######## anita3_event_header_store ########
anita3_event_header_store/placement.png
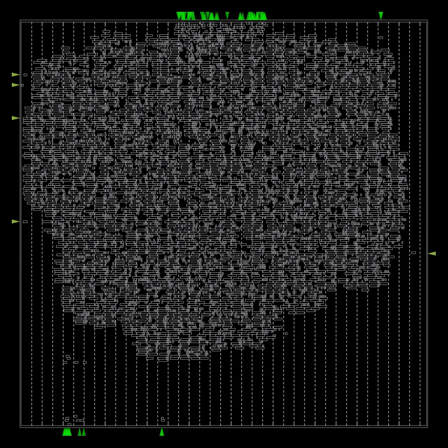

## config.mk

```make
export PLATFORM = sky130hd
export DESIGN_NAME = anita3_event_header_store
export DESIGN_NICKNAME = d
export VERILOG_FILES = /design/src/rtl/anita3_event_header_store.sv
export SDC_FILE = /design/constraint.sdc
export NUM_CORES = 2
export LEC_CHECK = 0
export ABC_AREA = 1
export CORE_UTILIZATION = 30
export DETAILED_ROUTE_END_ITERATION = 12
export PLACE_DENSITY = 0.49
export SYNTH_ARGS = -nofsm -noshare
export SYNTH_HDL_FRONTEND = slang
export SYNTH_SLANG_ARGS = --single-unit
```

## constraint.sdc

```tcl
create_clock -name clk33_i -period 6.3 [get_ports clk33_i]
set_input_delay 0.63 -clock clk33_i [delete_from_list [all_inputs] [get_ports clk33_i]]
set_output_delay 0.63 -clock clk33_i [all_outputs]
set_load 0.05 [all_outputs]
```

## src/rtl/anita3_event_header_store.sv

```systemverilog
// Event header capture: four 32x16 header buffers, completion-ordered queue and registered host read port.
// Optional per-buffer running checksum on word 0x1F when EVENT_HEADER_CHECKSUM_EN is defined.
module anita3_event_header_store (
  input  logic        clk33_i,
  input  logic        rst_n_i,
  input  logic [7:0]  event_addr_i,
  input  logic [15:0] event_dat_i,
  input  logic        event_wr_i,
  input  logic        event_done_i,
  input  logic        rd_req_i,
  input  logic [4:0]  rd_addr_i,
  input  logic        ack_i,
  input  logic        clear_i,
  output logic [15:0] rd_dat_o,
  output logic        rd_valid_o,
  output logic        ready_o,
  output logic [1:0]  head_buf_o,
  output logic [2:0]  pending_o,
  output logic [3:0]  held_mask_o,
  output logic        overflow_o,
  output logic        addr_err_o
);

  logic [15:0] ram_r [0:127];
  logic [1:0]  q_r [0:3];
  logic [1:0]  wp_r, rp_r;
  logic [2:0]  cnt_r, cnt_nxt_s;
  logic [3:0]  held_r, held_nxt_s;
  logic        overflow_r, addr_err_r;
  logic [15:0] rd_dat_r, rd_word_s;
  logic        rd_valid_r;
  logic [1:0]  evt_buf_s, head_s;
  logic        wr_ok_s, done_ok_s, ack_ok_s, ovf_hit_s, aerr_hit_s;

`ifdef EVENT_HEADER_CHECKSUM_EN
  logic [15:0] sum_r [0:3];

  function automatic logic [15:0] sum16(input logic [15:0] a, input logic [15:0] b);
    logic [16:0] s;
    s = {1'b0, a} + {1'b0, b};
    return s[15:0];
  endfunction
`endif

  // Acceptance decisions, all judged against the held mask from before this cycle
  always_comb begin
    evt_buf_s  = event_addr_i[7:6];
    head_s     = q_r[rp_r];
    wr_ok_s    = event_wr_i & ~event_addr_i[5] & ~held_r[evt_buf_s];
    done_ok_s  = event_done_i & ~held_r[evt_buf_s];
    ack_ok_s   = ack_i & (cnt_r != 3'd0);
    ovf_hit_s  = (event_done_i | event_wr_i) & held_r[evt_buf_s];
    aerr_hit_s = event_wr_i & event_addr_i[5];
  end

  // Next held mask and queue occupancy; an acked head is always held, so it never equals an accepted done
  always_comb begin
    held_nxt_s = held_r;
    cnt_nxt_s  = cnt_r;
    if (clear_i) begin
      held_nxt_s = 4'b0000;
      cnt_nxt_s  = 3'd0;
    end else begin
      if (ack_ok_s) begin
        held_nxt_s[head_s] = 1'b0;
      end else begin
        held_nxt_s = held_r;
      end
      if (done_ok_s) begin
        held_nxt_s[evt_buf_s] = 1'b1;
      end else begin
        held_nxt_s[evt_buf_s] = held_nxt_s[evt_buf_s];
      end
      case ({done_ok_s, ack_ok_s})
        2'b10:   cnt_nxt_s = cnt_r + 3'd1;
        2'b01:   cnt_nxt_s = cnt_r - 3'd1;
        default: cnt_nxt_s = cnt_r;
      endcase
    end
  end

  // Read data selection; an empty queue reads as zero
  always_comb begin
    rd_word_s = ram_r[{head_s, rd_addr_i}];
    if (cnt_r == 3'd0) begin
      rd_word_s = 16'h0000;
`ifdef EVENT_HEADER_CHECKSUM_EN
    end else if (rd_addr_i == 5'h1F) begin
      rd_word_s = sum_r[head_s];
`endif
    end else begin
      rd_word_s = ram_r[{head_s, rd_addr_i}];
    end
  end

  // Header RAM, uninitialised
  always_ff @(posedge clk33_i) begin
    if (wr_ok_s) ram_r[{evt_buf_s, event_addr_i[4:0]}] <= event_dat_i;
  end

  // Completion queue, held mask and sticky error flags
  always_ff @(posedge clk33_i or negedge rst_n_i) begin
    if (!rst_n_i) begin
      for (int i = 0; i < 4; i++) q_r[i] <= 2'd0;
      wp_r       <= 2'd0;
      rp_r       <= 2'd0;
      cnt_r      <= 3'd0;
      held_r     <= 4'b0000;
      overflow_r <= 1'b0;
      addr_err_r <= 1'b0;
    end else if (clear_i) begin
      wp_r       <= 2'd0;
      rp_r       <= 2'd0;
      cnt_r      <= 3'd0;
      held_r     <= 4'b0000;
      overflow_r <= 1'b0;
      addr_err_r <= 1'b0;
    end else begin
      if (done_ok_s) begin
        q_r[wp_r] <= evt_buf_s;
        wp_r      <= wp_r + 2'd1;
      end
      if (ack_ok_s) rp_r <= rp_r + 2'd1;
      cnt_r      <= cnt_nxt_s;
      held_r     <= held_nxt_s;
      overflow_r <= overflow_r | ovf_hit_s;
      addr_err_r <= addr_err_r | aerr_hit_s;
    end
  end

  // Registered read port; data holds between reads
  always_ff @(posedge clk33_i or negedge rst_n_i) begin
    if (!rst_n_i) begin
      rd_dat_r   <= 16'h0000;
      rd_valid_r <= 1'b0;
    end else begin
      rd_valid_r <= rd_req_i;
      if (rd_req_i) rd_dat_r <= rd_word_s;
    end
  end

`ifdef EVENT_HEADER_CHECKSUM_EN
  // Running sums; a released buffer restarts from zero
  always_ff @(posedge clk33_i or negedge rst_n_i) begin
    if (!rst_n_i) begin
      for (int i = 0; i < 4; i++) sum_r[i] <= 16'h0000;
    end else if (clear_i) begin
      for (int i = 0; i < 4; i++) sum_r[i] <= 16'h0000;
    end else begin
      if (ack_ok_s) sum_r[head_s] <= 16'h0000;
      if (wr_ok_s) sum_r[evt_buf_s] <= sum16(sum_r[evt_buf_s], event_dat_i);
    end
  end
`endif

  // Output mapping from registered state
  always_comb begin
    rd_dat_o    = rd_dat_r;
    rd_valid_o  = rd_valid_r;
    ready_o     = (cnt_r != 3'd0);
    pending_o   = cnt_r;
    held_mask_o = held_r;
    overflow_o  = overflow_r;
    addr_err_o  = addr_err_r;
    if (cnt_r != 3'd0) begin
      head_buf_o = q_r[rp_r];
    end else begin
      head_buf_o = 2'd0;
    end
  end

endmodule

```

######## vend_buy_ctrl ########
### src/rtl/vend_pkg.sv
// ============================================================================
// Module   : vend_pkg
// Shared state encoding, default parameters and stock_q slicing helper.
// Revision : 1.0
// ============================================================================
`default_nettype none

package vend_pkg;

    localparam int c_DEF_NUM_ITEMS  = 8;
    localparam int c_DEF_CODE_W     = 3;
    localparam int c_DEF_COUNT_W    = 4;
    localparam int c_DEF_STOCK_W    = 4;
    localparam int c_DEF_INIT_STOCK = 10;

    typedef enum logic [2:0] {
        ST_IDLE     = 3'd0,
        ST_CHECK    = 3'd1,
        ST_DISPENSE = 3'd2,
        ST_WAIT_ACK = 3'd3,
        ST_DONE     = 3'd4,
        ST_REJECT   = 3'd5
    } vend_state_e;

    // LSB position of a slot inside the packed stock vector.
    function automatic int stock_lsb(input int slot, input int stock_w);
        return slot * stock_w;
    endfunction

endpackage

`default_nettype wire

### src/rtl/vend_stock_bank.sv
// ============================================================================
// Module   : vend_stock_bank
// Per-slot stock registers with reset load, unit decrement and direct load.
// Revision : 1.0
// ============================================================================
`default_nettype none

module vend_stock_bank
    import vend_pkg::*;
#(
    parameter int NUM_ITEMS  = c_DEF_NUM_ITEMS,
    parameter int CODE_W     = c_DEF_CODE_W,
    parameter int STOCK_W    = c_DEF_STOCK_W,
    parameter int INIT_STOCK = c_DEF_INIT_STOCK
) (
    input  logic                          clock,
    input  logic                          reset_n,
    input  logic                          dec_en,
    input  logic [CODE_W-1:0]             dec_code,
    input  logic                          ld_en,
    input  logic [CODE_W-1:0]             ld_code,
    input  logic [STOCK_W-1:0]            ld_qty,
    input  logic [CODE_W-1:0]             rd_code,
    output logic [STOCK_W-1:0]            rd_stock,
    output logic [NUM_ITEMS*STOCK_W-1:0]  stock_q
);

    genvar gi;
    generate
        for (gi = 0; gi < NUM_ITEMS; gi++) begin : g_slot
            logic [STOCK_W-1:0] r_stock;

            // Codes outside the slot range match no slot, so loads to them vanish.
            always_ff @(posedge clock or negedge reset_n) begin
                if (!reset_n) begin
                    r_stock <= STOCK_W'(INIT_STOCK);
                end else if (ld_en && (ld_code == CODE_W'(gi))) begin
                    r_stock <= ld_qty;
                end else if (dec_en && (dec_code == CODE_W'(gi))) begin
                    r_stock <= r_stock - STOCK_W'(1);
                end
            end

            assign stock_q[stock_lsb(gi, STOCK_W) +: STOCK_W] = r_stock;
        end
    endgenerate

    always_comb begin
        rd_stock = '0;
        for (int i = 0; i < NUM_ITEMS; i++) begin
            if (rd_code == CODE_W'(i)) begin
                rd_stock = stock_q[i*STOCK_W +: STOCK_W];
            end
        end
    end

endmodule

`default_nettype wire

### src/rtl/vend_buy_ctrl.sv
// ============================================================================
// Module   : vend_buy_ctrl
// Buy-request FSM: validates item/count against stock, dispenses unit by unit.
// Optional restock port enabled by macro VEND_RESTOCK_EN.
// Revision : 1.0
// ============================================================================
`default_nettype none

module vend_buy_ctrl
    import vend_pkg::*;
#(
    parameter int NUM_ITEMS  = c_DEF_NUM_ITEMS,
    parameter int CODE_W     = c_DEF_CODE_W,
    parameter int COUNT_W    = c_DEF_COUNT_W,
    parameter int STOCK_W    = c_DEF_STOCK_W,
    parameter int INIT_STOCK = c_DEF_INIT_STOCK
) (
    input  logic                          clock,
    input  logic                          reset_n,
    input  logic                          req_valid,
    output logic                          req_ready,
    input  logic [CODE_W-1:0]             itemCode,
    input  logic [COUNT_W-1:0]            itemCount,
    output logic                          DP,
    input  logic                          dp_ack,
    output logic                          done,
    output logic                          err,
    output logic [NUM_ITEMS*STOCK_W-1:0]  stock_q,
    output logic                          busy
`ifdef VEND_RESTOCK_EN
    ,
    input  logic                          restock_valid,
    input  logic [CODE_W-1:0]             restock_code,
    input  logic [STOCK_W-1:0]            restock_qty
`endif
);

    localparam logic [2:0] c_S_IDLE     = ST_IDLE;
    localparam logic [2:0] c_S_CHECK    = ST_CHECK;
    localparam logic [2:0] c_S_DISPENSE = ST_DISPENSE;
    localparam logic [2:0] c_S_WAIT_ACK = ST_WAIT_ACK;
    localparam logic [2:0] c_S_DONE     = ST_DONE;
    localparam logic [2:0] c_S_REJECT   = ST_REJECT;

    localparam int c_CMP_W = (COUNT_W > STOCK_W) ? COUNT_W : STOCK_W;

    logic [2:0]          r_state;
    logic [2:0]          w_next;
    logic [CODE_W-1:0]   r_code;
    logic [COUNT_W-1:0]  r_remaining;
    logic                r_dp;

    logic                w_restock;
    logic [CODE_W-1:0]   w_ld_code;
    logic [STOCK_W-1:0]  w_ld_qty;
    logic                w_accept;
    logic                w_ack;
    logic                w_reject;
    logic [STOCK_W-1:0]  w_stock_sel;

`ifdef VEND_RESTOCK_EN
    assign w_restock = restock_valid && (r_state == c_S_IDLE);
    assign w_ld_code = restock_code;
    assign w_ld_qty  = restock_qty;
`else
    assign w_restock = 1'b0;
    assign w_ld_code = '0;
    assign w_ld_qty  = '0;
`endif

    // A restock in IDLE takes the cycle; the request waits one cycle.
    assign req_ready = (r_state == c_S_IDLE) && !w_restock;
    assign w_accept  = req_valid && req_ready;
    assign w_ack     = (r_state == c_S_WAIT_ACK) && dp_ack;

    assign w_reject = (r_remaining == '0)
                   || (int'(r_code) >= NUM_ITEMS)
                   || (c_CMP_W'(w_stock_sel) < c_CMP_W'(r_remaining));

    always_comb begin
        w_next = r_state;
        case (r_state)
            c_S_IDLE:     if (w_accept) w_next = c_S_CHECK;
            c_S_CHECK:    w_next = w_reject ? c_S_REJECT : c_S_DISPENSE;
            c_S_DISPENSE: w_next = c_S_WAIT_ACK;
            c_S_WAIT_ACK: begin
                if (dp_ack) begin
                    w_next = (r_remaining == COUNT_W'(1)) ? c_S_DONE : c_S_DISPENSE;
                end
            end
            c_S_DONE:     w_next = c_S_IDLE;
            c_S_REJECT:   w_next = c_S_IDLE;
            default:      w_next = c_S_IDLE;
        endcase
    end

    always_ff @(posedge clock or negedge reset_n) begin
        if (!reset_n) begin
            r_state     <= c_S_IDLE;
            r_code      <= '0;
            r_remaining <= '0;
            r_dp        <= 1'b0;
        end else begin
            r_state <= w_next;
            // DP is high exactly while in WAIT_ACK, so DISPENSE is always a DP-low gap.
            r_dp    <= (w_next == c_S_WAIT_ACK);
            if (w_accept) begin
                r_code      <= itemCode;
                r_remaining <= itemCount;
            end else if (w_ack) begin
                r_remaining <= r_remaining - COUNT_W'(1);
            end
        end
    end

    assign DP   = r_dp;
    assign done = (r_state == c_S_DONE);
    assign err  = (r_state == c_S_REJECT);
    assign busy = (r_state != c_S_IDLE);

    vend_stock_bank #(
        .NUM_ITEMS  (NUM_ITEMS),
        .CODE_W     (CODE_W),
        .STOCK_W    (STOCK_W),
        .INIT_STOCK (INIT_STOCK)
    ) u_stock (
        .clock    (clock),
        .reset_n  (reset_n),
        .dec_en   (w_ack),
        .dec_code (r_code),
        .ld_en    (w_restock),
        .ld_code  (w_ld_code),
        .ld_qty   (w_ld_qty),
        .rd_code  (r_code),
        .rd_stock (w_stock_sel),
        .stock_q  (stock_q)
    );

endmodule

`default_nettype wire
### config.mk
export PLATFORM = sky130hd
export DESIGN_NAME = vend_buy_ctrl
export DESIGN_NICKNAME = d
export VERILOG_FILES = /design/src/rtl/vend_pkg.sv /design/src/rtl/vend_stock_bank.sv /design/src/rtl/vend_buy_ctrl.sv
export SDC_FILE = /design/constraint.sdc
export NUM_CORES = 1
export LEC_CHECK = 0
export ABC_AREA = 0
export CORE_MARGIN = 3
export CORE_UTILIZATION = 45
export DETAILED_ROUTE_END_ITERATION = 7
export PLACE_DENSITY_LB_ADDON = 0.1
export SYNTH_ARGS = -nofsm -noshare
export SYNTH_HDL_FRONTEND = slang
export SYNTH_HIERARCHICAL = 1
export SYNTH_SLANG_ARGS = --single-unit
export TNS_END_PERCENT = 20
### constraint.sdc
create_clock -name clock -period 4 [get_ports clock]
set_input_delay 0.8 -clock clock [delete_from_list [all_inputs] [get_ports clock]]
set_output_delay 0.8 -clock clock [all_outputs]
set_load 0.01 [all_outputs]
######## alu_op_sequencer ########
### config.mk
export PLATFORM = sky130hd
export DESIGN_NAME = alu_op_sequencer
export DESIGN_NICKNAME = d
export VERILOG_FILES = /design/src/rtl/alu_op_sequencer.sv
export SDC_FILE = /design/constraint.sdc
export NUM_CORES = 1
export LEC_CHECK = 0
export CAP_MARGIN = 20
export CORE_ASPECT_RATIO = 0.75
export CORE_UTILIZATION = 44
export DETAILED_ROUTE_END_ITERATION = 8
export GPL_TIMING_DRIVEN = 0
export PLACE_DENSITY = 0.9
export SKIP_LAST_GASP = 1
export SYNTH_ARGS = -nofsm -noshare
export SYNTH_HDL_FRONTEND = slang
export SYNTH_SLANG_ARGS = --single-unit
### constraint.sdc
create_clock -name clk -period 6.4 [get_ports clk]
set_clock_uncertainty 0.2 [all_clocks]
set_input_delay 0.96 -clock clk [delete_from_list [all_inputs] [get_ports clk]]
set_output_delay 0.96 -clock clk [all_outputs]
set_load 0.05 [all_outputs]
### src/rtl/alu_op_sequencer.sv
// Initiator-side sequencer for a 32-bit floating-point ALU.
// Issues one command, waits a per-opcode latency, returns the result with its tag.
module alu_op_sequencer #(
   parameter int ADD_LAT = 2,
   parameter int SUB_LAT = 2,
   parameter int MUL_LAT = 4,
   parameter int DIV_LAT = 16,
   parameter int TAG_W   = 4
) (
   input  logic             clk,
   input  logic             rst,
   input  logic             cmd_valid,
   output logic             cmd_ready,
   input  logic [31:0]      cmd_a,
   input  logic [31:0]      cmd_b,
   input  logic [1:0]       cmd_op,
   input  logic [TAG_W-1:0] cmd_tag,
   output logic [31:0]      alu_a,
   output logic [31:0]      alu_b,
   output logic [1:0]       alu_op,
   input  logic [31:0]      alu_c,
   output logic             rsp_valid,
   input  logic             rsp_ready,
   output logic [31:0]      rsp_data,
   output logic [TAG_W-1:0] rsp_tag,
   output logic             rsp_dz,
   output logic             busy
);

   typedef enum logic [1:0] {
      S_IDLE = 2'd0,
      S_WAIT = 2'd1,
      S_RESP = 2'd2
   } state_t;

   state_t           r_state;
   state_t           w_next;
   logic             w_accept;
   logic             w_cnt_zero;
   logic [7:0]       w_lat;
   logic [7:0]       r_cnt;
   logic [31:0]      r_alu_a;
   logic [31:0]      r_alu_b;
   logic [1:0]       r_alu_op;
   logic [31:0]      r_rsp_data;
   logic [TAG_W-1:0] r_rsp_tag;
   logic             r_rsp_dz;

   assign w_accept   = cmd_valid && (r_state == S_IDLE);
   assign w_cnt_zero = (r_cnt == 8'd0);

   always_comb begin
      w_lat = 8'd0;
      unique case (cmd_op)
         2'b00: w_lat = 8'(ADD_LAT);
         2'b01: w_lat = 8'(SUB_LAT);
         2'b10: w_lat = 8'(MUL_LAT);
         2'b11: w_lat = 8'(DIV_LAT);
      endcase
   end

   always_ff @(posedge clk or posedge rst) begin
      if (rst) r_state <= S_IDLE;
      else     r_state <= w_next;
   end

   always_comb begin
      w_next = r_state;
      unique case (r_state)
         S_IDLE:  if (cmd_valid)  w_next = S_WAIT;
         S_WAIT:  if (w_cnt_zero) w_next = S_RESP;
         S_RESP:  if (rsp_ready)  w_next = S_IDLE;
         default: w_next = S_IDLE;
      endcase
   end

   always_comb begin
      cmd_ready = (r_state == S_IDLE);
      rsp_valid = (r_state == S_RESP);
      busy      = (r_state != S_IDLE);
   end

   // Operands stay frozen from accept until the next accept.
   always_ff @(posedge clk or posedge rst) begin
      if (rst) begin
         r_alu_a    <= '0;
         r_alu_b    <= '0;
         r_alu_op   <= '0;
         r_rsp_data <= '0;
         r_rsp_tag  <= '0;
         r_rsp_dz   <= 1'b0;
         r_cnt      <= '0;
      end else if (w_accept) begin
         r_alu_a   <= cmd_a;
         r_alu_b   <= cmd_b;
         r_alu_op  <= cmd_op;
         r_rsp_tag <= cmd_tag;
         r_rsp_dz  <= (cmd_op == 2'b11) && (cmd_b[30:0] == 31'd0);
         r_cnt     <= w_lat;
      end else if (r_state == S_WAIT) begin
         if (!w_cnt_zero) r_cnt      <= r_cnt - 8'd1;
         else             r_rsp_data <= alu_c;
      end
   end

   assign alu_a    = r_alu_a;
   assign alu_b    = r_alu_b;
   assign alu_op   = r_alu_op;
   assign rsp_data = r_rsp_data;
   assign rsp_tag  = r_rsp_tag;
   assign rsp_dz   = r_rsp_dz;

endmodule

######## brlshft_seq ########
File: src/rtl/brlshft_seq.sv
// rtl/brlshft_seq.sv - multi-pass sequencer driving an external 4-bit barrel shifter, at most 3 positions per cycle
// Optional feature macro: BRLSHFT_SEQ_ROTMOD_EN (rotates reduce the amount mod 4 on accept).
module brlshft_seq #(
  parameter int AMT_W = 4
) (
  input  logic             clk,
  input  logic             rst_n,
  input  logic             start,
  input  logic             dir,
  input  logic             rot_in,
  input  logic [AMT_W-1:0] amt,
  input  logic [3:0]       din,
  output logic             busy,
  output logic             done,
  output logic [3:0]       dout,
  output logic             l_r,
  output logic             rot,
  output logic             sv1,
  output logic             sv0,
  output logic [3:0]       sh_in,
  input  logic [3:0]       sh_out
);

  typedef enum logic [1:0] {IDLE, RUN, DONE} state_t;

  state_t           state;
  state_t           state_nx;
  logic [3:0]       data;
  logic [AMT_W-1:0] rem;
  logic [AMT_W-1:0] rem_nx;
  logic [AMT_W-1:0] amt_eff;
  logic [1:0]       step;
  logic             accept;
  logic             last;

  assign accept = start && (state != RUN);
  assign rem_nx = rem - AMT_W'(step);
  assign last   = (rem_nx == '0);
  assign sh_in  = data;

  always_comb begin
    step = 2'd3;
    if (rem < AMT_W'(3)) step = rem[1:0];
  end

`ifdef BRLSHFT_SEQ_ROTMOD_EN
  // A full rotation is the identity, so only amt mod 4 matters for rotates.
  assign amt_eff = rot_in ? (amt & AMT_W'(3)) : amt;
`else
  assign amt_eff = amt;
`endif

  always_ff @(posedge clk or negedge rst_n) begin
    if (!rst_n) state <= IDLE;
    else        state <= state_nx;
  end

  always_comb begin
    state_nx = IDLE;
    case (state)
      IDLE:    state_nx = accept ? RUN : IDLE;
      RUN:     state_nx = last ? DONE : RUN;
      DONE:    state_nx = accept ? RUN : IDLE;
      default: state_nx = IDLE;
    endcase
  end

  always_comb begin
    busy       = (state == RUN);
    done       = (state == DONE);
    {sv1, sv0} = (state == RUN) ? step : 2'b00;
  end

  // The shifter result is folded back into data every RUN cycle.
  always_ff @(posedge clk or negedge rst_n) begin
    if (!rst_n) begin
      data <= 4'd0;
      rem  <= '0;
      l_r  <= 1'b0;
      rot  <= 1'b0;
      dout <= 4'd0;
    end else if (accept) begin
      data <= din;
      rem  <= amt_eff;
      l_r  <= dir;
      rot  <= rot_in;
    end else if (state == RUN) begin
      data <= sh_out;
      rem  <= rem_nx;
      if (last) dout <= sh_out;
    end
  end

endmodule

File: config.mk
export PLATFORM = sky130hd
export DESIGN_NAME = brlshft_seq
export DESIGN_NICKNAME = d
export VERILOG_FILES = /design/src/rtl/brlshft_seq.sv
export SDC_FILE = /design/constraint.sdc
export NUM_CORES = 1
export LEC_CHECK = 0
export CORE_ASPECT_RATIO = 1.1
export CORE_UTILIZATION = 38
export DETAILED_ROUTE_END_ITERATION = 7
export PLACE_DENSITY = 0.74
export RECOVER_POWER = 100
export SETUP_SLACK_MARGIN = 0.3
export SLEW_MARGIN = 20
export SYNTH_ARGS = -nofsm -noshare
export SYNTH_HDL_FRONTEND = slang
export SYNTH_SLANG_ARGS = --single-unit
File: constraint.sdc
create_clock -name clk -period 1.8 [get_ports clk]
set_input_delay 0.45 -clock clk [delete_from_list [all_inputs] [get_ports clk]]
set_output_delay 0.45 -clock clk [all_outputs]
set_load 0.02 [all_outputs]
######## mem_access_master ########
File: src/rtl/mem_if_pkg.sv
// Types and defaults shared by the memory requester and the unified inst/data memory.
package mem_if_pkg;

  localparam int DATA_W_DEF = 32;
  localparam int ADDR_W_DEF = 6;

  typedef enum logic [1:0] {
    ST_IDLE  = 2'd0,
    ST_READ  = 2'd1,
    ST_WRITE = 2'd2
  } state_e;

  typedef enum logic [1:0] {
    OP_FETCH = 2'd0,
    OP_LOAD  = 2'd1,
    OP_STORE = 2'd2
  } op_e;

endpackage

File: src/rtl/mem_access_master.sv
// Requester side of the unified memory: runs one fetch/load/store per request,
// drives registered address/data/strobe and captures read data into IR or MDR.
//
// state    | meaning
// ---------+-------------------------------------------------------------
// ST_IDLE  | waiting for a request; errors are answered here without access
// ST_READ  | address driven, settling; last edge captures into IR/MDR
// ST_WRITE | address/data/strobe driven; memory writes every edge
module mem_access_master
  import mem_if_pkg::*;
#(
  parameter int DATA_W      = DATA_W_DEF,
  parameter int ADDR_W      = ADDR_W_DEF,
  parameter int DEPTH       = 32,
  parameter int WAIT_CYCLES = 0
) (
  input  logic              clk,
  input  logic              reset,
  input  logic              fetch_req,
  input  logic              load_req,
  input  logic              store_req,
  input  logic [31:0]       pc,
  input  logic [31:0]       alu_addr,
  input  logic [DATA_W-1:0] store_data,
  input  logic [DATA_W-1:0] mem_read_data,
  output logic [ADDR_W-1:0] mem_address,
  output logic [DATA_W-1:0] mem_write_data,
  output logic              mem_write,
  output logic [DATA_W-1:0] ir,
  output logic [DATA_W-1:0] mdr,
  output logic              busy,
  output logic              done,
  output logic              err
);

  localparam logic [3:0]      WAIT_L  = 4'(WAIT_CYCLES);
  localparam logic [ADDR_W:0] DEPTH_L = (ADDR_W + 1)'(DEPTH);

  state_e              state_q, state_d;
  op_e                 op_q, op_d;
  logic [3:0]          wait_q, wait_d;
  logic [ADDR_W-1:0]   addr_q, addr_d;
  logic [DATA_W-1:0]   wdata_q, wdata_d;
  logic                mem_write_q, mem_write_d;
  logic [DATA_W-1:0]   ir_q, ir_d;
  logic [DATA_W-1:0]   mdr_q, mdr_d;
  logic                busy_q, busy_d;
  logic                done_q, done_d;
  logic                err_q, err_d;

  logic [31:0]         req_addr;
  logic [ADDR_W-1:0]   req_idx;
  logic                req_any;
  logic                req_bad;
  op_e                 req_op;
  logic                unused_addr_hi;

  // Store wins over load, load over fetch; losers are simply dropped.
  always_comb begin
    req_any = store_req | load_req | fetch_req;
    if (store_req) begin
      req_op   = OP_STORE;
      req_addr = alu_addr;
    end else if (load_req) begin
      req_op   = OP_LOAD;
      req_addr = alu_addr;
    end else begin
      req_op   = OP_FETCH;
      req_addr = pc;
    end
    req_idx = req_addr[ADDR_W+1:2];
    req_bad = (req_addr[1:0] != 2'b00) || ({1'b0, req_idx} >= DEPTH_L);
  end

  // Upper byte-address bits wrap and are intentionally ignored.
  assign unused_addr_hi = ^req_addr[31:ADDR_W+2];

  always_comb begin
    state_d     = state_q;
    op_d        = op_q;
    wait_d      = wait_q;
    addr_d      = addr_q;
    wdata_d     = wdata_q;
    mem_write_d = mem_write_q;
    ir_d        = ir_q;
    mdr_d       = mdr_q;
    busy_d      = busy_q;
    done_d      = 1'b0;
    err_d       = 1'b0;
    case (state_q)
      ST_IDLE: begin
        if (req_any) begin
          if (req_bad) begin
            done_d = 1'b1;
            err_d  = 1'b1;
          end else begin
            addr_d = req_idx;
            op_d   = req_op;
            wait_d = WAIT_L;
            busy_d = 1'b1;
            if (req_op == OP_STORE) begin
              wdata_d     = store_data;
              mem_write_d = 1'b1;
              state_d     = ST_WRITE;
            end else begin
              state_d = ST_READ;
            end
          end
        end
      end
      ST_READ: begin
        if (wait_q == 4'd0) begin
          if (op_q == OP_FETCH) ir_d = mem_read_data;
          else                  mdr_d = mem_read_data;
          done_d  = 1'b1;
          busy_d  = 1'b0;
          state_d = ST_IDLE;
        end else begin
          wait_d = wait_q - 4'd1;
        end
      end
      ST_WRITE: begin
        if (wait_q == 4'd0) begin
          mem_write_d = 1'b0;
          done_d      = 1'b1;
          busy_d      = 1'b0;
          state_d     = ST_IDLE;
        end else begin
          wait_d = wait_q - 4'd1;
        end
      end
      default: begin
        state_d     = ST_IDLE;
        busy_d      = 1'b0;
        mem_write_d = 1'b0;
      end
    endcase
  end

  always_ff @(posedge clk) begin
    if (reset) begin
      state_q     <= ST_IDLE;
      op_q        <= OP_FETCH;
      wait_q      <= 4'd0;
      addr_q      <= '0;
      wdata_q     <= '0;
      mem_write_q <= 1'b0;
      ir_q        <= '0;
      mdr_q       <= '0;
      busy_q      <= 1'b0;
      done_q      <= 1'b0;
      err_q       <= 1'b0;
    end else begin
      state_q     <= state_d;
      op_q        <= op_d;
      wait_q      <= wait_d;
      addr_q      <= addr_d;
      wdata_q     <= wdata_d;
      mem_write_q <= mem_write_d;
      ir_q        <= ir_d;
      mdr_q       <= mdr_d;
      busy_q      <= busy_d;
      done_q      <= done_d;
      err_q       <= err_d;
    end
  end

  assign mem_address    = addr_q;
  assign mem_write_data = wdata_q;
  assign mem_write      = mem_write_q;
  assign ir             = ir_q;
  assign mdr            = mdr_q;
  assign busy           = busy_q;
  assign done           = done_q;
  assign err            = err_q;

endmodule

File: config.mk
export PLATFORM = sky130hd
export DESIGN_NAME = mem_access_master
export DESIGN_NICKNAME = d
export VERILOG_FILES = /design/src/rtl/mem_if_pkg.sv /design/src/rtl/mem_access_master.sv
export SDC_FILE = /design/constraint.sdc
export NUM_CORES = 1
export LEC_CHECK = 0
export CORE_ASPECT_RATIO = 0.7
export CORE_MARGIN = 1
export CORE_UTILIZATION = 39
export CTS_BUF_LIST = sky130_fd_sc_hd__clkbuf_4 sky130_fd_sc_hd__clkbuf_8
export CTS_CLUSTER_SIZE = 8
export DETAILED_ROUTE_END_ITERATION = 10
export HOLD_SLACK_MARGIN = 0.1
export PLACE_DENSITY = 0.84
export SYNTH_ARGS = -nofsm -noshare
export SYNTH_HDL_FRONTEND = slang
export SYNTH_SLANG_ARGS = --single-unit
File: constraint.sdc
create_clock -name clk -period 4.5 [get_ports clk]
set_input_delay 0.9 -clock clk [delete_from_list [all_inputs] [get_ports clk]]
set_output_delay 0.9 -clock clk [all_outputs]
set_load 0.1 [all_outputs]
anita3_event_header_store/wires.png
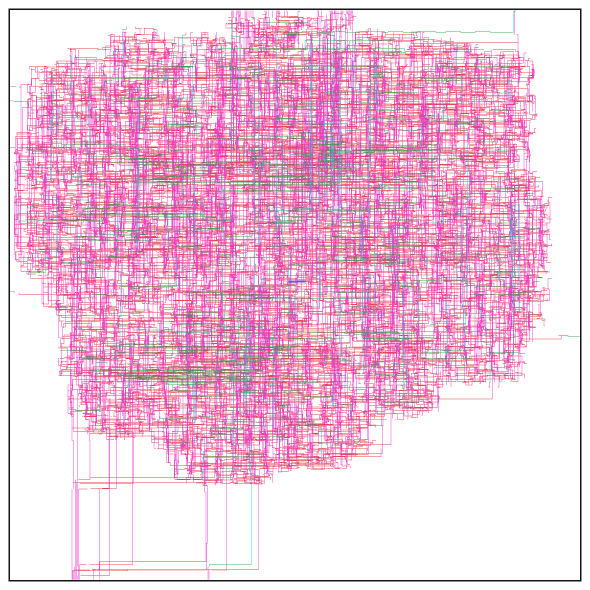
red -> metal 1  # wire length 116 mm
green -> metal 3  # wire length 16,800 um
magenta -> metal 2  # wire length 125 mm
blue -> metal 5  # wire length 13.8 um
cyan -> metal 4  # wire length 6,890 um

## Picture notes: anita3_event_header_store/placement.png
Flops: 2,086
layout filler cell count: 27,880
placeable core area: 282,800 um^2

==> summary.txt, anita3_event_header_store <==
The following summarizes the physical implementation.

Logic synthesis
Among the non-sequential cells, simple AND/OR/NAND/NOR gates take the most area. Per Yosys stat, the portion of area used by sequential elements is 73.02%. The xor/xnor share of the synthesized area is 0.01024%. The cell type that accounts for the most area after synthesis is sky130_fd_sc_hd__edfxtp_1. The synthesized netlist was found by Yosys to have 7,479 cells. Yosys reports the multiplexer fraction of the synthesized area as 0.01170%.

Critical path
STA classifies the critical path startpoint as a primary input. The number of buffers and inverters on the critical path is 3. The critical path goes through buf_8 -> inv_16 -> buf_4 -> nand2_1 -> nand3_1 -> nand2_1 -> a21oi_1 -> nand2_1 -> nand3_1 -> nand3_1 -> nand2_1 -> o21ai_1 -> nand2_1. Per STA, the endpoint of the critical path is rd_dat_o[0]. The worst register-to-register path begins at held_mask_o[1].

Clock tree
The clock passes through at most 3 buffers. The clock sink total is 2,086. After clock tree synthesis, the clock-pin slew on the worst setup and hold paths is 60 ps.

Placement
After detailed placement, the design holds a cell count of 11,030. The half-perimeter wire length after placement is 146,400 um.

Routing
The detailed router reports a met3 wire length of 16,800 um. After detailed routing, the average wire length per cell comes to 23.13 um.

Final layout
The register area is 62,450 um^2. The number of multi-input combinational cells in the layout is 4,641. Sequential cells make up 64.26% of the cell area. The register with the most flip-flops in the layout has 2,048 of them.

The final report gives the standard cell area, fillers excluded, as 97,190 um^2.

GRT
The routing usage on met3 is 2.690%. Global routing used 29.35% of the available met2 tracks. Global route summary, busiest routing layer listed as met2. For this run the aggregate overflow at the end of global routing stands at 0.

Floorplan
In this run the full chip footprint comes out at 287,200 um^2.

STA
Per the timing report, the achievable frequency comes out to 0.2786 GHz. The final timing report lists clock skew as 47.86 ps.

Power and ir drop
The leakage component of the power was reported as 35.21 nW.

Run
The warning total across the stage logs is 69.

Run status
The run finished with clean final reports.
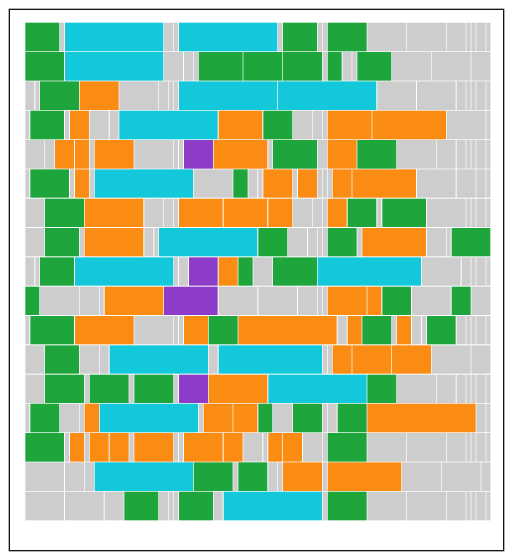
brlshft_seq/placement_by_type.png
Fill, decap, tap and diode cells in grey.
purple -> clock drivers and dummy loads  # cells 4, share of their area 2.8%
orange -> combinational and other logic  # cells 49, share of their area 35%
cyan -> sequential cells  # cells 16, share of their area 31%
green -> remaining buffers and delay cells  # cells 49, share of their area 32%
flop share of the area: 29.76%
Rows: 17
utilization after layout: 67.71%
final std cell area, no fill: 1354 um^2

==> summary.txt, brlshft_seq <==
The following summarizes the physical implementation.

STA
The worst clock skew is 2.076 ps. The worst path uses 97.84% of the clock period. The final-report setup violation count is 0.

The summed negative setup slack over all endpoints is 0 ps.

GRT
The global routing usage on met2 is 32.86%. The first global-routing pass estimated 3429 um of wire. The number of global-route vias before repair is 791. The global-route usage over all layers is 20.78%.

Logic synthesis
Among the non-sequential cells, multiplexers take the most area. The average instance in the mapped netlist occupies 11.59 um^2. After synthesis the cells add up to 799.5 um^2.

The adder and majority gate portion of the synthesized area is 3.130%. The xor/xnor share of the synthesized area is 1.095%. The cell count in the Yosys report is 69. The most common cell in the synthesized netlist is sky130_fd_sc_hd__dfrtp_1.

Critical path
The element type at the critical path start is a flop. The number of buffers and inverters on the critical path is 0. Looking at the reg2reg group, the worst path starts from rem[1].

Power and ir drop
The power attributed to sequential cells is 691 uW.

Clock tree
The clock sink total is 16.

Placement
The half-perimeter wire length after placement is 1400 um.

Final layout
The repair_antennas step left the layout with diodes totalling 0.

Routing
The first-iteration detailed-routing DRC count is 7. The met3 wirelength from detailed routing is 71 um. The routed design shows a wire length per standard cell of 14.23 um.

Run status
The flow ran to the end, and the final reports show no timing, DRC or antenna violations.
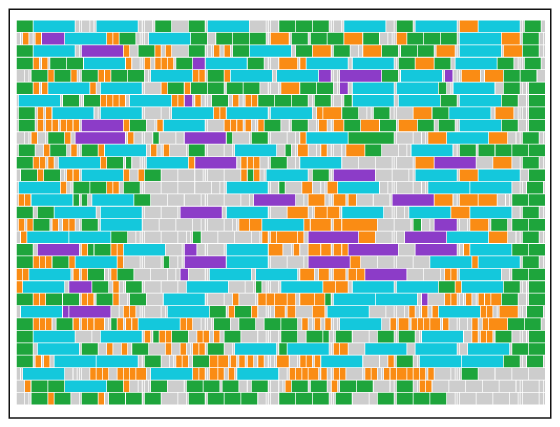
alu_op_sequencer/placement_by_type.png
Fill, decap, tap and diode cells in grey.
orange -> combinational and other logic  # cells 304, share of their area 22%
cyan -> sequential cells  # cells 113, share of their area 39%
purple -> clock drivers and dummy loads  # cells 32, share of their area 8.4%
green -> remaining buffers and delay cells  # cells 232, share of their area 31%
utilization after layout: 75.49%
flop share of the area: 38.32%

==> summary.txt, alu_op_sequencer <==
The following summarizes the physical implementation.

STA
The summed negative setup slack over all endpoints is 0 ps. At the pin with the least slew margin, the transition time is 639.2 ps. The highest clock rate this design can be run at is 0.3232 GHz.

Per the finish-stage timing summary, setup violations number 0. The final timing report derives a shortest allowable period of 3094 ps. The number of pins with negative max-slew slack in the final report is 0.

Setup repair after global routing left no endpoint under its margin.

Final layout
The final layout net count is 776. The count of non-CTS buffers in the layout is 232. There are 113 flip-flops and latches. The non-clock inverters instantiated in the layout total 5.

The logic gate fraction of the total cell area is 20.82%. The most common library cell in the layout ignoring fill and taps is sky130_fd_sc_hd__nand2_1. The final design was reported to hold multi-input combinational gates totalling 299.

The clock network contribution to total cell area is 8.225%. By area, sequential cells come first.

Placement
Detailed placement finished with a half-perimeter wire length of 9168 um. The post-place setup slack is 3426 ps. The instance area at placement is 6771 um^2. The placement summary gives the final routability congestion estimate as 0.7956.

Critical path
The startpoint of the most critical register-to-register path is r_cnt[0]. For the worst setup path, the data required time is 5240 ps. The element type at the critical path end is an output port. The highest-delay cell along the critical path is sky130_fd_sc_hd__clkdlybuf4s50_1.

The element type at the critical path start is a flop. The script reports the combined buffer and inverter count of the critical path as 1. The timing report lists the critical path depth as 2 cells. The setup slack of the most critical reg-to-reg path is 4110 ps. The critical path class is flop to output port. The critical path startpoint is r_state[1].

Routing
For this block, wires on met1 add up to 5247 um. The detailed-route wire length is 12,910 um. Dividing the detail-routed via count by the number of cells gives 4.855.

The remaining routing DRC violations is 0.

Clock tree
The cts-stage hold buffer count is 0. As reported, the later end of the worst-skew pair has a clock insertion delay of 400 ps. The cell resize tally after clock tree synthesis is 0. The clock sink total is 113. The number of H-tree branching levels is 4.

Run status
The run finished with clean final reports.

Power and ir drop
Overall power consumption after layout is estimated at 4.731 mW. The script extracted a net switching power of 2.184 mW. The power drawn by the clock network is 961 uW. The internal power is 2.547 mW.

The power report lists the sequential group at 1.27 mW. The worst-case IR drop observed on VDD is 0.0003667 V.

Hold path
The classification of the worst-slack hold path is flop to flop.

GRT
Per the GRT log, the top usage layer is met2. The global-route usage over all layers is 24.59%. The initial antenna violation count is 0.

For this run the aggregate overflow at the end of global routing stands at 0.

Logic synthesis
The mean cell area of the mapped netlist is 10.22 um^2. The xor/xnor share of the synthesized area is 0.5886%. The synthesized netlist devotes 2.270% of its cell area to compound gates. Of all flip-flops after synthesis, the portion carrying an async set or reset was 100.0%. When the netlist entered floorplanning its net count stood at 545. Of the combinational cells, the family taking the most area is simple AND/OR/NAND/NOR gates. The synthesized design spends more area on one cell type than any other, namely sky130_fd_sc_hd__dfrtp_1. The adder and majority gate portion of the synthesized area is 0.5605%. The Yosys step of the flow raised 0 warnings. The unique cell type count in the Yosys netlist is 34.

Run
The run reported a max-capacitance violation count of 0.

Floorplan
The area of the placeable core is 9774 um^2. The die width is 118.3 um. Per the OpenROAD floorplan log, the area of the die is 10,560 um^2.
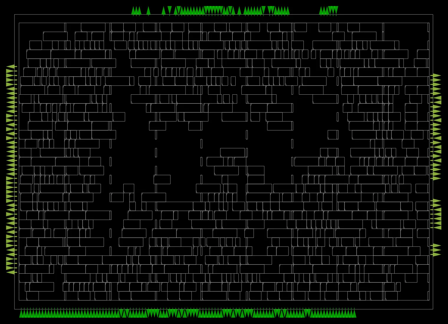
mem_access_master/placement.png
flop share of the area: 34.29%
layout filler cell count: 859

==> summary.txt, mem_access_master <==
The following summarizes the physical implementation.

Run status
The run finished with clean final reports.

Placement
RePlAce ended its routability-driven mode at a weighted congestion of 0.8179. Including well taps, the total number of placed cells is 839.

GRT
The most utilized layer in the global route result is met2.

Critical path
The gate family responsible for the most delay along the worst path is buffers and inverters. The worst path required time is 3600 ps. The cell sequence reported for the critical path is clkdlybuf4s50_1. The arrival time at the worst endpoint is 1920 ps. All stages included, the depth of the critical timing path comes to 1.

Routing
The highest metal layer used by the detailed router is met4. The final antenna-violating net count is 0. The met1 routed wirelength after detailed routing is 5092 um.

Final layout
The clock network contribution to total cell area is 5.959%. The number of diodes is 0. The area overhead of the layout relative to synthesis is 55.65%. The register area is 2282 um^2.

Logic synthesis
The proportion of synthesized area in mux cells is 0.4681%. The synthesis area per yosys is 4277 um^2. Of the total synthesized cell area, the portion taken by XOR and XNOR cells is 0%. The count of synthesis-stage warnings from yosys is 0.

Power and ir drop
The share of total power dissipated in sequential elements is 44.7%. The clock network is responsible for 40.2% of the overall power. The post-layout total power is 2.340 mW.

Floorplan
The initial utilization of the core area, before any placement, comes to 40.69%.

Clock tree
Hold repair after CTS inserted 0 buffers. Clock-pin slew was measured on the worst setup and hold paths at 70 ps.
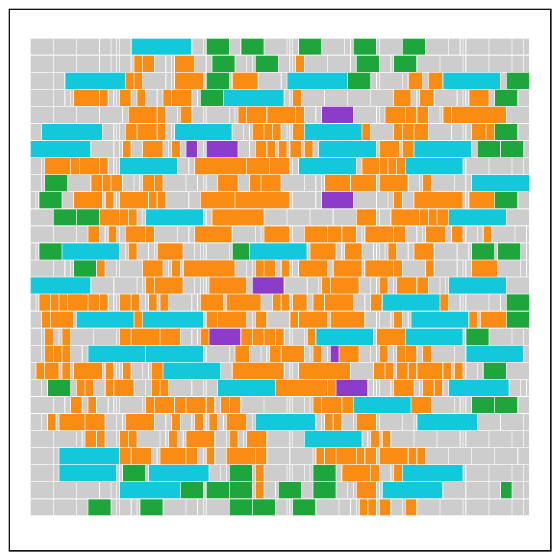
vend_buy_ctrl/placement_by_type.png
Fill, decap, tap and diode cells in grey.
orange -> combinational and other logic  # cells 279, share of their area 53%
purple -> clock drivers and dummy loads  # cells 8, share of their area 2.6%
cyan -> sequential cells  # cells 43, share of their area 31%
green -> remaining buffers and delay cells  # cells 48, share of their area 13%

==> summary.txt, vend_buy_ctrl <==
The following summarizes the physical implementation.

Hold path
For the worst min-delay path, the startpoint reported by OpenROAD is u_stock/g_slot[6].r_stock[3].

Final layout
The fraction of final cell area spent on non-clock buffers in this run is 12.95%. The clock buffers instantiated in the layout total 7. In the final layout, the registers with the most flip-flops are u_stock/g_slot.r_stock: 32 flops, r_remaining: 4 flops. The final layout net count is 402. In the layout the commonest cells are 46 x sky130_fd_sc_hd__clkdlybuf4s50_1, 39 x sky130_fd_sc_hd__conb_1, 33 x sky130_fd_sc_hd__nand2_1. For this run, the share of the core covered by cells in the final layout is 60.26%. The largest register by flop count is u_stock/g_slot.r_stock. The register with the most flip-flops in the layout has 32 of them.

The layout report lists the clock-cell share of area as 2.501%. The final design was reported to hold multi-input combinational gates totalling 250.

Power and ir drop
The post-layout total power is 2.633 mW. The fraction of power spent switching nets is 39.96%. The leakage power figure is 1.584 nW. The report lists the power per cell area as 720.9 nW/um^2. The power attributed to sequential cells is 1.02 mW.

Critical path
The setup slack of the most critical reg-to-reg path is 1320 ps. The signal on the critical path passes through mux4_2 -> mux2_2 -> ha_1 -> a21o_1 -> a31oi_1 -> o2111ai_1 -> o21ai_0. Looking at the reg2reg group, the worst path ends at r_state[0]. The worst setup path is captured at a flop. The highest-delay cell along the critical path is sky130_fd_sc_hd__dfrtp_1. The worst setup path is of the flop to flop kind. At the worst endpoint, the required time is 4220 ps. The largest single stage delay on the critical path is 870 ps.

Measured in cells, the most critical reg-to-reg path has a length of 7.

Logic synthesis
The xor/xnor share of the synthesized area is 8.192%. The cell taking the most area after synthesis is sky130_fd_sc_hd__dfrtp_1. Per the synthesis report, the AND-OR/OR-AND share of the synthesized area is 10.06%. The cell count in the Yosys report is 292. In the synthesized netlist, mux cells make up 10.84% of the area. The synthesis stat section lists a flop and latch total of 43.

The average instance in the mapped netlist occupies 9.885 um^2. The share of synthesized area in the top cell type comes to 23.41%. By count the netlist is led by 33 x sky130_fd_sc_hd__nand2_1, 29 x sky130_fd_sc_hd__inv_1, 27 x sky130_fd_sc_hd__dfrtp_1.

Clock tree
After clock tree synthesis, the flow added hold-fix buffers numbering 0. The clock root buffer is sky130_fd_sc_hd__clkbuf_8. The clock sink total is 43. The post-CTS setup buffer count is 0. TritonCTS built the clock tree.

Routing
The detailed-route wire length is 6422 um. The routed wire length on met2 is 3076 um. The highest metal layer used by the detailed router is met4. The total vias in the final route is 2,279. Per the detail_route log, met3 wirelength is 293 um.

Floorplan
The area of the placeable core is 6061 um^2. The chip occupies 7411 um^2.

Run
In this run the tools logged warnings totalling 28.

GRT
Entering global routing, the biggest net connects 44 pins. The wire length of the first global-routing pass is 11,070 um. The number of global-route vias before repair was 2,253. On met3, the global router reports a usage of 3.650%.

STA
At the pin with the least slew margin, the transition time is 984.9 ps. Setup repair after global routing left no endpoint under its margin. The final clock period utilization by the worst path is 66.92%.

Run status
The run finished with clean final reports.

==> gallery <==
Pin placement.
Pins as bars across the die edge, other pins in grey.
(a)
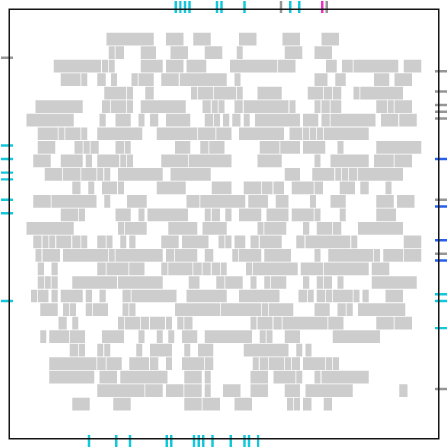
(b)
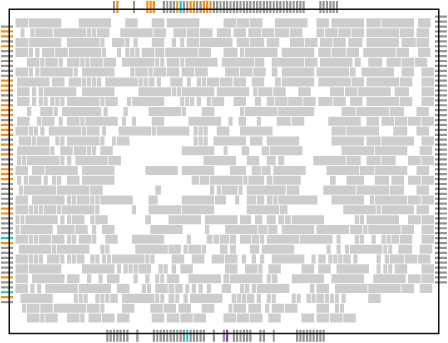
(c)
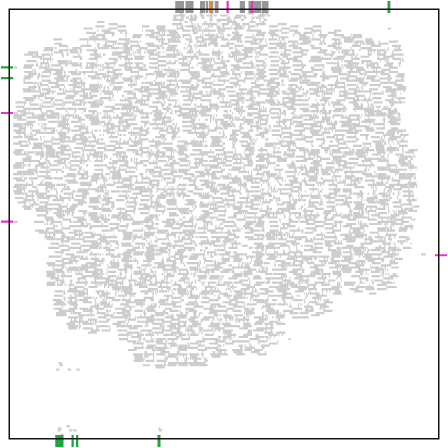
(d)
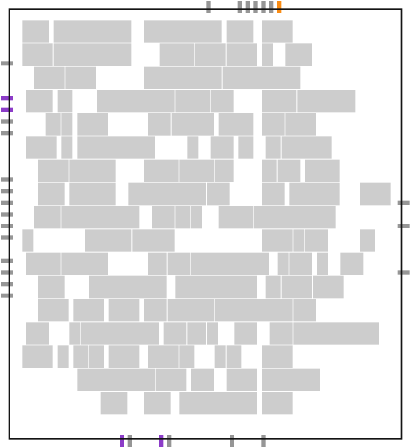
(e)
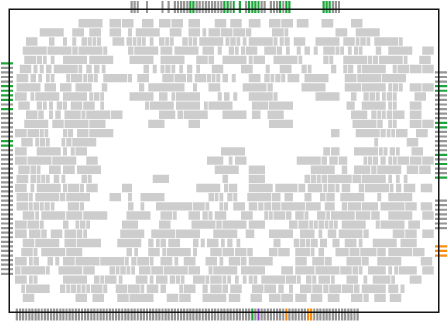
(e): mem_access_master
(d): brlshft_seq
(c): anita3_event_header_store
(a): vend_buy_ctrl
(b): alu_op_sequencer

Key to (a):
cyan -> `stock_q`  # pins 32, direction output, edge 13 bottom, 9 top, 7 left, 3 right
blue -> `itemCount`  # pins 4, direction input, edge right
magenta -> `req_valid`  # pins 1, direction input, edge top
all pins by edge = 15 right, 13 bottom, 12 top, 8 left


######## timer ########
timer/clk_routes.png
Scale bar: 50 um.
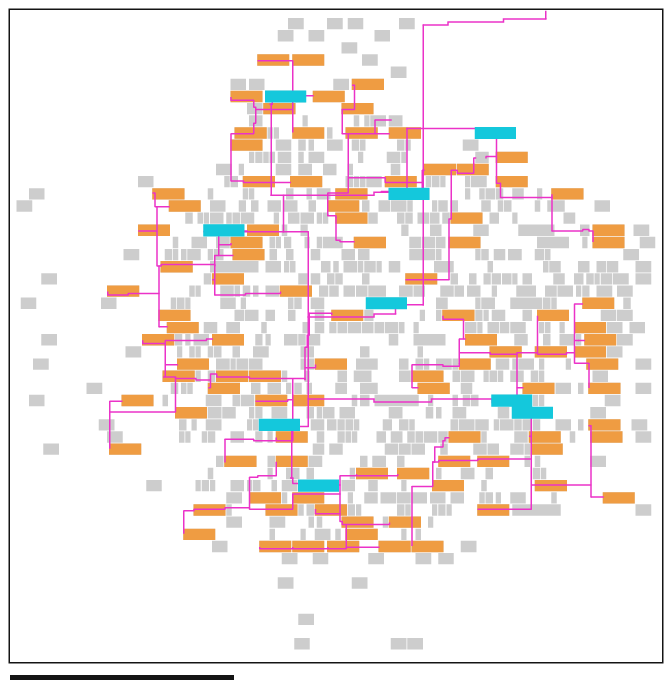

--- config.mk ---
export PLATFORM = sky130hd
export DESIGN_NAME = timer
export DESIGN_NICKNAME = d
export VERILOG_FILES = /design/src/rtl/timer.sv
export SDC_FILE = /design/constraint.sdc
export NUM_CORES = 1
export LEC_CHECK = 0
export CAP_MARGIN = 30
export CORE_UTILIZATION = 23
export CTS_CLUSTER_SIZE = 25
export DETAILED_ROUTE_END_ITERATION = 8
export SLEW_MARGIN = 15
export SYNTH_ARGS = -nofsm -noshare
export SYNTH_HDL_FRONTEND = slang
export SYNTH_SLANG_ARGS = --single-unit
--- constraint.sdc ---
create_clock -name clk -period 3.2 [get_ports clk]
set_clock_uncertainty 0.05 [all_clocks]
set_input_delay 0.96 -clock clk [delete_from_list [all_inputs] [get_ports clk]]
set_output_delay 0.96 -clock clk [all_outputs]
set_load 0.05 [all_outputs]
--- src/rtl/timer.sv ---
// Memory-mapped interval timer: bus-accessible CTRL/INTR/EXPR/COUNT registers,
// a free-running counter with expiry compare, and a level interrupt.
module timer #(
    parameter int ADDR_W = 30,
    parameter int DATA_W = 32
) (
    input  logic              clk,
    input  logic              reset,
    input  logic              cs_,
    input  logic              as_,
    input  logic              rw,
    input  logic [1:0]        addr,
    input  logic [DATA_W-1:0] wr_data,
    output logic [DATA_W-1:0] rd_data,
    output logic              rdy_,
    output logic              irq
);

    localparam logic [1:0] REG_CTRL  = 2'd0;
    localparam logic [1:0] REG_INTR  = 2'd1;
    localparam logic [1:0] REG_EXPR  = 2'd2;
    localparam logic [1:0] REG_COUNT = 2'd3;

    // The register index only needs two bits of the word address; a bus narrower
    // than the chip-select field plus the index cannot host this slave.
    if (ADDR_W < 5) begin : g_addr_w_check
        $error("timer: ADDR_W too small for chip-select and register index");
    end
    if (DATA_W < 8) begin : g_data_w_check
        $error("timer: DATA_W must be at least 8");
    end

    logic              start_reg,    start_next;
    logic              periodic_reg, periodic_next;
    logic              irq_reg,      irq_next;
    logic [DATA_W-1:0] expr_reg,     expr_next;
    logic [DATA_W-1:0] count_reg,    count_next;
    logic [DATA_W-1:0] rd_data_reg,  rd_data_next;
    logic              rdy_n_reg,    rdy_n_next;

    logic              accept;
    logic              wr_en;
    logic              rd_en;
    logic              expire;
    logic [3:0]        wr_sel;
    logic [DATA_W-1:0] reg_val;

    assign accept = !cs_ && !as_;
    assign wr_en  = accept && !rw;
    assign rd_en  = accept && rw;

    // Compare uses the counter value held during this cycle, so a same-cycle
    // COUNT write cannot mask or fake an expiry.
    assign expire = start_reg && (count_reg == expr_reg);

    // One write strobe per register index.
    for (genvar gi = 0; gi < 4; gi++) begin : g_wr_sel
        assign wr_sel[gi] = wr_en && (addr == 2'(gi));
    end

    // Read multiplexer over the pre-write register contents.
    always_comb begin
        reg_val = '0;
        case (addr)
            REG_CTRL:  reg_val = {{(DATA_W-2){1'b0}}, periodic_reg, start_reg};
            REG_INTR:  reg_val = {{(DATA_W-1){1'b0}}, irq_reg};
            REG_EXPR:  reg_val = expr_reg;
            REG_COUNT: reg_val = count_reg;
            default:   reg_val = '0;
        endcase
    end

    // Next-state logic: counting/expiry first, bus writes override where they
    // win, and expiry's IRQ set is applied last so it beats a clearing write.
    always_comb begin
        start_next    = start_reg;
        periodic_next = periodic_reg;
        irq_next      = irq_reg;
        expr_next     = expr_reg;
        count_next    = count_reg;

        if (start_reg) begin
            count_next = expire ? '0 : count_reg + 1'b1;
        end
        if (expire && !periodic_reg) begin
            start_next = 1'b0;
        end

        if (wr_sel[REG_CTRL]) begin
            start_next    = wr_data[0];
            periodic_next = wr_data[1];
        end
        if (wr_sel[REG_INTR]) begin
            irq_next = wr_data[0];
        end
        if (wr_sel[REG_EXPR]) begin
            expr_next = wr_data;
        end
        if (wr_sel[REG_COUNT]) begin
            count_next = wr_data;
        end

        if (expire) begin
            irq_next = 1'b1;
        end
    end

    // Bus response: one ready cycle per accepted access; data only on reads.
    always_comb begin
        rd_data_next = '0;
        rdy_n_next   = !accept;
        if (rd_en) begin
            rd_data_next = reg_val;
        end
    end

    // State registers with synchronous active-low reset taking priority.
    always_ff @(posedge clk) begin
        if (!reset) begin
            start_reg    <= 1'b0;
            periodic_reg <= 1'b0;
            irq_reg      <= 1'b0;
            expr_reg     <= '0;
            count_reg    <= '0;
            rd_data_reg  <= '0;
            rdy_n_reg    <= 1'b1;
        end else begin
            start_reg    <= start_next;
            periodic_reg <= periodic_next;
            irq_reg      <= irq_next;
            expr_reg     <= expr_next;
            count_reg    <= count_next;
            rd_data_reg  <= rd_data_next;
            rdy_n_reg    <= rdy_n_next;
        end
    end

    assign rd_data = rd_data_reg;
    assign rdy_    = rdy_n_reg;
    assign irq     = irq_reg;

endmodule

######## btb_update_ctrl ########
--- src/rtl/btb_update_ctrl.sv ---
// BTB update controller: queues resolved-branch updates and performs a
// read-merge-write on the BTB array, sharing its read port with fetch.
module btb_update_ctrl #(
  parameter int unsigned FIFO_DEPTH   = 2,
  parameter int unsigned STARVE_LIMIT = 4
) (
  input  logic         clk,
  input  logic         rst_n,
  input  logic         upd_valid,
  output logic         upd_ready,
  input  logic [31:0]  upd_pc,
  input  logic [31:0]  upd_target,
  input  logic         upd_mispredicted,
  input  logic         fetch_rd_en,
  input  logic [2:0]   fetch_index,
  output logic         fetch_grant,
  output logic         arr_rd_en,
  output logic [2:0]   arr_rd_index,
  input  logic [127:0] arr_rd_data,
  output logic         arr_wr_en,
  output logic [2:0]   arr_wr_index,
  output logic [127:0] arr_wr_set,
  output logic [127:0] wrl_update_set,
  output logic [26:0]  wrl_tag,
  output logic [2:0]   wrl_index,
  output logic [31:0]  wrl_target,
  output logic         wrl_mispredicted,
  input  logic [127:0] wrl_write_set,
  input  logic         wrl_next_lru,
  output logic [7:0]   lru,
  output logic         busy
);

  localparam int unsigned PtrW = $clog2(FIFO_DEPTH);
  localparam int unsigned CntW = $clog2(STARVE_LIMIT + 1);

  typedef struct packed {
    logic [26:0] tag;
    logic [2:0]  idx;
    logic [31:0] tgt;
    logic        mp;
  } entry_t;

  typedef enum logic [1:0] {StIdle, StRead, StWait, StWrite} state_e;

  state_e          state_q, state_d;
  logic [CntW-1:0] starve_q, starve_d;
  entry_t          fifo_q [FIFO_DEPTH];
  logic [PtrW:0]   wr_ptr_q, rd_ptr_q;
  logic [PtrW:0]   count;
  logic [127:0]    set_q;
  logic [7:0]      lru_q;
  logic            empty, full, push, pop, own;
  entry_t          head, in_entry;

  // Pointers carry one extra wrap bit to tell full from empty.
  assign count = wr_ptr_q - rd_ptr_q;
  assign empty = (wr_ptr_q == rd_ptr_q);
  assign full  = (wr_ptr_q[PtrW] != rd_ptr_q[PtrW]) &&
                 (wr_ptr_q[PtrW-1:0] == rd_ptr_q[PtrW-1:0]);
  assign upd_ready = ~full;
  assign push      = upd_valid & ~full;
  assign head      = fifo_q[rd_ptr_q[PtrW-1:0]];

  always_comb begin
    in_entry.tag = upd_pc[31:5];
    in_entry.idx = upd_pc[4:2];
    in_entry.tgt = upd_target;
    in_entry.mp  = upd_mispredicted;
  end

  always_ff @(posedge clk) begin
    if (push) begin
      fifo_q[wr_ptr_q[PtrW-1:0]] <= in_entry;
    end
  end

  always_ff @(posedge clk or negedge rst_n) begin
    if (!rst_n) begin
      wr_ptr_q <= '0;
      rd_ptr_q <= '0;
    end else begin
      if (push) wr_ptr_q <= wr_ptr_q + 1'b1;
      if (pop)  rd_ptr_q <= rd_ptr_q + 1'b1;
    end
  end

  always_comb begin
    state_d  = state_q;
    starve_d = '0;
    own      = 1'b0;
    pop      = 1'b0;
    unique case (state_q)
      StIdle: begin
        if (!empty) state_d = StRead;
      end
      StRead: begin
        // Take the port when fetch is idle or has been favoured long enough.
        if (!fetch_rd_en || (starve_q == CntW'(STARVE_LIMIT))) begin
          own     = 1'b1;
          state_d = StWait;
        end else begin
          starve_d = starve_q + CntW'(1);
        end
      end
      StWait: begin
        state_d = StWrite;
      end
      StWrite: begin
        pop     = 1'b1;
        state_d = ((count > (PtrW + 1)'(1)) || push) ? StRead : StIdle;
      end
      default: state_d = StIdle;
    endcase
  end

  always_ff @(posedge clk or negedge rst_n) begin
    if (!rst_n) begin
      state_q  <= StIdle;
      starve_q <= '0;
    end else begin
      state_q  <= state_d;
      starve_q <= starve_d;
    end
  end

  always_ff @(posedge clk or negedge rst_n) begin
    if (!rst_n) begin
      set_q <= '0;
    end else if (state_q == StWait) begin
      set_q <= arr_rd_data;
    end
  end

  always_ff @(posedge clk or negedge rst_n) begin
    if (!rst_n) begin
      lru_q <= '0;
    end else if (state_q == StWrite) begin
      lru_q[head.idx] <= wrl_next_lru;
    end
  end

  always_comb begin
    arr_rd_en        = own ? 1'b1 : fetch_rd_en;
    arr_rd_index     = own ? head.idx : fetch_index;
    fetch_grant      = own ? 1'b0 : fetch_rd_en;
    arr_wr_en        = (state_q == StWrite);
    arr_wr_index     = head.idx;
    arr_wr_set       = wrl_write_set;
    wrl_update_set   = set_q;
    wrl_tag          = head.tag;
    wrl_index        = head.idx;
    wrl_target       = head.tgt;
    wrl_mispredicted = head.mp;
    lru              = lru_q;
    busy             = (state_q != StIdle) || !empty;
  end

endmodule
--- config.mk ---
export PLATFORM = sky130hd
export DESIGN_NAME = btb_update_ctrl
export DESIGN_NICKNAME = d
export VERILOG_FILES = /design/src/rtl/btb_update_ctrl.sv
export SDC_FILE = /design/constraint.sdc
export NUM_CORES = 1
export LEC_CHECK = 0
export CORE_AREA = 2 2 263 265
export DETAILED_ROUTE_END_ITERATION = 7
export DIE_AREA = 0 0 265 267
export GPL_TIMING_DRIVEN = 0
export SYNTH_ARGS = -nofsm -noshare
export SYNTH_HDL_FRONTEND = slang
export SYNTH_SLANG_ARGS = --single-unit
export TNS_END_PERCENT = 100
--- constraint.sdc ---
create_clock -name clk -period 5 [get_ports clk]
set_input_delay 0.75 -clock clk [delete_from_list [all_inputs] [get_ports clk]]
set_output_delay 0.75 -clock clk [all_outputs]
set_load 0.01 [all_outputs]
######## padlock_ctrl ########
===== src/rtl/padlock_pkg.sv =====
// Shared types and constants for the keypad padlock controller.
package padlock_pkg;

    localparam int unsigned DIGIT_W    = 2;
    localparam int unsigned NUM_DIGITS = 1 << DIGIT_W;

    typedef logic [DIGIT_W-1:0] digit_t;

    // Default code 2,1,3,0 with digit k at bits [2k+1:2k].
    localparam logic [7:0] DEFAULT_CODE = 8'h36;

    typedef enum logic [2:0] {
        ST_IDLE,
        ST_ENTRY,
        ST_CHECK,
        ST_UNLOCKED,
        ST_LOCKOUT
    } state_e;

endpackage


===== src/rtl/padlock_edge.sv =====
// Rising-edge detector: one-cycle pulse when a level goes from 0 to 1.
module padlock_edge #(
    parameter int unsigned W = 1
) (
    input  logic         clk,
    input  logic         reset,
    input  logic [W-1:0] din,
    output logic [W-1:0] rise_c
);

    logic [W-1:0] prev_q;

    always_ff @(posedge clk or negedge reset) begin
        if (!reset) prev_q <= '0;
        else        prev_q <= din;
    end

    assign rise_c = din & ~prev_q;

endmodule


===== src/rtl/padlock_ctrl.sv =====
// Keypad padlock sequencer: digit entry, code check, lockout and relock timing.
module padlock_ctrl
    import padlock_pkg::*;
#(
    parameter int unsigned             CODE_LEN       = 4,
    parameter logic [DIGIT_W*CODE_LEN-1:0] CODE       = DEFAULT_CODE,
    parameter int unsigned             MAX_FAILS      = 3,
    parameter int unsigned             LOCKOUT_CYCLES = 1000,
    parameter int unsigned             ENTRY_TIMEOUT  = 2000,
    parameter int unsigned             RELOCK_CYCLES  = 5000
) (
    input  logic                             clk,
    input  logic                             reset,
    input  logic [NUM_DIGITS-1:0]            but,
    input  logic                             open,
    input  logic                             relock,
    output logic                             lock,
    output logic                             locked_out,
    output logic [$clog2(MAX_FAILS+1)-1:0]   fail_count,
    output logic [$clog2(CODE_LEN+1)-1:0]    entry_count
);

    localparam int unsigned FAIL_W  = $clog2(MAX_FAILS + 1);
    localparam int unsigned ENTRY_W = $clog2(CODE_LEN + 1);
    localparam int unsigned IDX_W   = (CODE_LEN > 1) ? $clog2(CODE_LEN) : 1;
    localparam int unsigned MAX_T0  = (LOCKOUT_CYCLES > ENTRY_TIMEOUT) ? LOCKOUT_CYCLES : ENTRY_TIMEOUT;
    localparam int unsigned MAX_T   = (MAX_T0 > RELOCK_CYCLES) ? MAX_T0 : RELOCK_CYCLES;
    localparam int unsigned TIMER_W = (MAX_T > 1) ? $clog2(MAX_T) : 1;

    logic [NUM_DIGITS-1:0] but_rise;
    logic                  open_ev;
    logic                  relock_ev;

    padlock_edge #(.W(NUM_DIGITS)) u_but_edge (
        .clk(clk), .reset(reset), .din(but), .rise_c(but_rise)
    );
    padlock_edge #(.W(1)) u_open_edge (
        .clk(clk), .reset(reset), .din(open), .rise_c(open_ev)
    );
    padlock_edge #(.W(1)) u_relock_edge (
        .clk(clk), .reset(reset), .din(relock), .rise_c(relock_ev)
    );

    state_e               state_q, state_d;
    logic [TIMER_W-1:0]   timer_q, timer_d;
    logic                 lock_d, locked_out_d;
    logic [FAIL_W-1:0]    fail_d;
    logic [ENTRY_W-1:0]   entry_d;
    digit_t               buf_q [CODE_LEN];
    logic                 buf_we;
    logic [IDX_W-1:0]     buf_idx;
    logic                 timer_clr;
    logic                 dig_valid;
    digit_t               dig_val;
    logic                 match;

    // Lowest-index button rise wins.
    always_comb begin
        dig_valid = 1'b0;
        dig_val   = '0;
        for (int k = NUM_DIGITS - 1; k >= 0; k--) begin
            if (but_rise[k]) begin
                dig_valid = 1'b1;
                dig_val   = DIGIT_W'(k);
            end
        end
    end

    always_comb begin
        match = (entry_count == ENTRY_W'(CODE_LEN));
        for (int k = 0; k < CODE_LEN; k++) begin
            if (buf_q[k] != CODE[DIGIT_W*k +: DIGIT_W]) match = 1'b0;
        end
    end

    always_comb begin
        state_d      = state_q;
        lock_d       = lock;
        locked_out_d = locked_out;
        fail_d       = fail_count;
        entry_d      = entry_count;
        buf_we       = 1'b0;
        buf_idx      = IDX_W'(entry_count);
        timer_clr    = 1'b0;

        case (state_q)
            ST_IDLE: begin
                if (open_ev) begin
                    state_d = ST_CHECK;
                end else if (dig_valid) begin
                    buf_we  = 1'b1;
                    buf_idx = '0;
                    entry_d = ENTRY_W'(1);
                    state_d = ST_ENTRY;
                end
            end
            ST_ENTRY: begin
                if (open_ev) begin
                    state_d = ST_CHECK;
                end else if (dig_valid && entry_count < ENTRY_W'(CODE_LEN)) begin
                    buf_we    = 1'b1;
                    entry_d   = ENTRY_W'(entry_count + 1'b1);
                    timer_clr = 1'b1;
                end else if (timer_q == TIMER_W'(ENTRY_TIMEOUT - 1)) begin
                    entry_d = '0;
                    state_d = ST_IDLE;
                end
            end
            ST_CHECK: begin
                entry_d = '0;
                if (match) begin
                    lock_d  = 1'b0;
                    fail_d  = '0;
                    state_d = ST_UNLOCKED;
                end else begin
                    fail_d = FAIL_W'(fail_count + 1'b1);
                    if (fail_d == FAIL_W'(MAX_FAILS)) begin
                        locked_out_d = 1'b1;
                        state_d      = ST_LOCKOUT;
                    end else begin
                        state_d = ST_IDLE;
                    end
                end
            end
            ST_UNLOCKED: begin
                if (relock_ev || timer_q == TIMER_W'(RELOCK_CYCLES - 1)) begin
                    lock_d  = 1'b1;
                    state_d = ST_IDLE;
                end
            end
            ST_LOCKOUT: begin
                if (timer_q == TIMER_W'(LOCKOUT_CYCLES - 1)) begin
                    locked_out_d = 1'b0;
                    fail_d       = '0;
                    state_d      = ST_IDLE;
                end
            end
            default: state_d = ST_IDLE;
        endcase

        // Shared saturating timer, restarted on any state change.
        if (state_d != state_q || timer_clr) timer_d = '0;
        else if (timer_q != '1)               timer_d = timer_q + 1'b1;
        else                                  timer_d = timer_q;
    end

    always_ff @(posedge clk or negedge reset) begin
        if (!reset) begin
            state_q     <= ST_IDLE;
            timer_q     <= '0;
            lock        <= 1'b1;
            locked_out  <= 1'b0;
            fail_count  <= '0;
            entry_count <= '0;
        end else begin
            state_q     <= state_d;
            timer_q     <= timer_d;
            lock        <= lock_d;
            locked_out  <= locked_out_d;
            fail_count  <= fail_d;
            entry_count <= entry_d;
        end
    end

    // Entry buffer holds don't-care data after reset, so it has no reset.
    always_ff @(posedge clk) begin
        if (buf_we) buf_q[buf_idx] <= dig_val;
    end

endmodule


===== config.mk =====
export PLATFORM = sky130hd
export DESIGN_NAME = padlock_ctrl
export DESIGN_NICKNAME = d
export VERILOG_FILES = /design/src/rtl/padlock_pkg.sv /design/src/rtl/padlock_edge.sv /design/src/rtl/padlock_ctrl.sv
export SDC_FILE = /design/constraint.sdc
export NUM_CORES = 1
export LEC_CHECK = 0
export CORE_MARGIN = 4
export CORE_UTILIZATION = 52
export CTS_CLUSTER_DIAMETER = 100
export CTS_CLUSTER_SIZE = 16
export DETAILED_ROUTE_END_ITERATION = 10
export PLACE_DENSITY = 0.84
export SYNTH_ARGS = -nofsm -noshare
export SYNTH_HDL_FRONTEND = slang
export SYNTH_SLANG_ARGS = --single-unit

===== constraint.sdc =====
create_clock -name clk -period 1.75 [get_ports clk]
set_input_delay 0.2625 -clock clk [delete_from_list [all_inputs] [get_ports clk]]
set_output_delay 0.2625 -clock clk [all_outputs]
set_load 0.1 [all_outputs]

padlock_ctrl/clk_routes.png
Scale bar: 20 um.
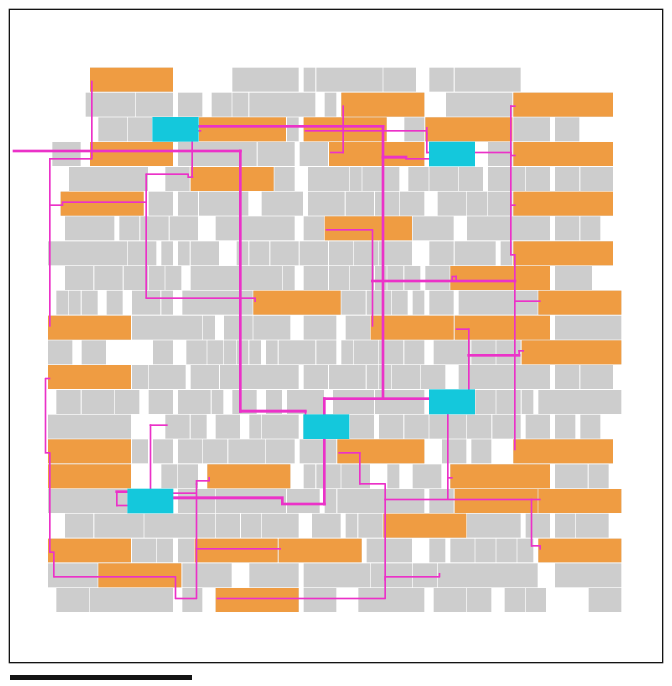
magenta -> clock wires  # length 542 um
cyan -> clock drivers  # count 5
orange -> flip-flops  # count 37
flops lie = all over the die
clock latency reported for the late side of the worst-skew pair: 310 ps
worst clock skew: 7.038 ps

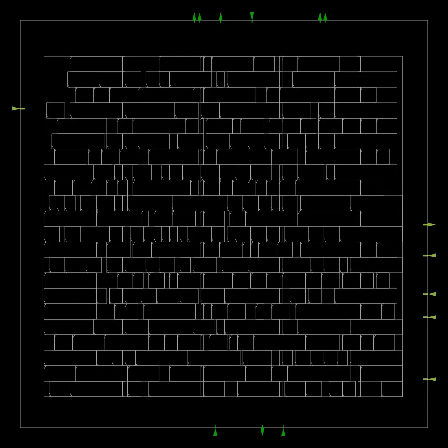
padlock_ctrl/placement.png
flop share of the area: 29.18%
Finished Layout Cells: 325
placeable core area: 3771 um^2
layout filler cell count: 147

==> summary.txt, padlock_ctrl <==
The following summarizes the physical implementation.

Run status
The run finished, with violations left. The checks that failed: negative setup slack.

Final layout
timer_q holds more flip-flops than any other register.

Power and ir drop
Sequential cells burn 22.8% of the power. The combinational fraction of design power is 63.1%. Summed over all nets, the switching power comes to 2.408 mW.

STA
In this run the tightest slew margin relative to its limit is 67.31%. The final-report setup violation count is 29. The critical path in the final layout is reported with a setup slack of -354.4 ps.

Clock tree
Counting the buffers created by CTS gives 5. The H-tree was split into 2 levels.

Critical path
The arrival time at the worst endpoint is 2290 ps. The element type at the critical path start is a flop.

GRT
The number of global-route vias before repair is 2,087.

Logic synthesis
Sorting the synthesized cells by area gives the leading types as sky130_fd_sc_hd__dfrtp_1 33%, sky130_fd_sc_hd__edfxtp_1 11%, sky130_fd_sc_hd__nor4b_1 5.0%. Per the synthesis report, the AND-OR/OR-AND share of the synthesized area is 11.73%. The post-synthesis register bit count is 37.

Placement
In this run the cell area measured after placement is 2788 um^2.

Routing
Routed signal wires occupy layers up through met4. The via density per instance is 6.092.
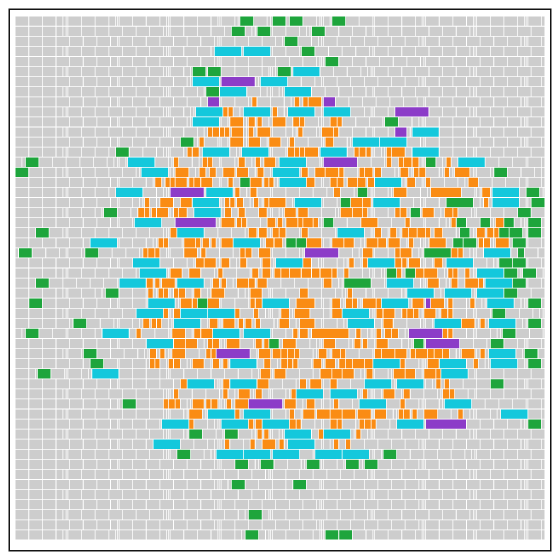
timer/placement_by_type.png
Fill, decap, tap and diode cells in grey.
cyan -> sequential cells  # cells 100, share of their area 35%
orange -> combinational and other logic  # cells 429, share of their area 44%
purple -> clock drivers and dummy loads  # cells 15, share of their area 5.5%
green -> remaining buffers and delay cells  # cells 94, share of their area 16%

Notes on timer/clk_routes.png above:
orange -> flip-flops  # count 100
magenta -> clock wires  # length 1,280 um
cyan -> clock drivers  # count 9
routed clock nets = 10

==> summary.txt, timer <==
The following summarizes the physical implementation.

Clock tree
The insertion delay of the later-clocked pin in the worst-skew pair is 360 ps.

Routing
Per the detail_route report, DRC violations left total 0.

Power and ir drop
The leakage power figure is 2.000 nW. The fraction of power spent switching nets is 22.77%.

Run
OpenROAD emitted warnings numbering 26.

Final layout
The buffering overhead is 15.02%.

Logic synthesis
Counting the warning lines in the Yosys log gives 0. The async set-reset flop share out of synthesis is 0%.

Run status
The flow ran to the end, and the final reports show no timing, DRC or antenna violations.

GRT
The first global-routing pass estimated 21,980 um of wire.

STA
Derived from the worst setup path, the maximum achievable clock frequency is 0.3422 GHz. Setup repair after global routing left no endpoint under its margin.

Critical path
Together, buffers and inverters on the worst path number 2. The OpenROAD report gives the critical path a data arrival time of 3170 ps.

Placement
The placement stage leaves a total instance area of 5801 um^2.
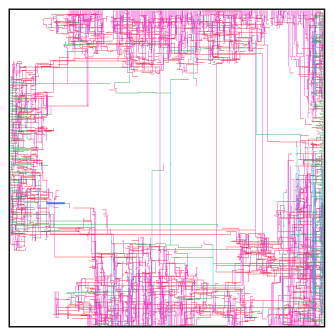
btb_update_ctrl/wires.png
blue -> metal 5  # wire length 13.8 um
cyan -> metal 4  # wire length 2,050 um
green -> metal 3  # wire length 2,750 um
red -> metal 1  # wire length 12,500 um
magenta -> metal 2  # wire length 21.0 mm

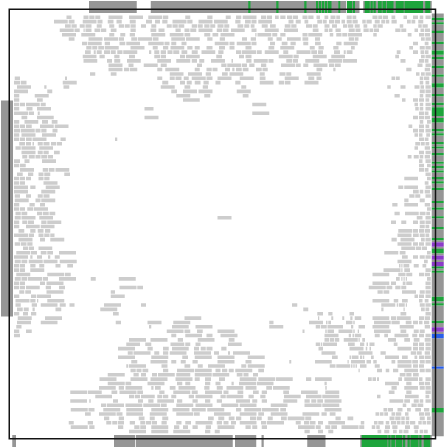
btb_update_ctrl/io_placement.png
Pins as bars across the die edge, other pins in grey.
purple -> `lru`  # pins 8, direction output, edge right
blue -> `fetch_index`  # pins 3, direction input, edge right
green -> `wrl_write_set`  # pins 128, direction input, edge 47 top, 45 right, 36 bottom
all pins by edge = 218 top, 194 right, 156 bottom, 99 left
# port buffers: 536
Chip Height: 267 um
horizontal extent of the die: 265 um

==> summary.txt, btb_update_ctrl <==
The following summarizes the physical implementation.

Clock tree
The maximum number of buffers from clock root to sink is 3. The post-CTS setup buffer count is 0. Clock latency on the worst-skew pair, taken at its later pin, is 540 ps. Counting the buffers created by CTS gives 35.

Critical path
The startpoint of the most critical register-to-register path is state_q[0]. The depth of the critical timing path with buffers and inverters included is 5. OpenSTA lists the critical path startpoint as fetch_rd_en. For flop-to-flop paths, the worst setup slack is 2600 ps. The cell family contributing the most delay on the critical path is buffers and inverters.

STA
The final critical-path setup slack is 1803 ps. The worst pin sits at a relative slew slack of 51.59%. The final timing report lists clock skew as 17.62 ps. The count of endpoints failing hold in the final timing report is 0.

Logic synthesis
The synthesis report lists the most area-consuming cells as sky130_fd_sc_hd__edfxtp_1 34%, sky130_fd_sc_hd__dfrtp_1 32%, sky130_fd_sc_hd__mux2_2 20%. The number of nets in the synthesized netlist is 1,023. The number of instances in the synthesized netlist is 686.

The mean cell area of the mapped netlist is 16.31 um^2. The unique cell type count in the Yosys netlist is 27.

GRT
The global-route usage over all layers is 10.14%. The number of global-route vias before repair was 8,301. Looking at the global route congestion table, the highest-usage layer is met2. The maximum number of pins on one net before global-route repair is 76.

Final layout
The number of clock buffers in the layout is 41. Of the total standard cell area in the layout, the sequential portion is 39.12%.

Power and ir drop
In the power breakdown, the internal column shows 7.673 mW. In this run, the clock network consumes 22.7% of the power.

Placement
The half-perimeter wire length after placement is 30,280 um. The instance area at placement is 17,780 um^2.

Run status
The flow ran to the end, and the final reports show no timing, DRC or antenna violations.

######## onehot_pulse_decoder ########
==> config.mk <==
export PLATFORM = sky130hd
export DESIGN_NAME = onehot_pulse_decoder
export DESIGN_NICKNAME = d
export VERILOG_FILES = /design/src/rtl/onehot_pulse_decoder.sv
export SDC_FILE = /design/constraint.sdc
export NUM_CORES = 1
export LEC_CHECK = 0
export CORE_ASPECT_RATIO = 0.9
export CORE_MARGIN = 2
export CORE_UTILIZATION = 46
export CTS_BUF_LIST = sky130_fd_sc_hd__clkbuf_8
export DETAILED_ROUTE_END_ITERATION = 12
export PLACE_DENSITY = 0.77
export SYNTH_ARGS = -nofsm -noshare
export SYNTH_HDL_FRONTEND = slang
export SYNTH_SLANG_ARGS = --single-unit
==> constraint.sdc <==
create_clock -name clk -period 3.55 [get_ports clk]
set_input_delay 0.5325 -clock clk [delete_from_list [all_inputs] [get_ports clk]]
set_output_delay 0.5325 -clock clk [all_outputs]
set_load 0.02 [all_outputs]
==> src/rtl/onehot_pulse_decoder.sv <==
// onehot_pulse_decoder
//   Sequential 3-to-8 decoder. It accepts a 3-bit index over a valid/ready
//   handshake and drives the matching one-hot line for PULSE_LEN cycles.
//   It then forces GAP_LEN all-zero cycles before it accepts the next index.
//
// Parameters
//   PULSE_LEN   cycles each one-hot pulse is held (1..255)
//   GAP_LEN     idle cycles after each pulse (0..255)
// Ports
//   clk         system clock, rising edge
//   rst         asynchronous active-high reset
//   din         encoded index 0..7
//   din_valid   din is valid this cycle
//   din_ready   block can accept (IDLE and not in reset)
//   dout        registered one-hot output, zero when not driving
//   dout_valid  registered, high exactly while dout is non-zero
//   done        registered single-cycle pulse on the last drive cycle
//
// state | meaning
// IDLE  | waiting for din_valid, din_ready high
// DRIVE | one-hot line held high, cnt counts down remaining drive cycles
// GAP   | forced all-zero output, cnt counts down remaining gap cycles
module onehot_pulse_decoder #(
  parameter int PULSE_LEN = 4,
  parameter int GAP_LEN   = 1
) (
  input  logic       clk,
  input  logic       rst,
  input  logic [2:0] din,
  input  logic       din_valid,
  output logic       din_ready,
  output logic [7:0] dout,
  output logic       dout_valid,
  output logic       done
);

  typedef enum logic [1:0] {
    IDLE  = 2'd0,
    DRIVE = 2'd1,
    GAP   = 2'd2
  } state_t;

  localparam logic [7:0] PULSE_LOAD = 8'(PULSE_LEN - 1);
  localparam logic [7:0] GAP_LOAD   = 8'(GAP_LEN - 1);
  localparam bit         HAS_GAP    = (GAP_LEN > 0);

  state_t     state, state_nxt;
  logic [7:0] cnt, cnt_nxt;
  logic [2:0] code, code_nxt;
  logic [7:0] dout_nxt;
  logic       drive_nxt;
  logic       done_nxt;

  assign din_ready = (state == IDLE) && !rst;

  always_comb begin
    state_nxt = state;
    cnt_nxt   = cnt;
    code_nxt  = code;
    case (state)
      IDLE: begin
        if (din_valid) begin
          state_nxt = DRIVE;
          cnt_nxt   = PULSE_LOAD;
          code_nxt  = din;
        end
      end
      DRIVE: begin
        if (cnt == 8'd0) begin
          if (HAS_GAP) begin
            state_nxt = GAP;
            cnt_nxt   = GAP_LOAD;
          end else begin
            state_nxt = IDLE;
            cnt_nxt   = 8'd0;
          end
        end else begin
          cnt_nxt = cnt - 8'd1;
        end
      end
      GAP: begin
        if (cnt == 8'd0) begin
          state_nxt = IDLE;
        end else begin
          cnt_nxt = cnt - 8'd1;
        end
      end
      default: begin
        state_nxt = IDLE;
        cnt_nxt   = 8'd0;
      end
    endcase

    // Outputs are computed from the next state so that the registered
    // versions line up with the cycle the state machine is in.
    drive_nxt = (state_nxt == DRIVE);
    dout_nxt  = drive_nxt ? (8'd1 << code_nxt) : 8'd0;
    done_nxt  = drive_nxt && (cnt_nxt == 8'd0);
  end

  always_ff @(posedge clk or posedge rst) begin
    if (rst) begin
      state      <= IDLE;
      cnt        <= 8'd0;
      code       <= 3'd0;
      dout       <= 8'h00;
      dout_valid <= 1'b0;
      done       <= 1'b0;
    end else begin
      state      <= state_nxt;
      cnt        <= cnt_nxt;
      code       <= code_nxt;
      dout       <= dout_nxt;
      dout_valid <= drive_nxt;
      done       <= done_nxt;
    end
  end

endmodule

######## conv_window_scheduler_flat ########
`src/rtl/conv_window_scheduler_if.sv`:
```
// Handshake bundle between conv_window_scheduler and its neighbours.
//  master: scheduler side (drives window request, engine start, result write).
//  slave : window fetcher / conv engine / output buffer side.
// Signals:
//  win_req/win_row/win_col -> window request and its top-left coordinate
//  win_ack                 <- window loaded onto engine inputs
//  conv_start/conv_finish  level handshake with the 5x5 engine
//  conv_result             <- signed 16-bit engine result
//  res_valid/res_ready     result write handshake
//  res_data/res_addr       -> result and its row-major output address
interface conv_window_scheduler_if #(
  parameter int IMG_W  = 32,
  parameter int IMG_H  = 32,
  parameter int K      = 5,
  parameter int STRIDE = 1
);
  localparam int OUT_W = (IMG_W - K) / STRIDE + 1;
  localparam int OUT_H = (IMG_H - K) / STRIDE + 1;
  localparam int AW    = (OUT_W * OUT_H > 1) ? $clog2(OUT_W * OUT_H) : 1;
  localparam int RW    = (IMG_H > 1) ? $clog2(IMG_H) : 1;
  localparam int CW    = (IMG_W > 1) ? $clog2(IMG_W) : 1;

  logic          win_req;
  logic [RW-1:0] win_row;
  logic [CW-1:0] win_col;
  logic          win_ack;
  logic          conv_start;
  logic          conv_finish;
  logic [15:0]   conv_result;
  logic          res_valid;
  logic          res_ready;
  logic [15:0]   res_data;
  logic [AW-1:0] res_addr;

  modport master (
    output win_req, win_row, win_col, conv_start, res_valid, res_data, res_addr,
    input  win_ack, conv_finish, conv_result, res_ready
  );

  modport slave (
    input  win_req, win_row, win_col, conv_start, res_valid, res_data, res_addr,
    output win_ack, conv_finish, conv_result, res_ready
  );
endinterface

```
`src/rtl/conv_window_scheduler.sv`:
```
// conv_window_scheduler
//  Walks the output positions of one feature map row-major, requests each
//  KxK window, runs the engine start/finish level handshake, captures the
//  result (optionally ReLU-clamped) and writes it out with its address.
// Ports:
//  clk, rst_n  clock / synchronous active-low reset
//  start       1-cycle frame start pulse (ignored while busy)
//  abort       synchronous abort, returns to IDLE from any state
//  busy        high while a frame is in progress
//  done        1-cycle pulse after the last result is accepted
//  err         sticky engine timeout flag, cleared by an accepted start
//  bus         handshake bundle (master side), see conv_window_scheduler_if
module conv_window_scheduler #(
  parameter int IMG_W   = 32,
  parameter int IMG_H   = 32,
  parameter int K       = 5,
  parameter int STRIDE  = 1,
  parameter int RELU    = 0,
  parameter int TIMEOUT = 64
) (
  input  logic clk,
  input  logic rst_n,
  input  logic start,
  input  logic abort,
  output logic busy,
  output logic done,
  output logic err,
  conv_window_scheduler_if.master bus
);
  localparam int OUT_W = (IMG_W - K) / STRIDE + 1;
  localparam int OUT_H = (IMG_H - K) / STRIDE + 1;
  localparam int AW    = (OUT_W * OUT_H > 1) ? $clog2(OUT_W * OUT_H) : 1;
  localparam int RW    = (IMG_H > 1) ? $clog2(IMG_H) : 1;
  localparam int CW    = (IMG_W > 1) ? $clog2(IMG_W) : 1;
  localparam int TW    = $clog2(TIMEOUT + 1);

  // Window coordinates are tracked directly in pixel units; the last
  // position is recognised by its pixel coordinate rather than out_row/out_col.
  localparam logic [RW-1:0] ROW_LAST = RW'((OUT_H - 1) * STRIDE);
  localparam logic [CW-1:0] COL_LAST = CW'((OUT_W - 1) * STRIDE);
  localparam logic [RW-1:0] ROW_STEP = RW'(STRIDE);
  localparam logic [CW-1:0] COL_STEP = CW'(STRIDE);
  localparam logic [TW-1:0] WD_LAST  = TW'(TIMEOUT - 1);

  typedef enum logic [2:0] {
    IDLE,
    FETCH,
    ARM,
    DISARM,
    WRITE,
    DONE
  } state_t;

  state_t        state;
  logic [AW-1:0] pos;
  logic [TW-1:0] wd;
  logic [15:0]   result_relu;

  always_comb begin
    result_relu = bus.conv_result;
    if (RELU != 0 && bus.conv_result[15]) result_relu = '0;
  end

  always_ff @(posedge clk) begin
    if (!rst_n) begin
      state          <= IDLE;
      pos            <= '0;
      wd             <= '0;
      busy           <= 1'b0;
      done           <= 1'b0;
      err            <= 1'b0;
      bus.win_req    <= 1'b0;
      bus.win_row    <= '0;
      bus.win_col    <= '0;
      bus.conv_start <= 1'b0;
      bus.res_valid  <= 1'b0;
      bus.res_data   <= '0;
      bus.res_addr   <= '0;
    end else if (abort) begin
      // err is intentionally left as-is
      state          <= IDLE;
      pos            <= '0;
      wd             <= '0;
      busy           <= 1'b0;
      done           <= 1'b0;
      bus.win_req    <= 1'b0;
      bus.win_row    <= '0;
      bus.win_col    <= '0;
      bus.conv_start <= 1'b0;
      bus.res_valid  <= 1'b0;
      bus.res_data   <= '0;
      bus.res_addr   <= '0;
    end else begin
      case (state)
        IDLE: begin
          done <= 1'b0;
          if (start) begin
            state       <= FETCH;
            busy        <= 1'b1;
            err         <= 1'b0;
            pos         <= '0;
            bus.win_row <= '0;
            bus.win_col <= '0;
            bus.win_req <= 1'b1;
          end
        end

        FETCH: begin
          if (bus.win_ack) begin
            state          <= ARM;
            bus.win_req    <= 1'b0;
            bus.conv_start <= 1'b1;
            wd             <= '0;
          end
        end

        ARM: begin
          // A finish level already high on entry counts as completion.
          if (bus.conv_finish) begin
            state          <= DISARM;
            bus.conv_start <= 1'b0;
            bus.res_data   <= result_relu;
            wd             <= '0;
          end else if (wd == WD_LAST) begin
            state          <= IDLE;
            bus.conv_start <= 1'b0;
            busy           <= 1'b0;
            err            <= 1'b1;
          end else begin
            wd <= wd + 1'b1;
          end
        end

        DISARM: begin
          if (!bus.conv_finish) begin
            state         <= WRITE;
            bus.res_valid <= 1'b1;
            bus.res_addr  <= pos;
          end else if (wd == WD_LAST) begin
            state <= IDLE;
            busy  <= 1'b0;
            err   <= 1'b1;
          end else begin
            wd <= wd + 1'b1;
          end
        end

        WRITE: begin
          if (bus.res_ready) begin
            bus.res_valid <= 1'b0;
            if (bus.win_row == ROW_LAST && bus.win_col == COL_LAST) begin
              state <= DONE;
              done  <= 1'b1;
            end else begin
              state       <= FETCH;
              bus.win_req <= 1'b1;
              pos         <= pos + 1'b1;
              if (bus.win_col == COL_LAST) begin
                bus.win_col <= '0;
                bus.win_row <= bus.win_row + ROW_STEP;
              end else begin
                bus.win_col <= bus.win_col + COL_STEP;
              end
            end
          end
        end

        DONE: begin
          done  <= 1'b0;
          busy  <= 1'b0;
          state <= IDLE;
        end

        default: state <= IDLE;
      endcase
    end
  end
endmodule
```
`src/flat_wrapper.sv`:
```
// flat-port wrapper written by rule: the top's interface ports become plain ports
module conv_window_scheduler_flat 
#(
  parameter int IMG_W   = 32,
  parameter int IMG_H   = 32,
  parameter int K       = 5,
  parameter int STRIDE  = 1,
  parameter int RELU    = 0,
  parameter int TIMEOUT = 64
)
  (clk, rst_n, start, abort, busy, done, err, bus_win_req, bus_win_row, bus_win_col, bus_conv_start, bus_res_valid, bus_res_data, bus_res_addr, bus_win_ack, bus_conv_finish, bus_conv_result, bus_res_ready);
  conv_window_scheduler_if #(.IMG_W(IMG_W), .IMG_H(IMG_H), .K(K), .STRIDE(STRIDE)) bus_i ();
  input  logic clk;
  input  logic rst_n;
  input  logic start;
  input  logic abort;
  output logic busy;
  output logic done;
  output logic err;
  output wire logic [$bits(bus_i.win_req)-1:0] bus_win_req;
  output wire logic [$bits(bus_i.win_row)-1:0] bus_win_row;
  output wire logic [$bits(bus_i.win_col)-1:0] bus_win_col;
  output wire logic [$bits(bus_i.conv_start)-1:0] bus_conv_start;
  output wire logic [$bits(bus_i.res_valid)-1:0] bus_res_valid;
  output wire logic [$bits(bus_i.res_data)-1:0] bus_res_data;
  output wire logic [$bits(bus_i.res_addr)-1:0] bus_res_addr;
  input wire logic [$bits(bus_i.win_ack)-1:0] bus_win_ack;
  input wire logic [$bits(bus_i.conv_finish)-1:0] bus_conv_finish;
  input wire logic [$bits(bus_i.conv_result)-1:0] bus_conv_result;
  input wire logic [$bits(bus_i.res_ready)-1:0] bus_res_ready;
  assign bus_win_req = bus_i.win_req;
  assign bus_win_row = bus_i.win_row;
  assign bus_win_col = bus_i.win_col;
  assign bus_conv_start = bus_i.conv_start;
  assign bus_res_valid = bus_i.res_valid;
  assign bus_res_data = bus_i.res_data;
  assign bus_res_addr = bus_i.res_addr;
  assign bus_i.win_ack = bus_win_ack;
  assign bus_i.conv_finish = bus_conv_finish;
  assign bus_i.conv_result = bus_conv_result;
  assign bus_i.res_ready = bus_res_ready;
  conv_window_scheduler #(.IMG_W(IMG_W), .IMG_H(IMG_H), .K(K), .STRIDE(STRIDE), .RELU(RELU), .TIMEOUT(TIMEOUT)) u_core (.clk(clk), .rst_n(rst_n), .start(start), .abort(abort), .busy(busy), .done(done), .err(err), .bus(bus_i));
endmodule
```
`config.mk`:
```
export PLATFORM = sky130hd
export DESIGN_NAME = conv_window_scheduler_flat
export DESIGN_NICKNAME = d
export VERILOG_FILES = /design/src/rtl/conv_window_scheduler_if.sv /design/src/rtl/conv_window_scheduler.sv /design/src/flat_wrapper.sv
export SDC_FILE = /design/constraint.sdc
export NUM_CORES = 1
export LEC_CHECK = 0
export ABC_AREA = 1
export CORE_UTILIZATION = 40
export DETAILED_ROUTE_END_ITERATION = 8
export PLACE_DENSITY = 0.73
export SLEW_MARGIN = 20
export SYNTH_ARGS = -nofsm -noshare
export SYNTH_HDL_FRONTEND = slang
export SYNTH_SLANG_ARGS = --single-unit
export TNS_END_PERCENT = 10
```
`constraint.sdc`:
```
create_clock -name clk -period 2.67 [get_ports clk]
set_input_delay 0.267 -clock clk [delete_from_list [all_inputs] [get_ports clk]]
set_output_delay 0.267 -clock clk [all_outputs]
set_load 0.05 [all_outputs]
```
######## ama_riscv_decoder ########
<file path="config.mk">
export PLATFORM = sky130hd
export DESIGN_NAME = ama_riscv_decoder
export DESIGN_NICKNAME = d
export VERILOG_FILES = /design/src/rtl/ama_riscv_decoder_pkg.sv /design/src/rtl/ama_riscv_decoder_ctrl.sv /design/src/rtl/ama_riscv_decoder.sv
export SDC_FILE = /design/constraint.sdc
export NUM_CORES = 1
export LEC_CHECK = 0
export CORE_UTILIZATION = 29
export DETAILED_ROUTE_END_ITERATION = 10
export MAX_ROUTING_LAYER = met4
export PLACE_DENSITY = 0.79
export SLEW_MARGIN = 40
export SYNTH_ARGS = -nofsm -noshare
export SYNTH_HDL_FRONTEND = slang
export SYNTH_SLANG_ARGS = --single-unit
</file>
<file path="constraint.sdc">
create_clock -name clk -period 1.7 [get_ports clk]
set_input_delay 0.425 -clock clk [delete_from_list [all_inputs] [get_ports clk]]
set_output_delay 0.425 -clock clk [all_outputs]
set_load 0.1 [all_outputs]
</file>
<file path="src/rtl/ama_riscv_decoder_pkg.sv">
// -----------------------------------------------------------------------------
// ama_riscv_decoder_pkg
// Shared constants for the ID-stage decoder and the immediate generator:
//   - IG_*  : immediate generator select codes
//   - PC_*  : PC mux select codes
//   - ALU_* : ALU operation codes (special values only; the rest are funct3)
//   - WB_*  : write-back mux select codes
//   - OPC_* : RV32I major opcodes (inst[6:2])
//   - dec_state_t : decoder FSM states
//   - is_rv32i_opcode() : membership test for the RV32I opcode set
// Optional feature macro used by the decoder: AMA_RISCV_ILLEGAL_INST_EN
// -----------------------------------------------------------------------------
package ama_riscv_decoder_pkg;

   localparam logic [2:0] IG_DISABLED = 3'b000;
   localparam logic [2:0] IG_I_TYPE   = 3'b001;
   localparam logic [2:0] IG_S_TYPE   = 3'b010;
   localparam logic [2:0] IG_B_TYPE   = 3'b011;
   localparam logic [2:0] IG_J_TYPE   = 3'b100;
   localparam logic [2:0] IG_U_TYPE   = 3'b101;

   localparam logic [1:0] PC_START = 2'b00;
   localparam logic [1:0] PC_PLUS4 = 2'b01;
   localparam logic [1:0] PC_ALU   = 2'b10;

   localparam logic [3:0] ALU_ADD    = 4'b0000;
   localparam logic [3:0] ALU_PASS_B = 4'b1111;

   localparam logic [1:0] WB_DMEM = 2'd0;
   localparam logic [1:0] WB_ALU  = 2'd1;
   localparam logic [1:0] WB_PC4  = 2'd2;

   localparam logic [4:0] OPC_LOAD     = 5'b00000;
   localparam logic [4:0] OPC_MISC_MEM = 5'b00011;
   localparam logic [4:0] OPC_OP_IMM   = 5'b00100;
   localparam logic [4:0] OPC_AUIPC    = 5'b00101;
   localparam logic [4:0] OPC_STORE    = 5'b01000;
   localparam logic [4:0] OPC_OP       = 5'b01100;
   localparam logic [4:0] OPC_LUI      = 5'b01101;
   localparam logic [4:0] OPC_BRANCH   = 5'b11000;
   localparam logic [4:0] OPC_JALR     = 5'b11001;
   localparam logic [4:0] OPC_JAL      = 5'b11011;
   localparam logic [4:0] OPC_SYSTEM   = 5'b11100;

   typedef enum logic [1:0] {
      RST_SEQ = 2'b00,
      RUN     = 2'b01,
      FLUSH   = 2'b10
   } dec_state_t;

   // FENCE and SYSTEM belong to RV32I even though this decoder treats them
   // as NOPs, so they are not flagged as illegal.
   function automatic logic is_rv32i_opcode(input logic [4:0] opc);
      case (opc)
         OPC_LOAD, OPC_MISC_MEM, OPC_OP_IMM, OPC_AUIPC, OPC_STORE, OPC_OP,
         OPC_LUI, OPC_BRANCH, OPC_JALR, OPC_JAL, OPC_SYSTEM:
            is_rv32i_opcode = 1'b1;
         default:
            is_rv32i_opcode = 1'b0;
      endcase
   endfunction

endpackage

</file>
<file path="src/rtl/ama_riscv_decoder_ctrl.sv">
// -----------------------------------------------------------------------------
// ama_riscv_decoder_ctrl
// Purely combinational opcode -> control decode for one instruction.
// Ports:
//   inst        in  32  instruction to decode
//   ig_sel      out 3   immediate generator select
//   rf_we       out 1   register file write enable (gated by rd == x0)
//   alu_a_sel   out 1   0 rs1, 1 PC
//   alu_b_sel   out 1   0 rs2, 1 imm
//   alu_op_sel  out 4   ALU operation
//   dmem_en     out 1   data memory enable
//   dmem_we     out 1   data memory write enable
//   wb_sel      out 2   0 DMEM, 1 ALU, 2 PC+4
//   ctrl_flow   out 1   BRANCH, JAL or JALR
//   is_jump     out 1   JAL or JALR (unconditionally taken)
// Unknown opcodes decode to a NOP (no enables, immediate disabled).
// -----------------------------------------------------------------------------
module ama_riscv_decoder_ctrl
   import ama_riscv_decoder_pkg::*;
(
   input  logic [31:0] inst,
   output logic [2:0]  ig_sel,
   output logic        rf_we,
   output logic        alu_a_sel,
   output logic        alu_b_sel,
   output logic [3:0]  alu_op_sel,
   output logic        dmem_en,
   output logic        dmem_we,
   output logic [1:0]  wb_sel,
   output logic        ctrl_flow,
   output logic        is_jump
);

   logic [4:0] opc;
   logic [2:0] funct3;
   logic       writes_rd;

   assign opc    = inst[6:2];
   assign funct3 = inst[14:12];

   always_comb begin
      ig_sel     = IG_DISABLED;
      writes_rd  = 1'b0;
      alu_a_sel  = 1'b0;
      alu_b_sel  = 1'b1;
      alu_op_sel = ALU_ADD;
      dmem_en    = 1'b0;
      dmem_we    = 1'b0;
      wb_sel     = WB_ALU;
      ctrl_flow  = 1'b0;
      is_jump    = 1'b0;
      case (opc)
         OPC_OP: begin
            writes_rd  = 1'b1;
            alu_b_sel  = 1'b0;
            alu_op_sel = {inst[30], funct3};
         end
         OPC_OP_IMM: begin
            ig_sel     = IG_I_TYPE;
            writes_rd  = 1'b1;
            // inst[30] only selects SRAI; for other OP-IMM it is immediate data
            alu_op_sel = {inst[30] & (funct3 == 3'b101), funct3};
         end
         OPC_LOAD: begin
            ig_sel    = IG_I_TYPE;
            writes_rd = 1'b1;
            dmem_en   = 1'b1;
            wb_sel    = WB_DMEM;
         end
         OPC_STORE: begin
            ig_sel  = IG_S_TYPE;
            dmem_en = 1'b1;
            dmem_we = 1'b1;
         end
         OPC_BRANCH: begin
            ig_sel    = IG_B_TYPE;
            alu_a_sel = 1'b1;
            ctrl_flow = 1'b1;
         end
         OPC_JAL: begin
            ig_sel    = IG_J_TYPE;
            writes_rd = 1'b1;
            alu_a_sel = 1'b1;
            wb_sel    = WB_PC4;
            ctrl_flow = 1'b1;
            is_jump   = 1'b1;
         end
         OPC_JALR: begin
            ig_sel    = IG_I_TYPE;
            writes_rd = 1'b1;
            wb_sel    = WB_PC4;
            ctrl_flow = 1'b1;
            is_jump   = 1'b1;
         end
         OPC_LUI: begin
            ig_sel     = IG_U_TYPE;
            writes_rd  = 1'b1;
            alu_op_sel = ALU_PASS_B;
         end
         OPC_AUIPC: begin
            ig_sel    = IG_U_TYPE;
            writes_rd = 1'b1;
            alu_a_sel = 1'b1;
         end
         default: ;
      endcase
   end

   // Writes to x0 are dropped here so the register file never sees them.
   assign rf_we = writes_rd & (inst[11:7] != 5'd0);

endmodule

</file>
<file path="src/rtl/ama_riscv_decoder.sv">
// -----------------------------------------------------------------------------
// ama_riscv_decoder
// ID-stage control: reset sequencing FSM plus zero-latency instruction decode.
// After rst the PC is held at its start value for RST_SEQ_CYCLES cycles. Each
// control-flow instruction stalls fetch for one cycle (FLUSH) in which the PC
// is redirected (taken) or advanced, and the wrong-path ID slot is cleared.
// Parameter: RST_SEQ_CYCLES (1..4) cycles in reset sequence after rst release
// Ports:
//   clk, rst (synchronous, active-high)
//   inst_id      in  32  instruction in ID
//   br_taken     in  1   branch compare result for inst_id
//   ig_sel 3, pc_sel 2, pc_we, stall_if, clear_id, rf_we, alu_a_sel,
//   alu_b_sel, alu_op_sel 4, dmem_en, dmem_we, wb_sel 2   (outputs)
//   illegal_inst, illegal_seen  (outputs, only with AMA_RISCV_ILLEGAL_INST_EN)
// -----------------------------------------------------------------------------
module ama_riscv_decoder
   import ama_riscv_decoder_pkg::*;
#(
   parameter int RST_SEQ_CYCLES = 3
)(
   input  logic        clk,
   input  logic        rst,
   input  logic [31:0] inst_id,
   input  logic        br_taken,
   output logic [2:0]  ig_sel,
   output logic [1:0]  pc_sel,
   output logic        pc_we,
   output logic        stall_if,
   output logic        clear_id,
   output logic        rf_we,
   output logic        alu_a_sel,
   output logic        alu_b_sel,
   output logic [3:0]  alu_op_sel,
   output logic        dmem_en,
   output logic        dmem_we,
`ifdef AMA_RISCV_ILLEGAL_INST_EN
   output logic [1:0]  wb_sel,
   output logic        illegal_inst,
   output logic        illegal_seen
`else
   output logic [1:0]  wb_sel
`endif
);

   localparam logic [1:0] CNT_LAST = 2'(RST_SEQ_CYCLES - 1);

   dec_state_t state_reg;
   logic [1:0] cnt_reg;
   logic       taken_q;

   logic [2:0] d_ig_sel;
   logic       d_rf_we;
   logic       d_alu_a_sel;
   logic       d_alu_b_sel;
   logic [3:0] d_alu_op_sel;
   logic       d_dmem_en;
   logic       d_dmem_we;
   logic [1:0] d_wb_sel;
   logic       d_ctrl_flow;
   logic       d_is_jump;

   ama_riscv_decoder_ctrl u_ctrl (
      .inst       (inst_id),
      .ig_sel     (d_ig_sel),
      .rf_we      (d_rf_we),
      .alu_a_sel  (d_alu_a_sel),
      .alu_b_sel  (d_alu_b_sel),
      .alu_op_sel (d_alu_op_sel),
      .dmem_en    (d_dmem_en),
      .dmem_we    (d_dmem_we),
      .wb_sel     (d_wb_sel),
      .ctrl_flow  (d_ctrl_flow),
      .is_jump    (d_is_jump)
   );

   // rst overrides the state so the reset-cycle outputs match RST_SEQ even
   // when rst arrives mid-FLUSH.
   logic in_run;
   assign in_run = !rst && (state_reg == RUN);

   always_ff @(posedge clk) begin
      if (rst) begin
         state_reg <= RST_SEQ;
         cnt_reg   <= 2'd0;
         taken_q   <= 1'b0;
      end else begin
         case (state_reg)
            RST_SEQ: begin
               if (cnt_reg == CNT_LAST) begin
                  state_reg <= RUN;
                  cnt_reg   <= 2'd0;
               end else begin
                  cnt_reg <= cnt_reg + 2'd1;
               end
            end
            RUN: begin
               if (d_ctrl_flow) begin
                  taken_q   <= br_taken | d_is_jump;
                  state_reg <= FLUSH;
               end
            end
            FLUSH:   state_reg <= RUN;
            default: state_reg <= RST_SEQ;
         endcase
      end
   end

   always_comb begin
      // Safe idle values shared by RST_SEQ and FLUSH.
      ig_sel     = IG_DISABLED;
      pc_sel     = PC_START;
      pc_we      = 1'b1;
      stall_if   = 1'b1;
      clear_id   = 1'b1;
      rf_we      = 1'b0;
      alu_a_sel  = 1'b0;
      alu_b_sel  = 1'b0;
      alu_op_sel = ALU_ADD;
      dmem_en    = 1'b0;
      dmem_we    = 1'b0;
      wb_sel     = WB_ALU;
      if (in_run) begin
         ig_sel     = d_ig_sel;
         pc_sel     = PC_PLUS4;
         clear_id   = 1'b0;
         rf_we      = d_rf_we;
         alu_a_sel  = d_alu_a_sel;
         alu_b_sel  = d_alu_b_sel;
         alu_op_sel = d_alu_op_sel;
         dmem_en    = d_dmem_en;
         dmem_we    = d_dmem_we;
         wb_sel     = d_wb_sel;
         // Hold the PC one cycle until the target is resolved in FLUSH.
         pc_we      = !d_ctrl_flow;
         stall_if   = d_ctrl_flow;
      end else if (!rst && state_reg == FLUSH) begin
         pc_sel   = taken_q ? PC_ALU : PC_PLUS4;
         stall_if = 1'b0;
      end
   end

`ifdef AMA_RISCV_ILLEGAL_INST_EN
   logic illegal_seen_reg;

   assign illegal_inst = in_run &&
                         (!is_rv32i_opcode(inst_id[6:2]) || inst_id[1:0] != 2'b11);
   assign illegal_seen = illegal_seen_reg;

   always_ff @(posedge clk) begin
      if (rst)
         illegal_seen_reg <= 1'b0;
      else if (illegal_inst)
         illegal_seen_reg <= 1'b1;
   end
`endif

endmodule

</file>
######## debounce_sync ########
[src/rtl/debounce_sync.sv]
// Switch debouncer: SYNC_STAGES-flop synchronizer feeding a 4-state stability FSM.
// Define DEBOUNCE_PULSE_EN to build the registered rise/fall edge pulses; otherwise they read 0.
module debounce_sync #(
   parameter int SYNC_STAGES = 2,
   parameter int STABLE_CNT  = 10,
   parameter int CNT_W       = 4
) (
   input  logic clk,
   input  logic reset,
   input  logic d_in,
   output logic q,
   output logic rise,
   output logic fall,
   output logic busy
);

   typedef enum logic [1:0] {
      LOW_STABLE,
      LOW_PENDING,
      HIGH_STABLE,
      HIGH_PENDING
   } state_t;

   localparam logic [CNT_W-1:0] LAST_CNT = CNT_W'(STABLE_CNT - 1);

   logic [SYNC_STAGES-1:0] sync_q;
   logic                   sync_out;
   state_t                 state_q;
   logic [CNT_W-1:0]       count_q;
   logic                   q_q;
   logic                   differ;
   logic                   is_stable;
   logic                   toggle;

   generate
      for (genvar gi = 0; gi < SYNC_STAGES; gi++) begin : g_sync
         if (gi == 0) begin : g_first
            always_ff @(posedge clk or posedge reset) begin
               if (reset) sync_q[gi] <= 1'b0;
               else       sync_q[gi] <= d_in;
            end
         end else begin : g_rest
            always_ff @(posedge clk or posedge reset) begin
               if (reset) sync_q[gi] <= 1'b0;
               else       sync_q[gi] <= sync_q[gi-1];
            end
         end
      end
   endgenerate

   assign sync_out  = sync_q[SYNC_STAGES-1];
   assign differ    = (sync_out != q_q);
   assign is_stable = (state_q == LOW_STABLE) || (state_q == HIGH_STABLE);
   // q flips on the edge whose increment would reach STABLE_CNT; with STABLE_CNT=1 that is the first disagreement
   assign toggle    = differ && (is_stable ? (STABLE_CNT == 1) : (count_q == LAST_CNT));

   always_ff @(posedge clk or posedge reset) begin
      if (reset) begin
         state_q <= LOW_STABLE;
         count_q <= '0;
         q_q     <= 1'b0;
      end else if (toggle) begin
         state_q <= q_q ? LOW_STABLE : HIGH_STABLE;
         count_q <= '0;
         q_q     <= ~q_q;
      end else begin
         case (state_q)
            LOW_STABLE, HIGH_STABLE: begin
               if (differ) begin
                  state_q <= q_q ? HIGH_PENDING : LOW_PENDING;
                  count_q <= CNT_W'(1);
               end
            end
            LOW_PENDING, HIGH_PENDING: begin
               if (differ) begin
                  count_q <= count_q + CNT_W'(1);
               end else begin
                  state_q <= q_q ? HIGH_STABLE : LOW_STABLE;
                  count_q <= '0;
               end
            end
            default: begin
               state_q <= LOW_STABLE;
               count_q <= '0;
            end
         endcase
      end
   end

   assign q    = q_q;
   assign busy = (count_q != '0);

`ifdef DEBOUNCE_PULSE_EN
   logic rise_q;
   logic fall_q;

   always_ff @(posedge clk or posedge reset) begin
      if (reset) begin
         rise_q <= 1'b0;
         fall_q <= 1'b0;
      end else begin
         rise_q <= toggle && !q_q;
         fall_q <= toggle && q_q;
      end
   end

   assign rise = rise_q;
   assign fall = fall_q;
`else
   assign rise = 1'b0;
   assign fall = 1'b0;
`endif

endmodule

[config.mk]
export PLATFORM = sky130hd
export DESIGN_NAME = debounce_sync
export DESIGN_NICKNAME = d
export VERILOG_FILES = /design/src/rtl/debounce_sync.sv
export SDC_FILE = /design/constraint.sdc
export NUM_CORES = 1
export LEC_CHECK = 0
export CAP_MARGIN = 40
export CELL_PAD_IN_SITES_DETAIL_PLACEMENT = 0
export CELL_PAD_IN_SITES_GLOBAL_PLACEMENT = 1
export CORE_AREA = 2 2 39 41
export DETAILED_ROUTE_END_ITERATION = 12
export DIE_AREA = 0 0 41 43
export GPL_TIMING_DRIVEN = 0
export PLACE_DENSITY = 0.6
export SYNTH_ARGS = -nofsm -noshare
export SYNTH_HDL_FRONTEND = slang
export SYNTH_SLANG_ARGS = --single-unit
[constraint.sdc]
create_clock -name clk -period 1.5 [get_ports clk]
set_clock_uncertainty 0.1 [all_clocks]
set_input_delay 0.3 -clock clk [delete_from_list [all_inputs] [get_ports clk]]
set_output_delay 0.3 -clock clk [all_outputs]
set_load 0.02 [all_outputs]

==> notes/layouts.md <==
Pictures saved along the way, in no particular order.

Clock network drawn from the DEF.
shot_01.png
Scale bar: 10 um.
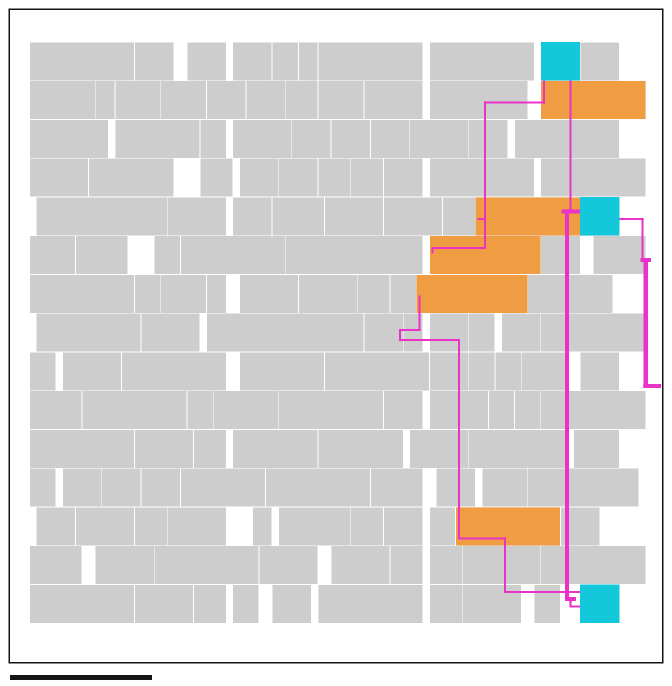
shot_02.png
Scale bar: 20 um.
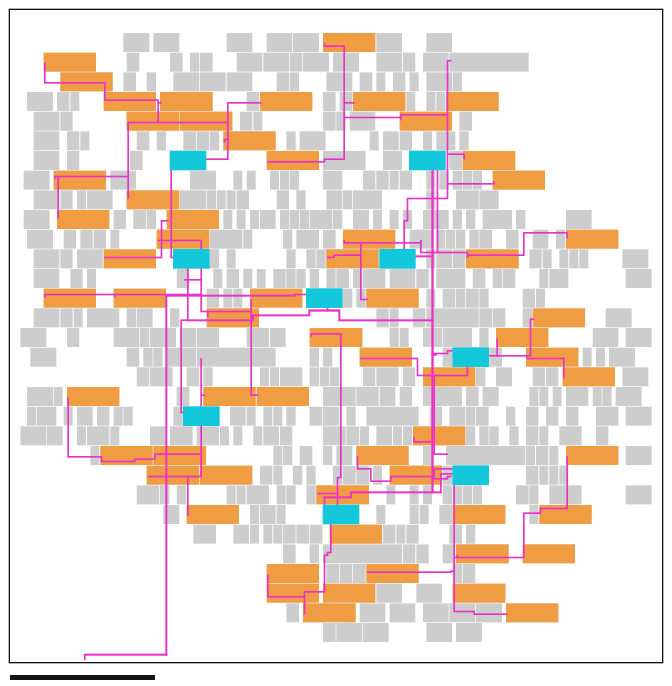
shot_03.png
Scale bar: 10 um.
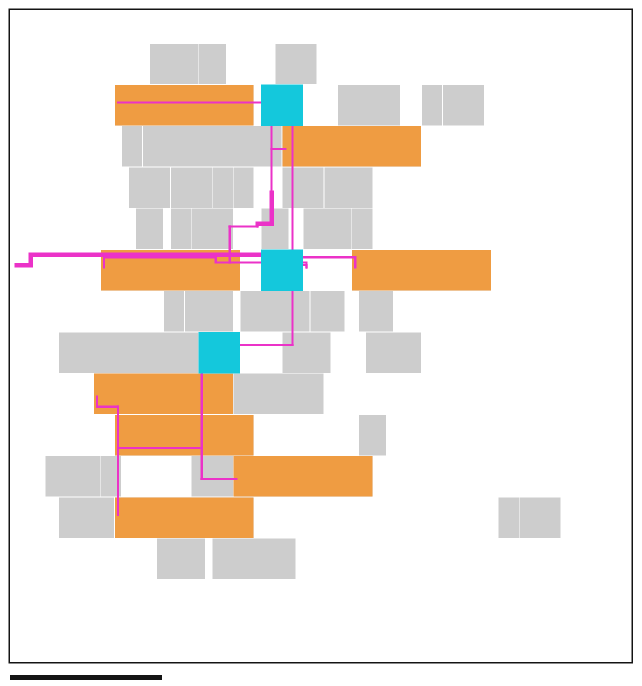
shot_04.png
Scale bar: 20 um.
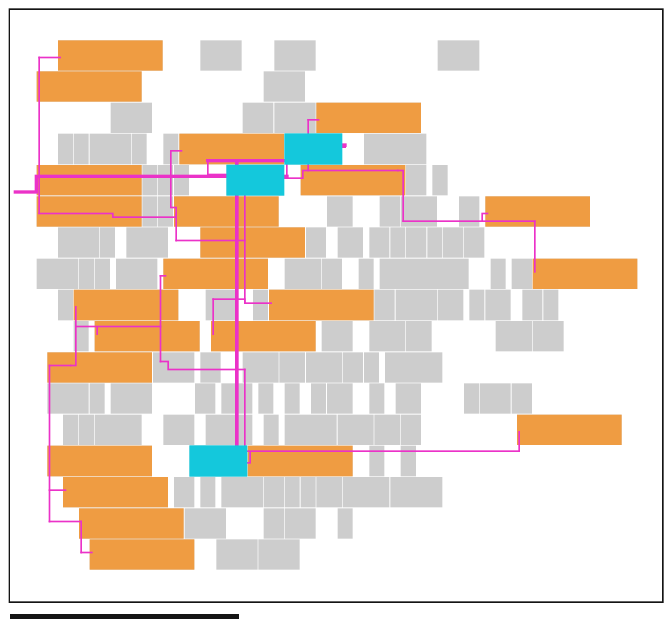
ama_riscv_decoder is shot_01.png.
conv_window_scheduler_flat is shot_02.png.
onehot_pulse_decoder is shot_04.png.
debounce_sync is shot_03.png.
The one with the most sequential cells is shot_02.png.
The one with the largest die is shot_02.png.

Key to shot_02.png:
magenta -> clock wires  # length 833 um
cyan -> clock drivers  # count 9
orange -> flip-flops  # count 62
routed clock nets = 10

onehot_pulse_decoder/wires.png
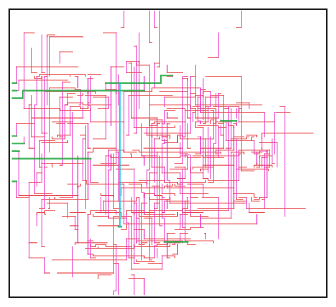
cyan -> metal 4  # wire length 25.8 um
red -> metal 1  # wire length 1,020 um
magenta -> metal 2  # wire length 1,220 um
green -> metal 3  # wire length 65.5 um
vias: 917
Tot GR Track Use: 17.44%
average wire length per cell after detail routing: 14.13 um
routed wire length: 2332 um

==> summary.txt, onehot_pulse_decoder <==
The following summarizes the physical implementation.

Placement
Summed over all nets, the half-perimeter wirelength after detailed placement is 1789 um. Per the placement log, port buffering inserted 16 buffers. Timing analysis after detailed placement gives a worst setup slack of 670.9 ps.

Critical path
The worst setup path endpoint is done. The timing report lists the critical path depth as 10 cells. Looking at the reg2reg group, the worst path starts from cnt[0]. The element type at the critical path start is a flop. The arrival time at the worst endpoint is 3050 ps. The slowest stage of the critical path belongs to the cell sky130_fd_sc_hd__or4b_4. The worst path required time is 3710 ps.

Final layout
The number of diodes is 0. For this run, combinational gates with multiple inputs come to 86. Counting the inverters off the clock network in the layout gives 7. Leaving out fill and tap cells, the most frequent cells in the layout are 23 x sky130_fd_sc_hd__dfrtp_1, 20 x sky130_fd_sc_hd__nor2_1, 16 x sky130_fd_sc_hd__clkdlybuf4s50_1. Cells with a size suffix above 1 make up 8.759% of the layout.

STA
In the final timing run, aggregate negative setup slack is 0 ps. Setup violations remaining at the end of the flow were counted as 0. The worst clock skew is 3.696 ps.

Clock tree
Clock tree synthesis inserted a total of 3 buffers. The clock tree from TritonCTS is built. After clock tree synthesis, the repair step resized 0 gates. The post-CTS setup buffer count is 0.

Power and ir drop
The top contributor to total power is combinational cells.

Floorplan
According to the tapcell log, the count of inserted taps is 28. The area of the placeable core is 2425 um^2. The die is 51.56 um tall.

Run status
The run finished with clean final reports.

Logic synthesis
The largest family of logic cells by area is simple AND/OR/NAND/NOR gates. The post-synth count of flops with an enable pin is 0. The largest total area in the synthesized netlist belongs to sky130_fd_sc_hd__dfrtp_1. By area the synthesized netlist is led by sky130_fd_sc_hd__dfrtp_1 50%, sky130_fd_sc_hd__nor2_1 6.5%, sky130_fd_sc_hd__o21ai_0 4.8%.
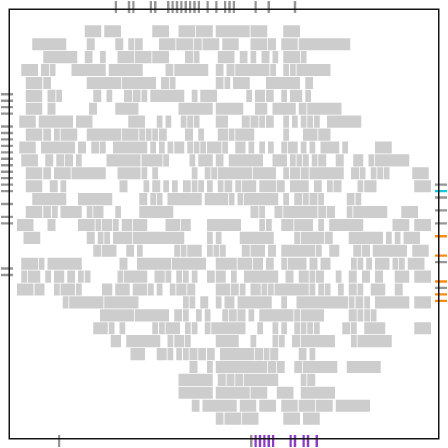
conv_window_scheduler_flat/io_placement.png
Pins as bars across the die edge, other pins in grey.
orange -> `bus_win_row`  # pins 5, direction output, edge right
purple -> `bus_res_addr`  # pins 10, direction output, edge bottom
cyan -> `abort`  # pins 1, direction input, edge right
# port buffers: 64
Chip Height: 90.17 um
horizontal extent of the die: 90.17 um

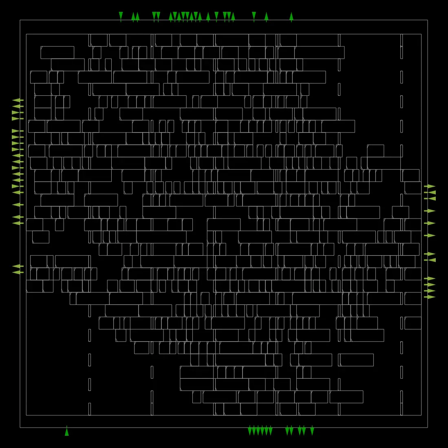
conv_window_scheduler_flat/placement.png
Flops: 62
utilization after layout: 55.26%

==> summary.txt, conv_window_scheduler_flat <==
The following summarizes the physical implementation.

Run status
The flow ran to the end, and the final reports show no timing, DRC or antenna violations.

STA
Timing would allow up to 0.5073 GHz. The worst hold slack after final layout is 451.6 ps. The final timing report counts setup violations totalling 0. The worst path uses 73.83% of the clock period. Setup repair after global routing left no endpoint under its margin.

Hold path
The cell depth of the worst hold path is 2.

Clock tree
The number of H-tree branching levels is 3. The cts-stage hold buffer count is 0. The timing report gives the clock slew at the launch and capture registers of the worst setup and hold paths as 70 ps.

Final layout
Relative to the synthesized area, the layout overhead comes to 30.99%. The layout report gives the register share of total cell area as 30.48%. The ratio of cells with drive above 1 in the final layout is 12.55%. The number of diodes is 0. The clock network contribution to total cell area is 6.421%.

More flip-flops sit in one register than any other, and that register is u_core.bus.res_data.

Routing
Per the detail_route log, met2 wirelength is 3593 um. The met1 routed wirelength after detailed routing is 3467 um. The number of iterations in the first detailed-routing pass is 4.

The final antenna-violating net count is 0.

Logic synthesis
The post-synthesis register bit count is 62. For reference, full adder, half adder and majority cells occupy 1.610% of the area reported after synthesis. By area the synthesized netlist is led by sky130_fd_sc_hd__dfxtp_1 40%, sky130_fd_sc_hd__nand2_1 12%, sky130_fd_sc_hd__a21oi_1 6.9%.

The most instantiated flip-flop cell in the synthesis netlist is sky130_fd_sc_hd__dfxtp_1. The xor/xnor share of the synthesized area is 2.535%. The number of instances in the synthesized netlist is 433.

Critical path
Per the timing report, the most critical flop-to-flop path finishes at u_core.bus.win_col[0]. Of all nets on the critical path, the largest fanout is 7. The element type at the critical path start is a flop.

The setup path with the least slack is of type flop to output port.

Floorplan
According to the floorplan report, the placeable core area is 7370 um^2. The total die area is 8130 um^2.

Placement
Before CTS, the worst setup slack after placement is 797.6 ps.

Power and ir drop
Per the power-grid run, VDD falls by no more than 0.0002683 V. In this run, flip-flops and latches consume 42.6% of the power. The completed layout was analyzed and its total power is 2.209 mW. The internal power of the cells totals 1.714 mW.

GRT
The total overflow left after global routing is 0. The number of global-route vias before repair came to 2,856. The global routing usage on met2 is 31.87%.

Run
The report counts max-capacitance violations totalling 0.
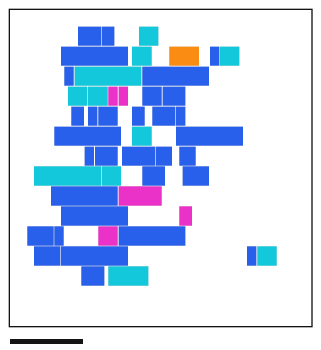
debounce_sync/sizes.png
Scale bar: 10 um.
blue -> _0 and _1 cells  # cells 32
cyan -> _3 and _4 cells  # cells 11
orange -> _6 and larger  # cells 1
magenta -> _2 cells  # cells 5

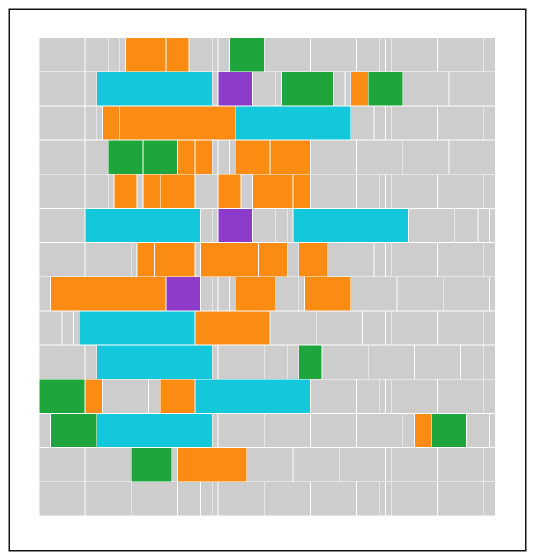
debounce_sync/placement_by_type.png
Fill, decap, tap and diode cells in grey.
green -> remaining buffers and delay cells  # cells 10, share of their area 15%
cyan -> sequential cells  # cells 8, share of their area 37%
orange -> combinational and other logic  # cells 28, share of their area 43%
purple -> clock drivers  # cells 3, share of their area 4.2%
final std cell area, no fill: 556.8 um^2
utilization after layout: 40.24%
placeable core area: 1384 um^2
Rows: 14
flop share of the area: 35.96%

==> summary.txt, debounce_sync <==
The following summarizes the physical implementation.

Logic synthesis
The number of enable-type register cells in the synthesized netlist is 0. After synthesis, the share of cell area in mux cells is 5.075%. The synthesis run shows the most used standard cells to be 8 x sky130_fd_sc_hd__dfrtp_1, 5 x sky130_fd_sc_hd__inv_1, 3 x sky130_fd_sc_hd__ha_1. The share of synthesized area in the top cell type comes to 47.76%. The synthesis log from Yosys contains 0 warnings.

Final layout
The most common logic cells in the final layout are 8 x sky130_fd_sc_hd__dfrtp_1, 5 x sky130_fd_sc_hd__buf_4, 3 x sky130_fd_sc_hd__inv_1, 3 x sky130_fd_sc_hd__clkbuf_4. The number of sequential cells in the layout is 8. The number of multi-input combinational cells in the layout is 23.

Clock tree
The clock tree from TritonCTS is built. The clock-pin transition on the worst setup and hold timing paths is 60 ps. The cell resize tally after clock tree synthesis is 6.

Routing
Per the detail_route report, DRC violations left total 0.

STA
Static timing analysis puts the maximum clock frequency at 0.6668 GHz. The final clock period utilization by the worst path is 99.98%.

Floorplan
7 I/O pins were placed. The total die area is 1763 um^2.

Power and ir drop
The script extracted a total leakage power of 0.2623 nW. The post-layout total power is 643.0 uW. Sequential cells consume a total of 260 uW. The flow reports that the clock network draws 25.9% of the design power.

GRT
The first global-routing pass estimated 1297 um of wire. The routing usage on met3 is 4.712%.

Critical path
The element type at the critical path start is a flop.

Run status
The flow ran to the end, and the final reports show no timing, DRC or antenna violations.
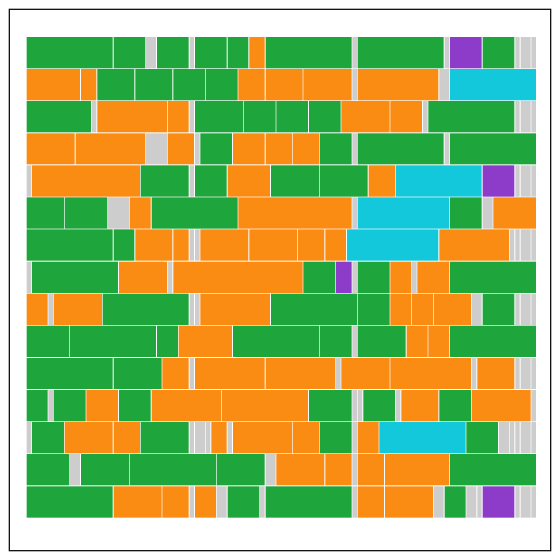
ama_riscv_decoder/placement_by_type.png
Fill, decap, tap and diode cells in grey.
purple -> clock drivers and dummy loads  # cells 4, share of their area 1.6%
cyan -> sequential cells  # cells 5, share of their area 6.3%
green -> remaining buffers and delay cells  # cells 68, share of their area 49%
orange -> combinational and other logic  # cells 69, share of their area 43%

==> summary.txt, ama_riscv_decoder <==
The following summarizes the physical implementation.

Power and ir drop
The switching component of the power was reported as 288.8 uW. Combinational power for this build is 390 uW. The fraction of power spent switching nets is 42.04%.

Final layout
Sequential cells make up 6.165% of the cell area. The layout summary lists the proportion of cells stronger than drive strength 1 as 71.92%. The count of non-CTS buffers in the layout is 68.

The layout has 4 clock buffers. Per the layout area report, the combinational fraction of cell area is 40.30%. In the final layout, clock buffers and inverters account for 1.579% of the cell area. Leaving out the clock tree, the finished layout contains an inverter count of 1.

STA
After layout, the worst setup slack is -404.0 ps. Setup violations remaining at the end of the flow were counted as 19. The flow reports an fmax of 0.4753 GHz. Setup repair after global routing could not meet its margin everywhere.

Run status
The flow ran to the end, but the final reports show violations. The checks that failed: negative setup slack.

Floorplan
The die covers 2094 um^2.

Clock tree
The number of H-tree branching levels is 1. The tree is rooted in a sky130_fd_sc_hd__clkbuf_4.

Logic synthesis
The top cell type by area accounts for 18.02% of the synthesized area. The cell-mix breakdown from Yosys lists the compound-gate area share as 28.60%. The synthesis area per yosys is 555.5 um^2.

Routing
The via density per instance is 6.012.

GRT
The routing usage on met3 is 3.571%.

Hold path
The cell depth of the worst hold path is 2.


==> notes/layouts.md <==
Pictures saved along the way, in no particular order.

Clock network drawn from the DEF.
panel A
Scale bar: 20 um.
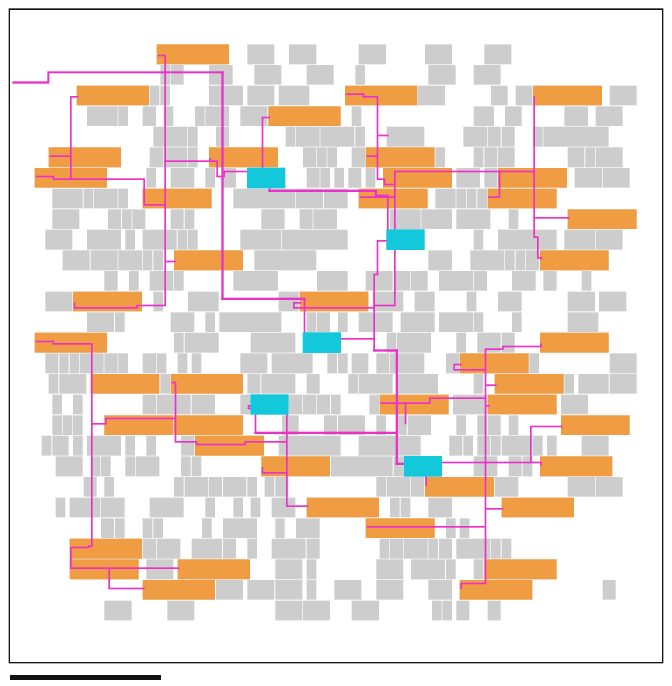
panel B
Scale bar: 20 um.
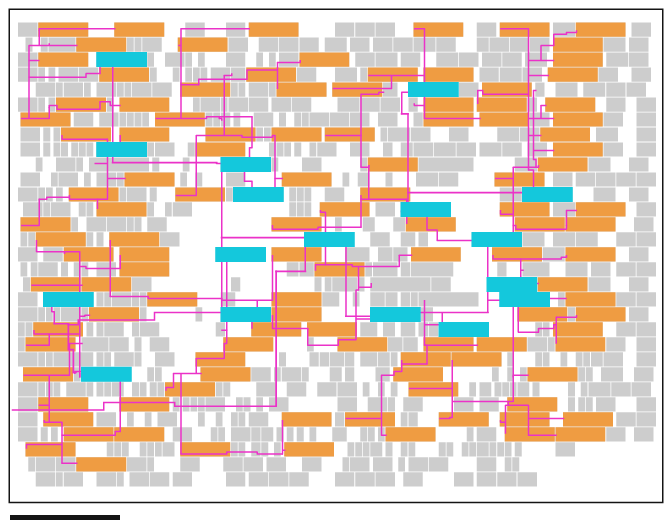
panel C
Scale bar: 100 um.
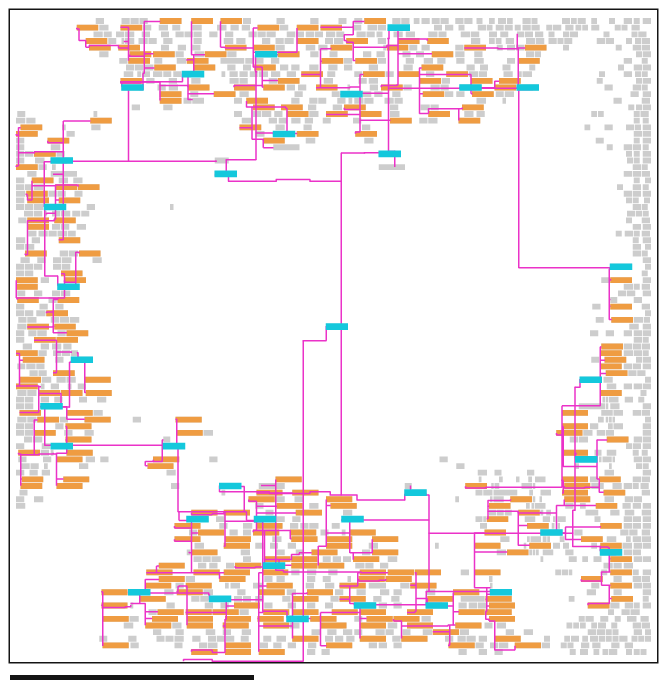
panel D
Scale bar: 10 um.
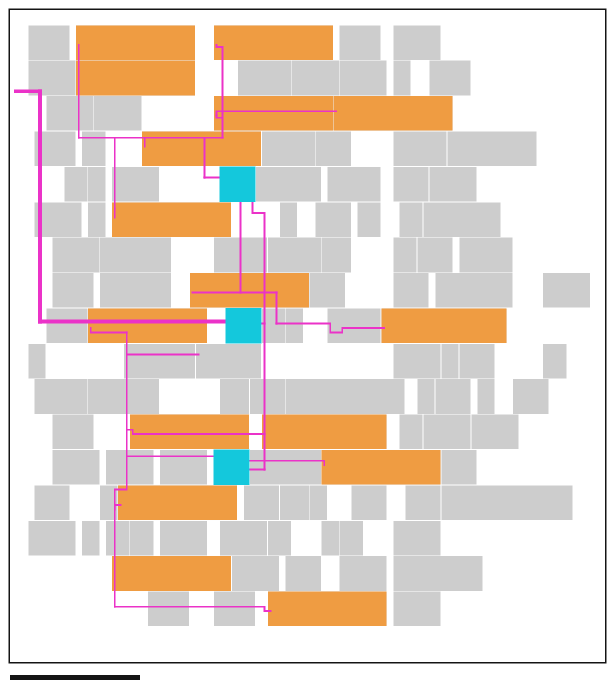
panel E
Scale bar: 200 um.
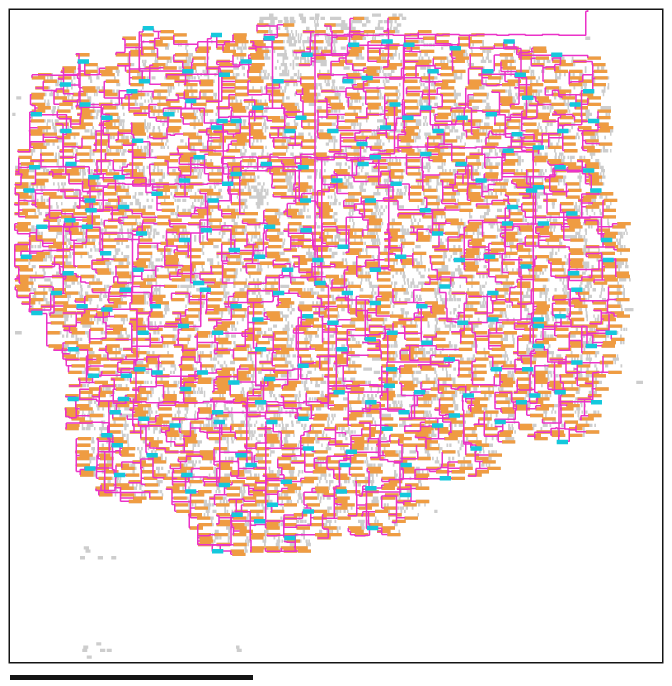
panel F
Scale bar: 50 um.
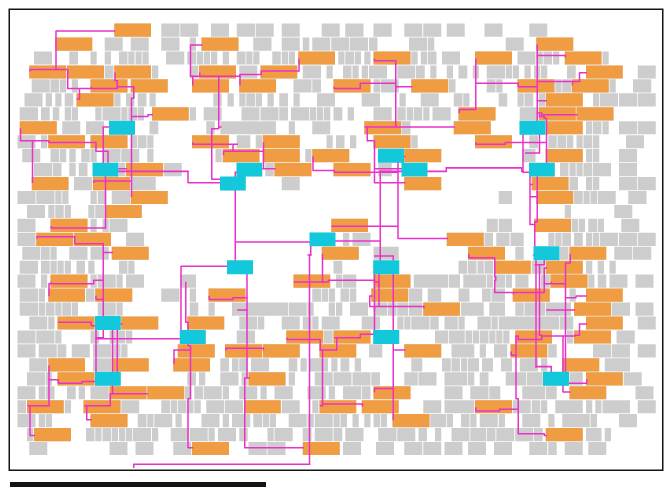
Panel E is anita3_event_header_store.
Panel A is vend_buy_ctrl.
Panel C is btb_update_ctrl.
Panel F is mem_access_master.
Panel D is brlshft_seq.
Panel B is alu_op_sequencer.


==> gallery <==
Placed standard cells.
image #1
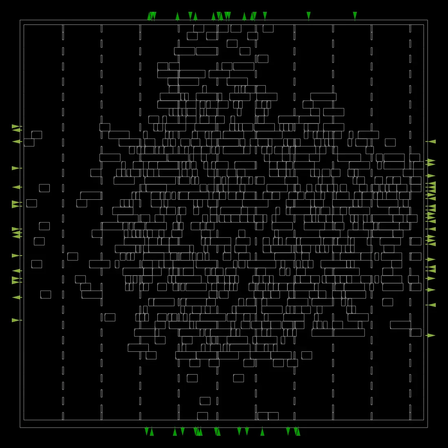
image #2
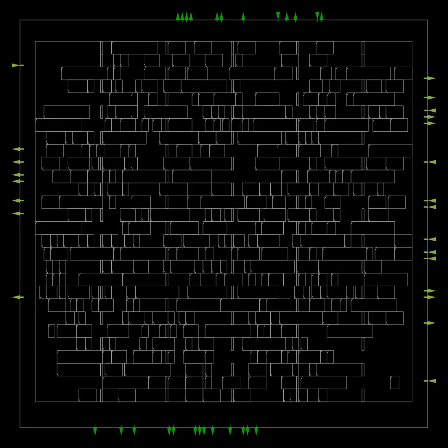
image #3
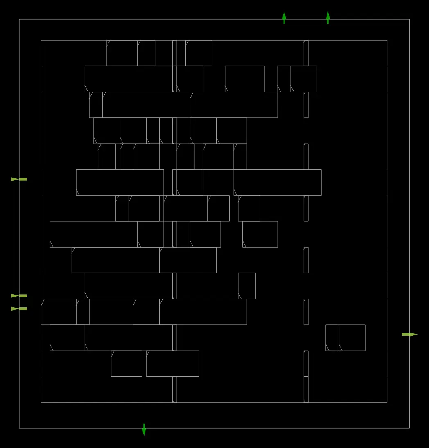
image #4
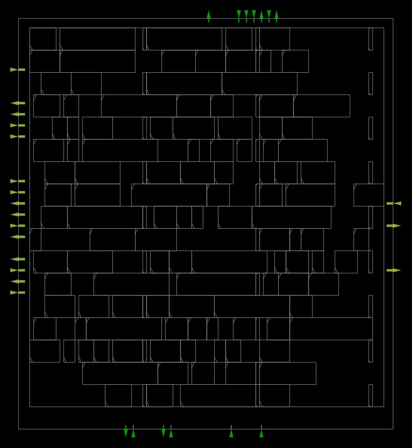
image #5
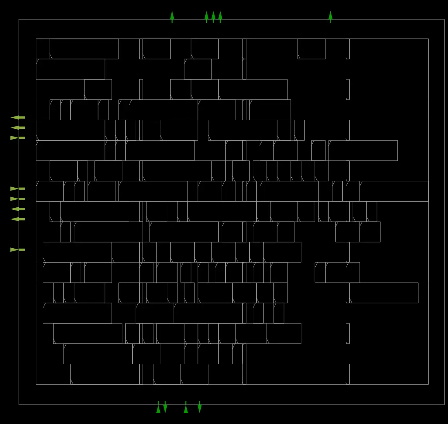
image #3: debounce_sync
image #2: vend_buy_ctrl
image #5: onehot_pulse_decoder
image #1: timer
image #4: brlshft_seq

No activity file was given, so power comes from the tool's default toggle rates.
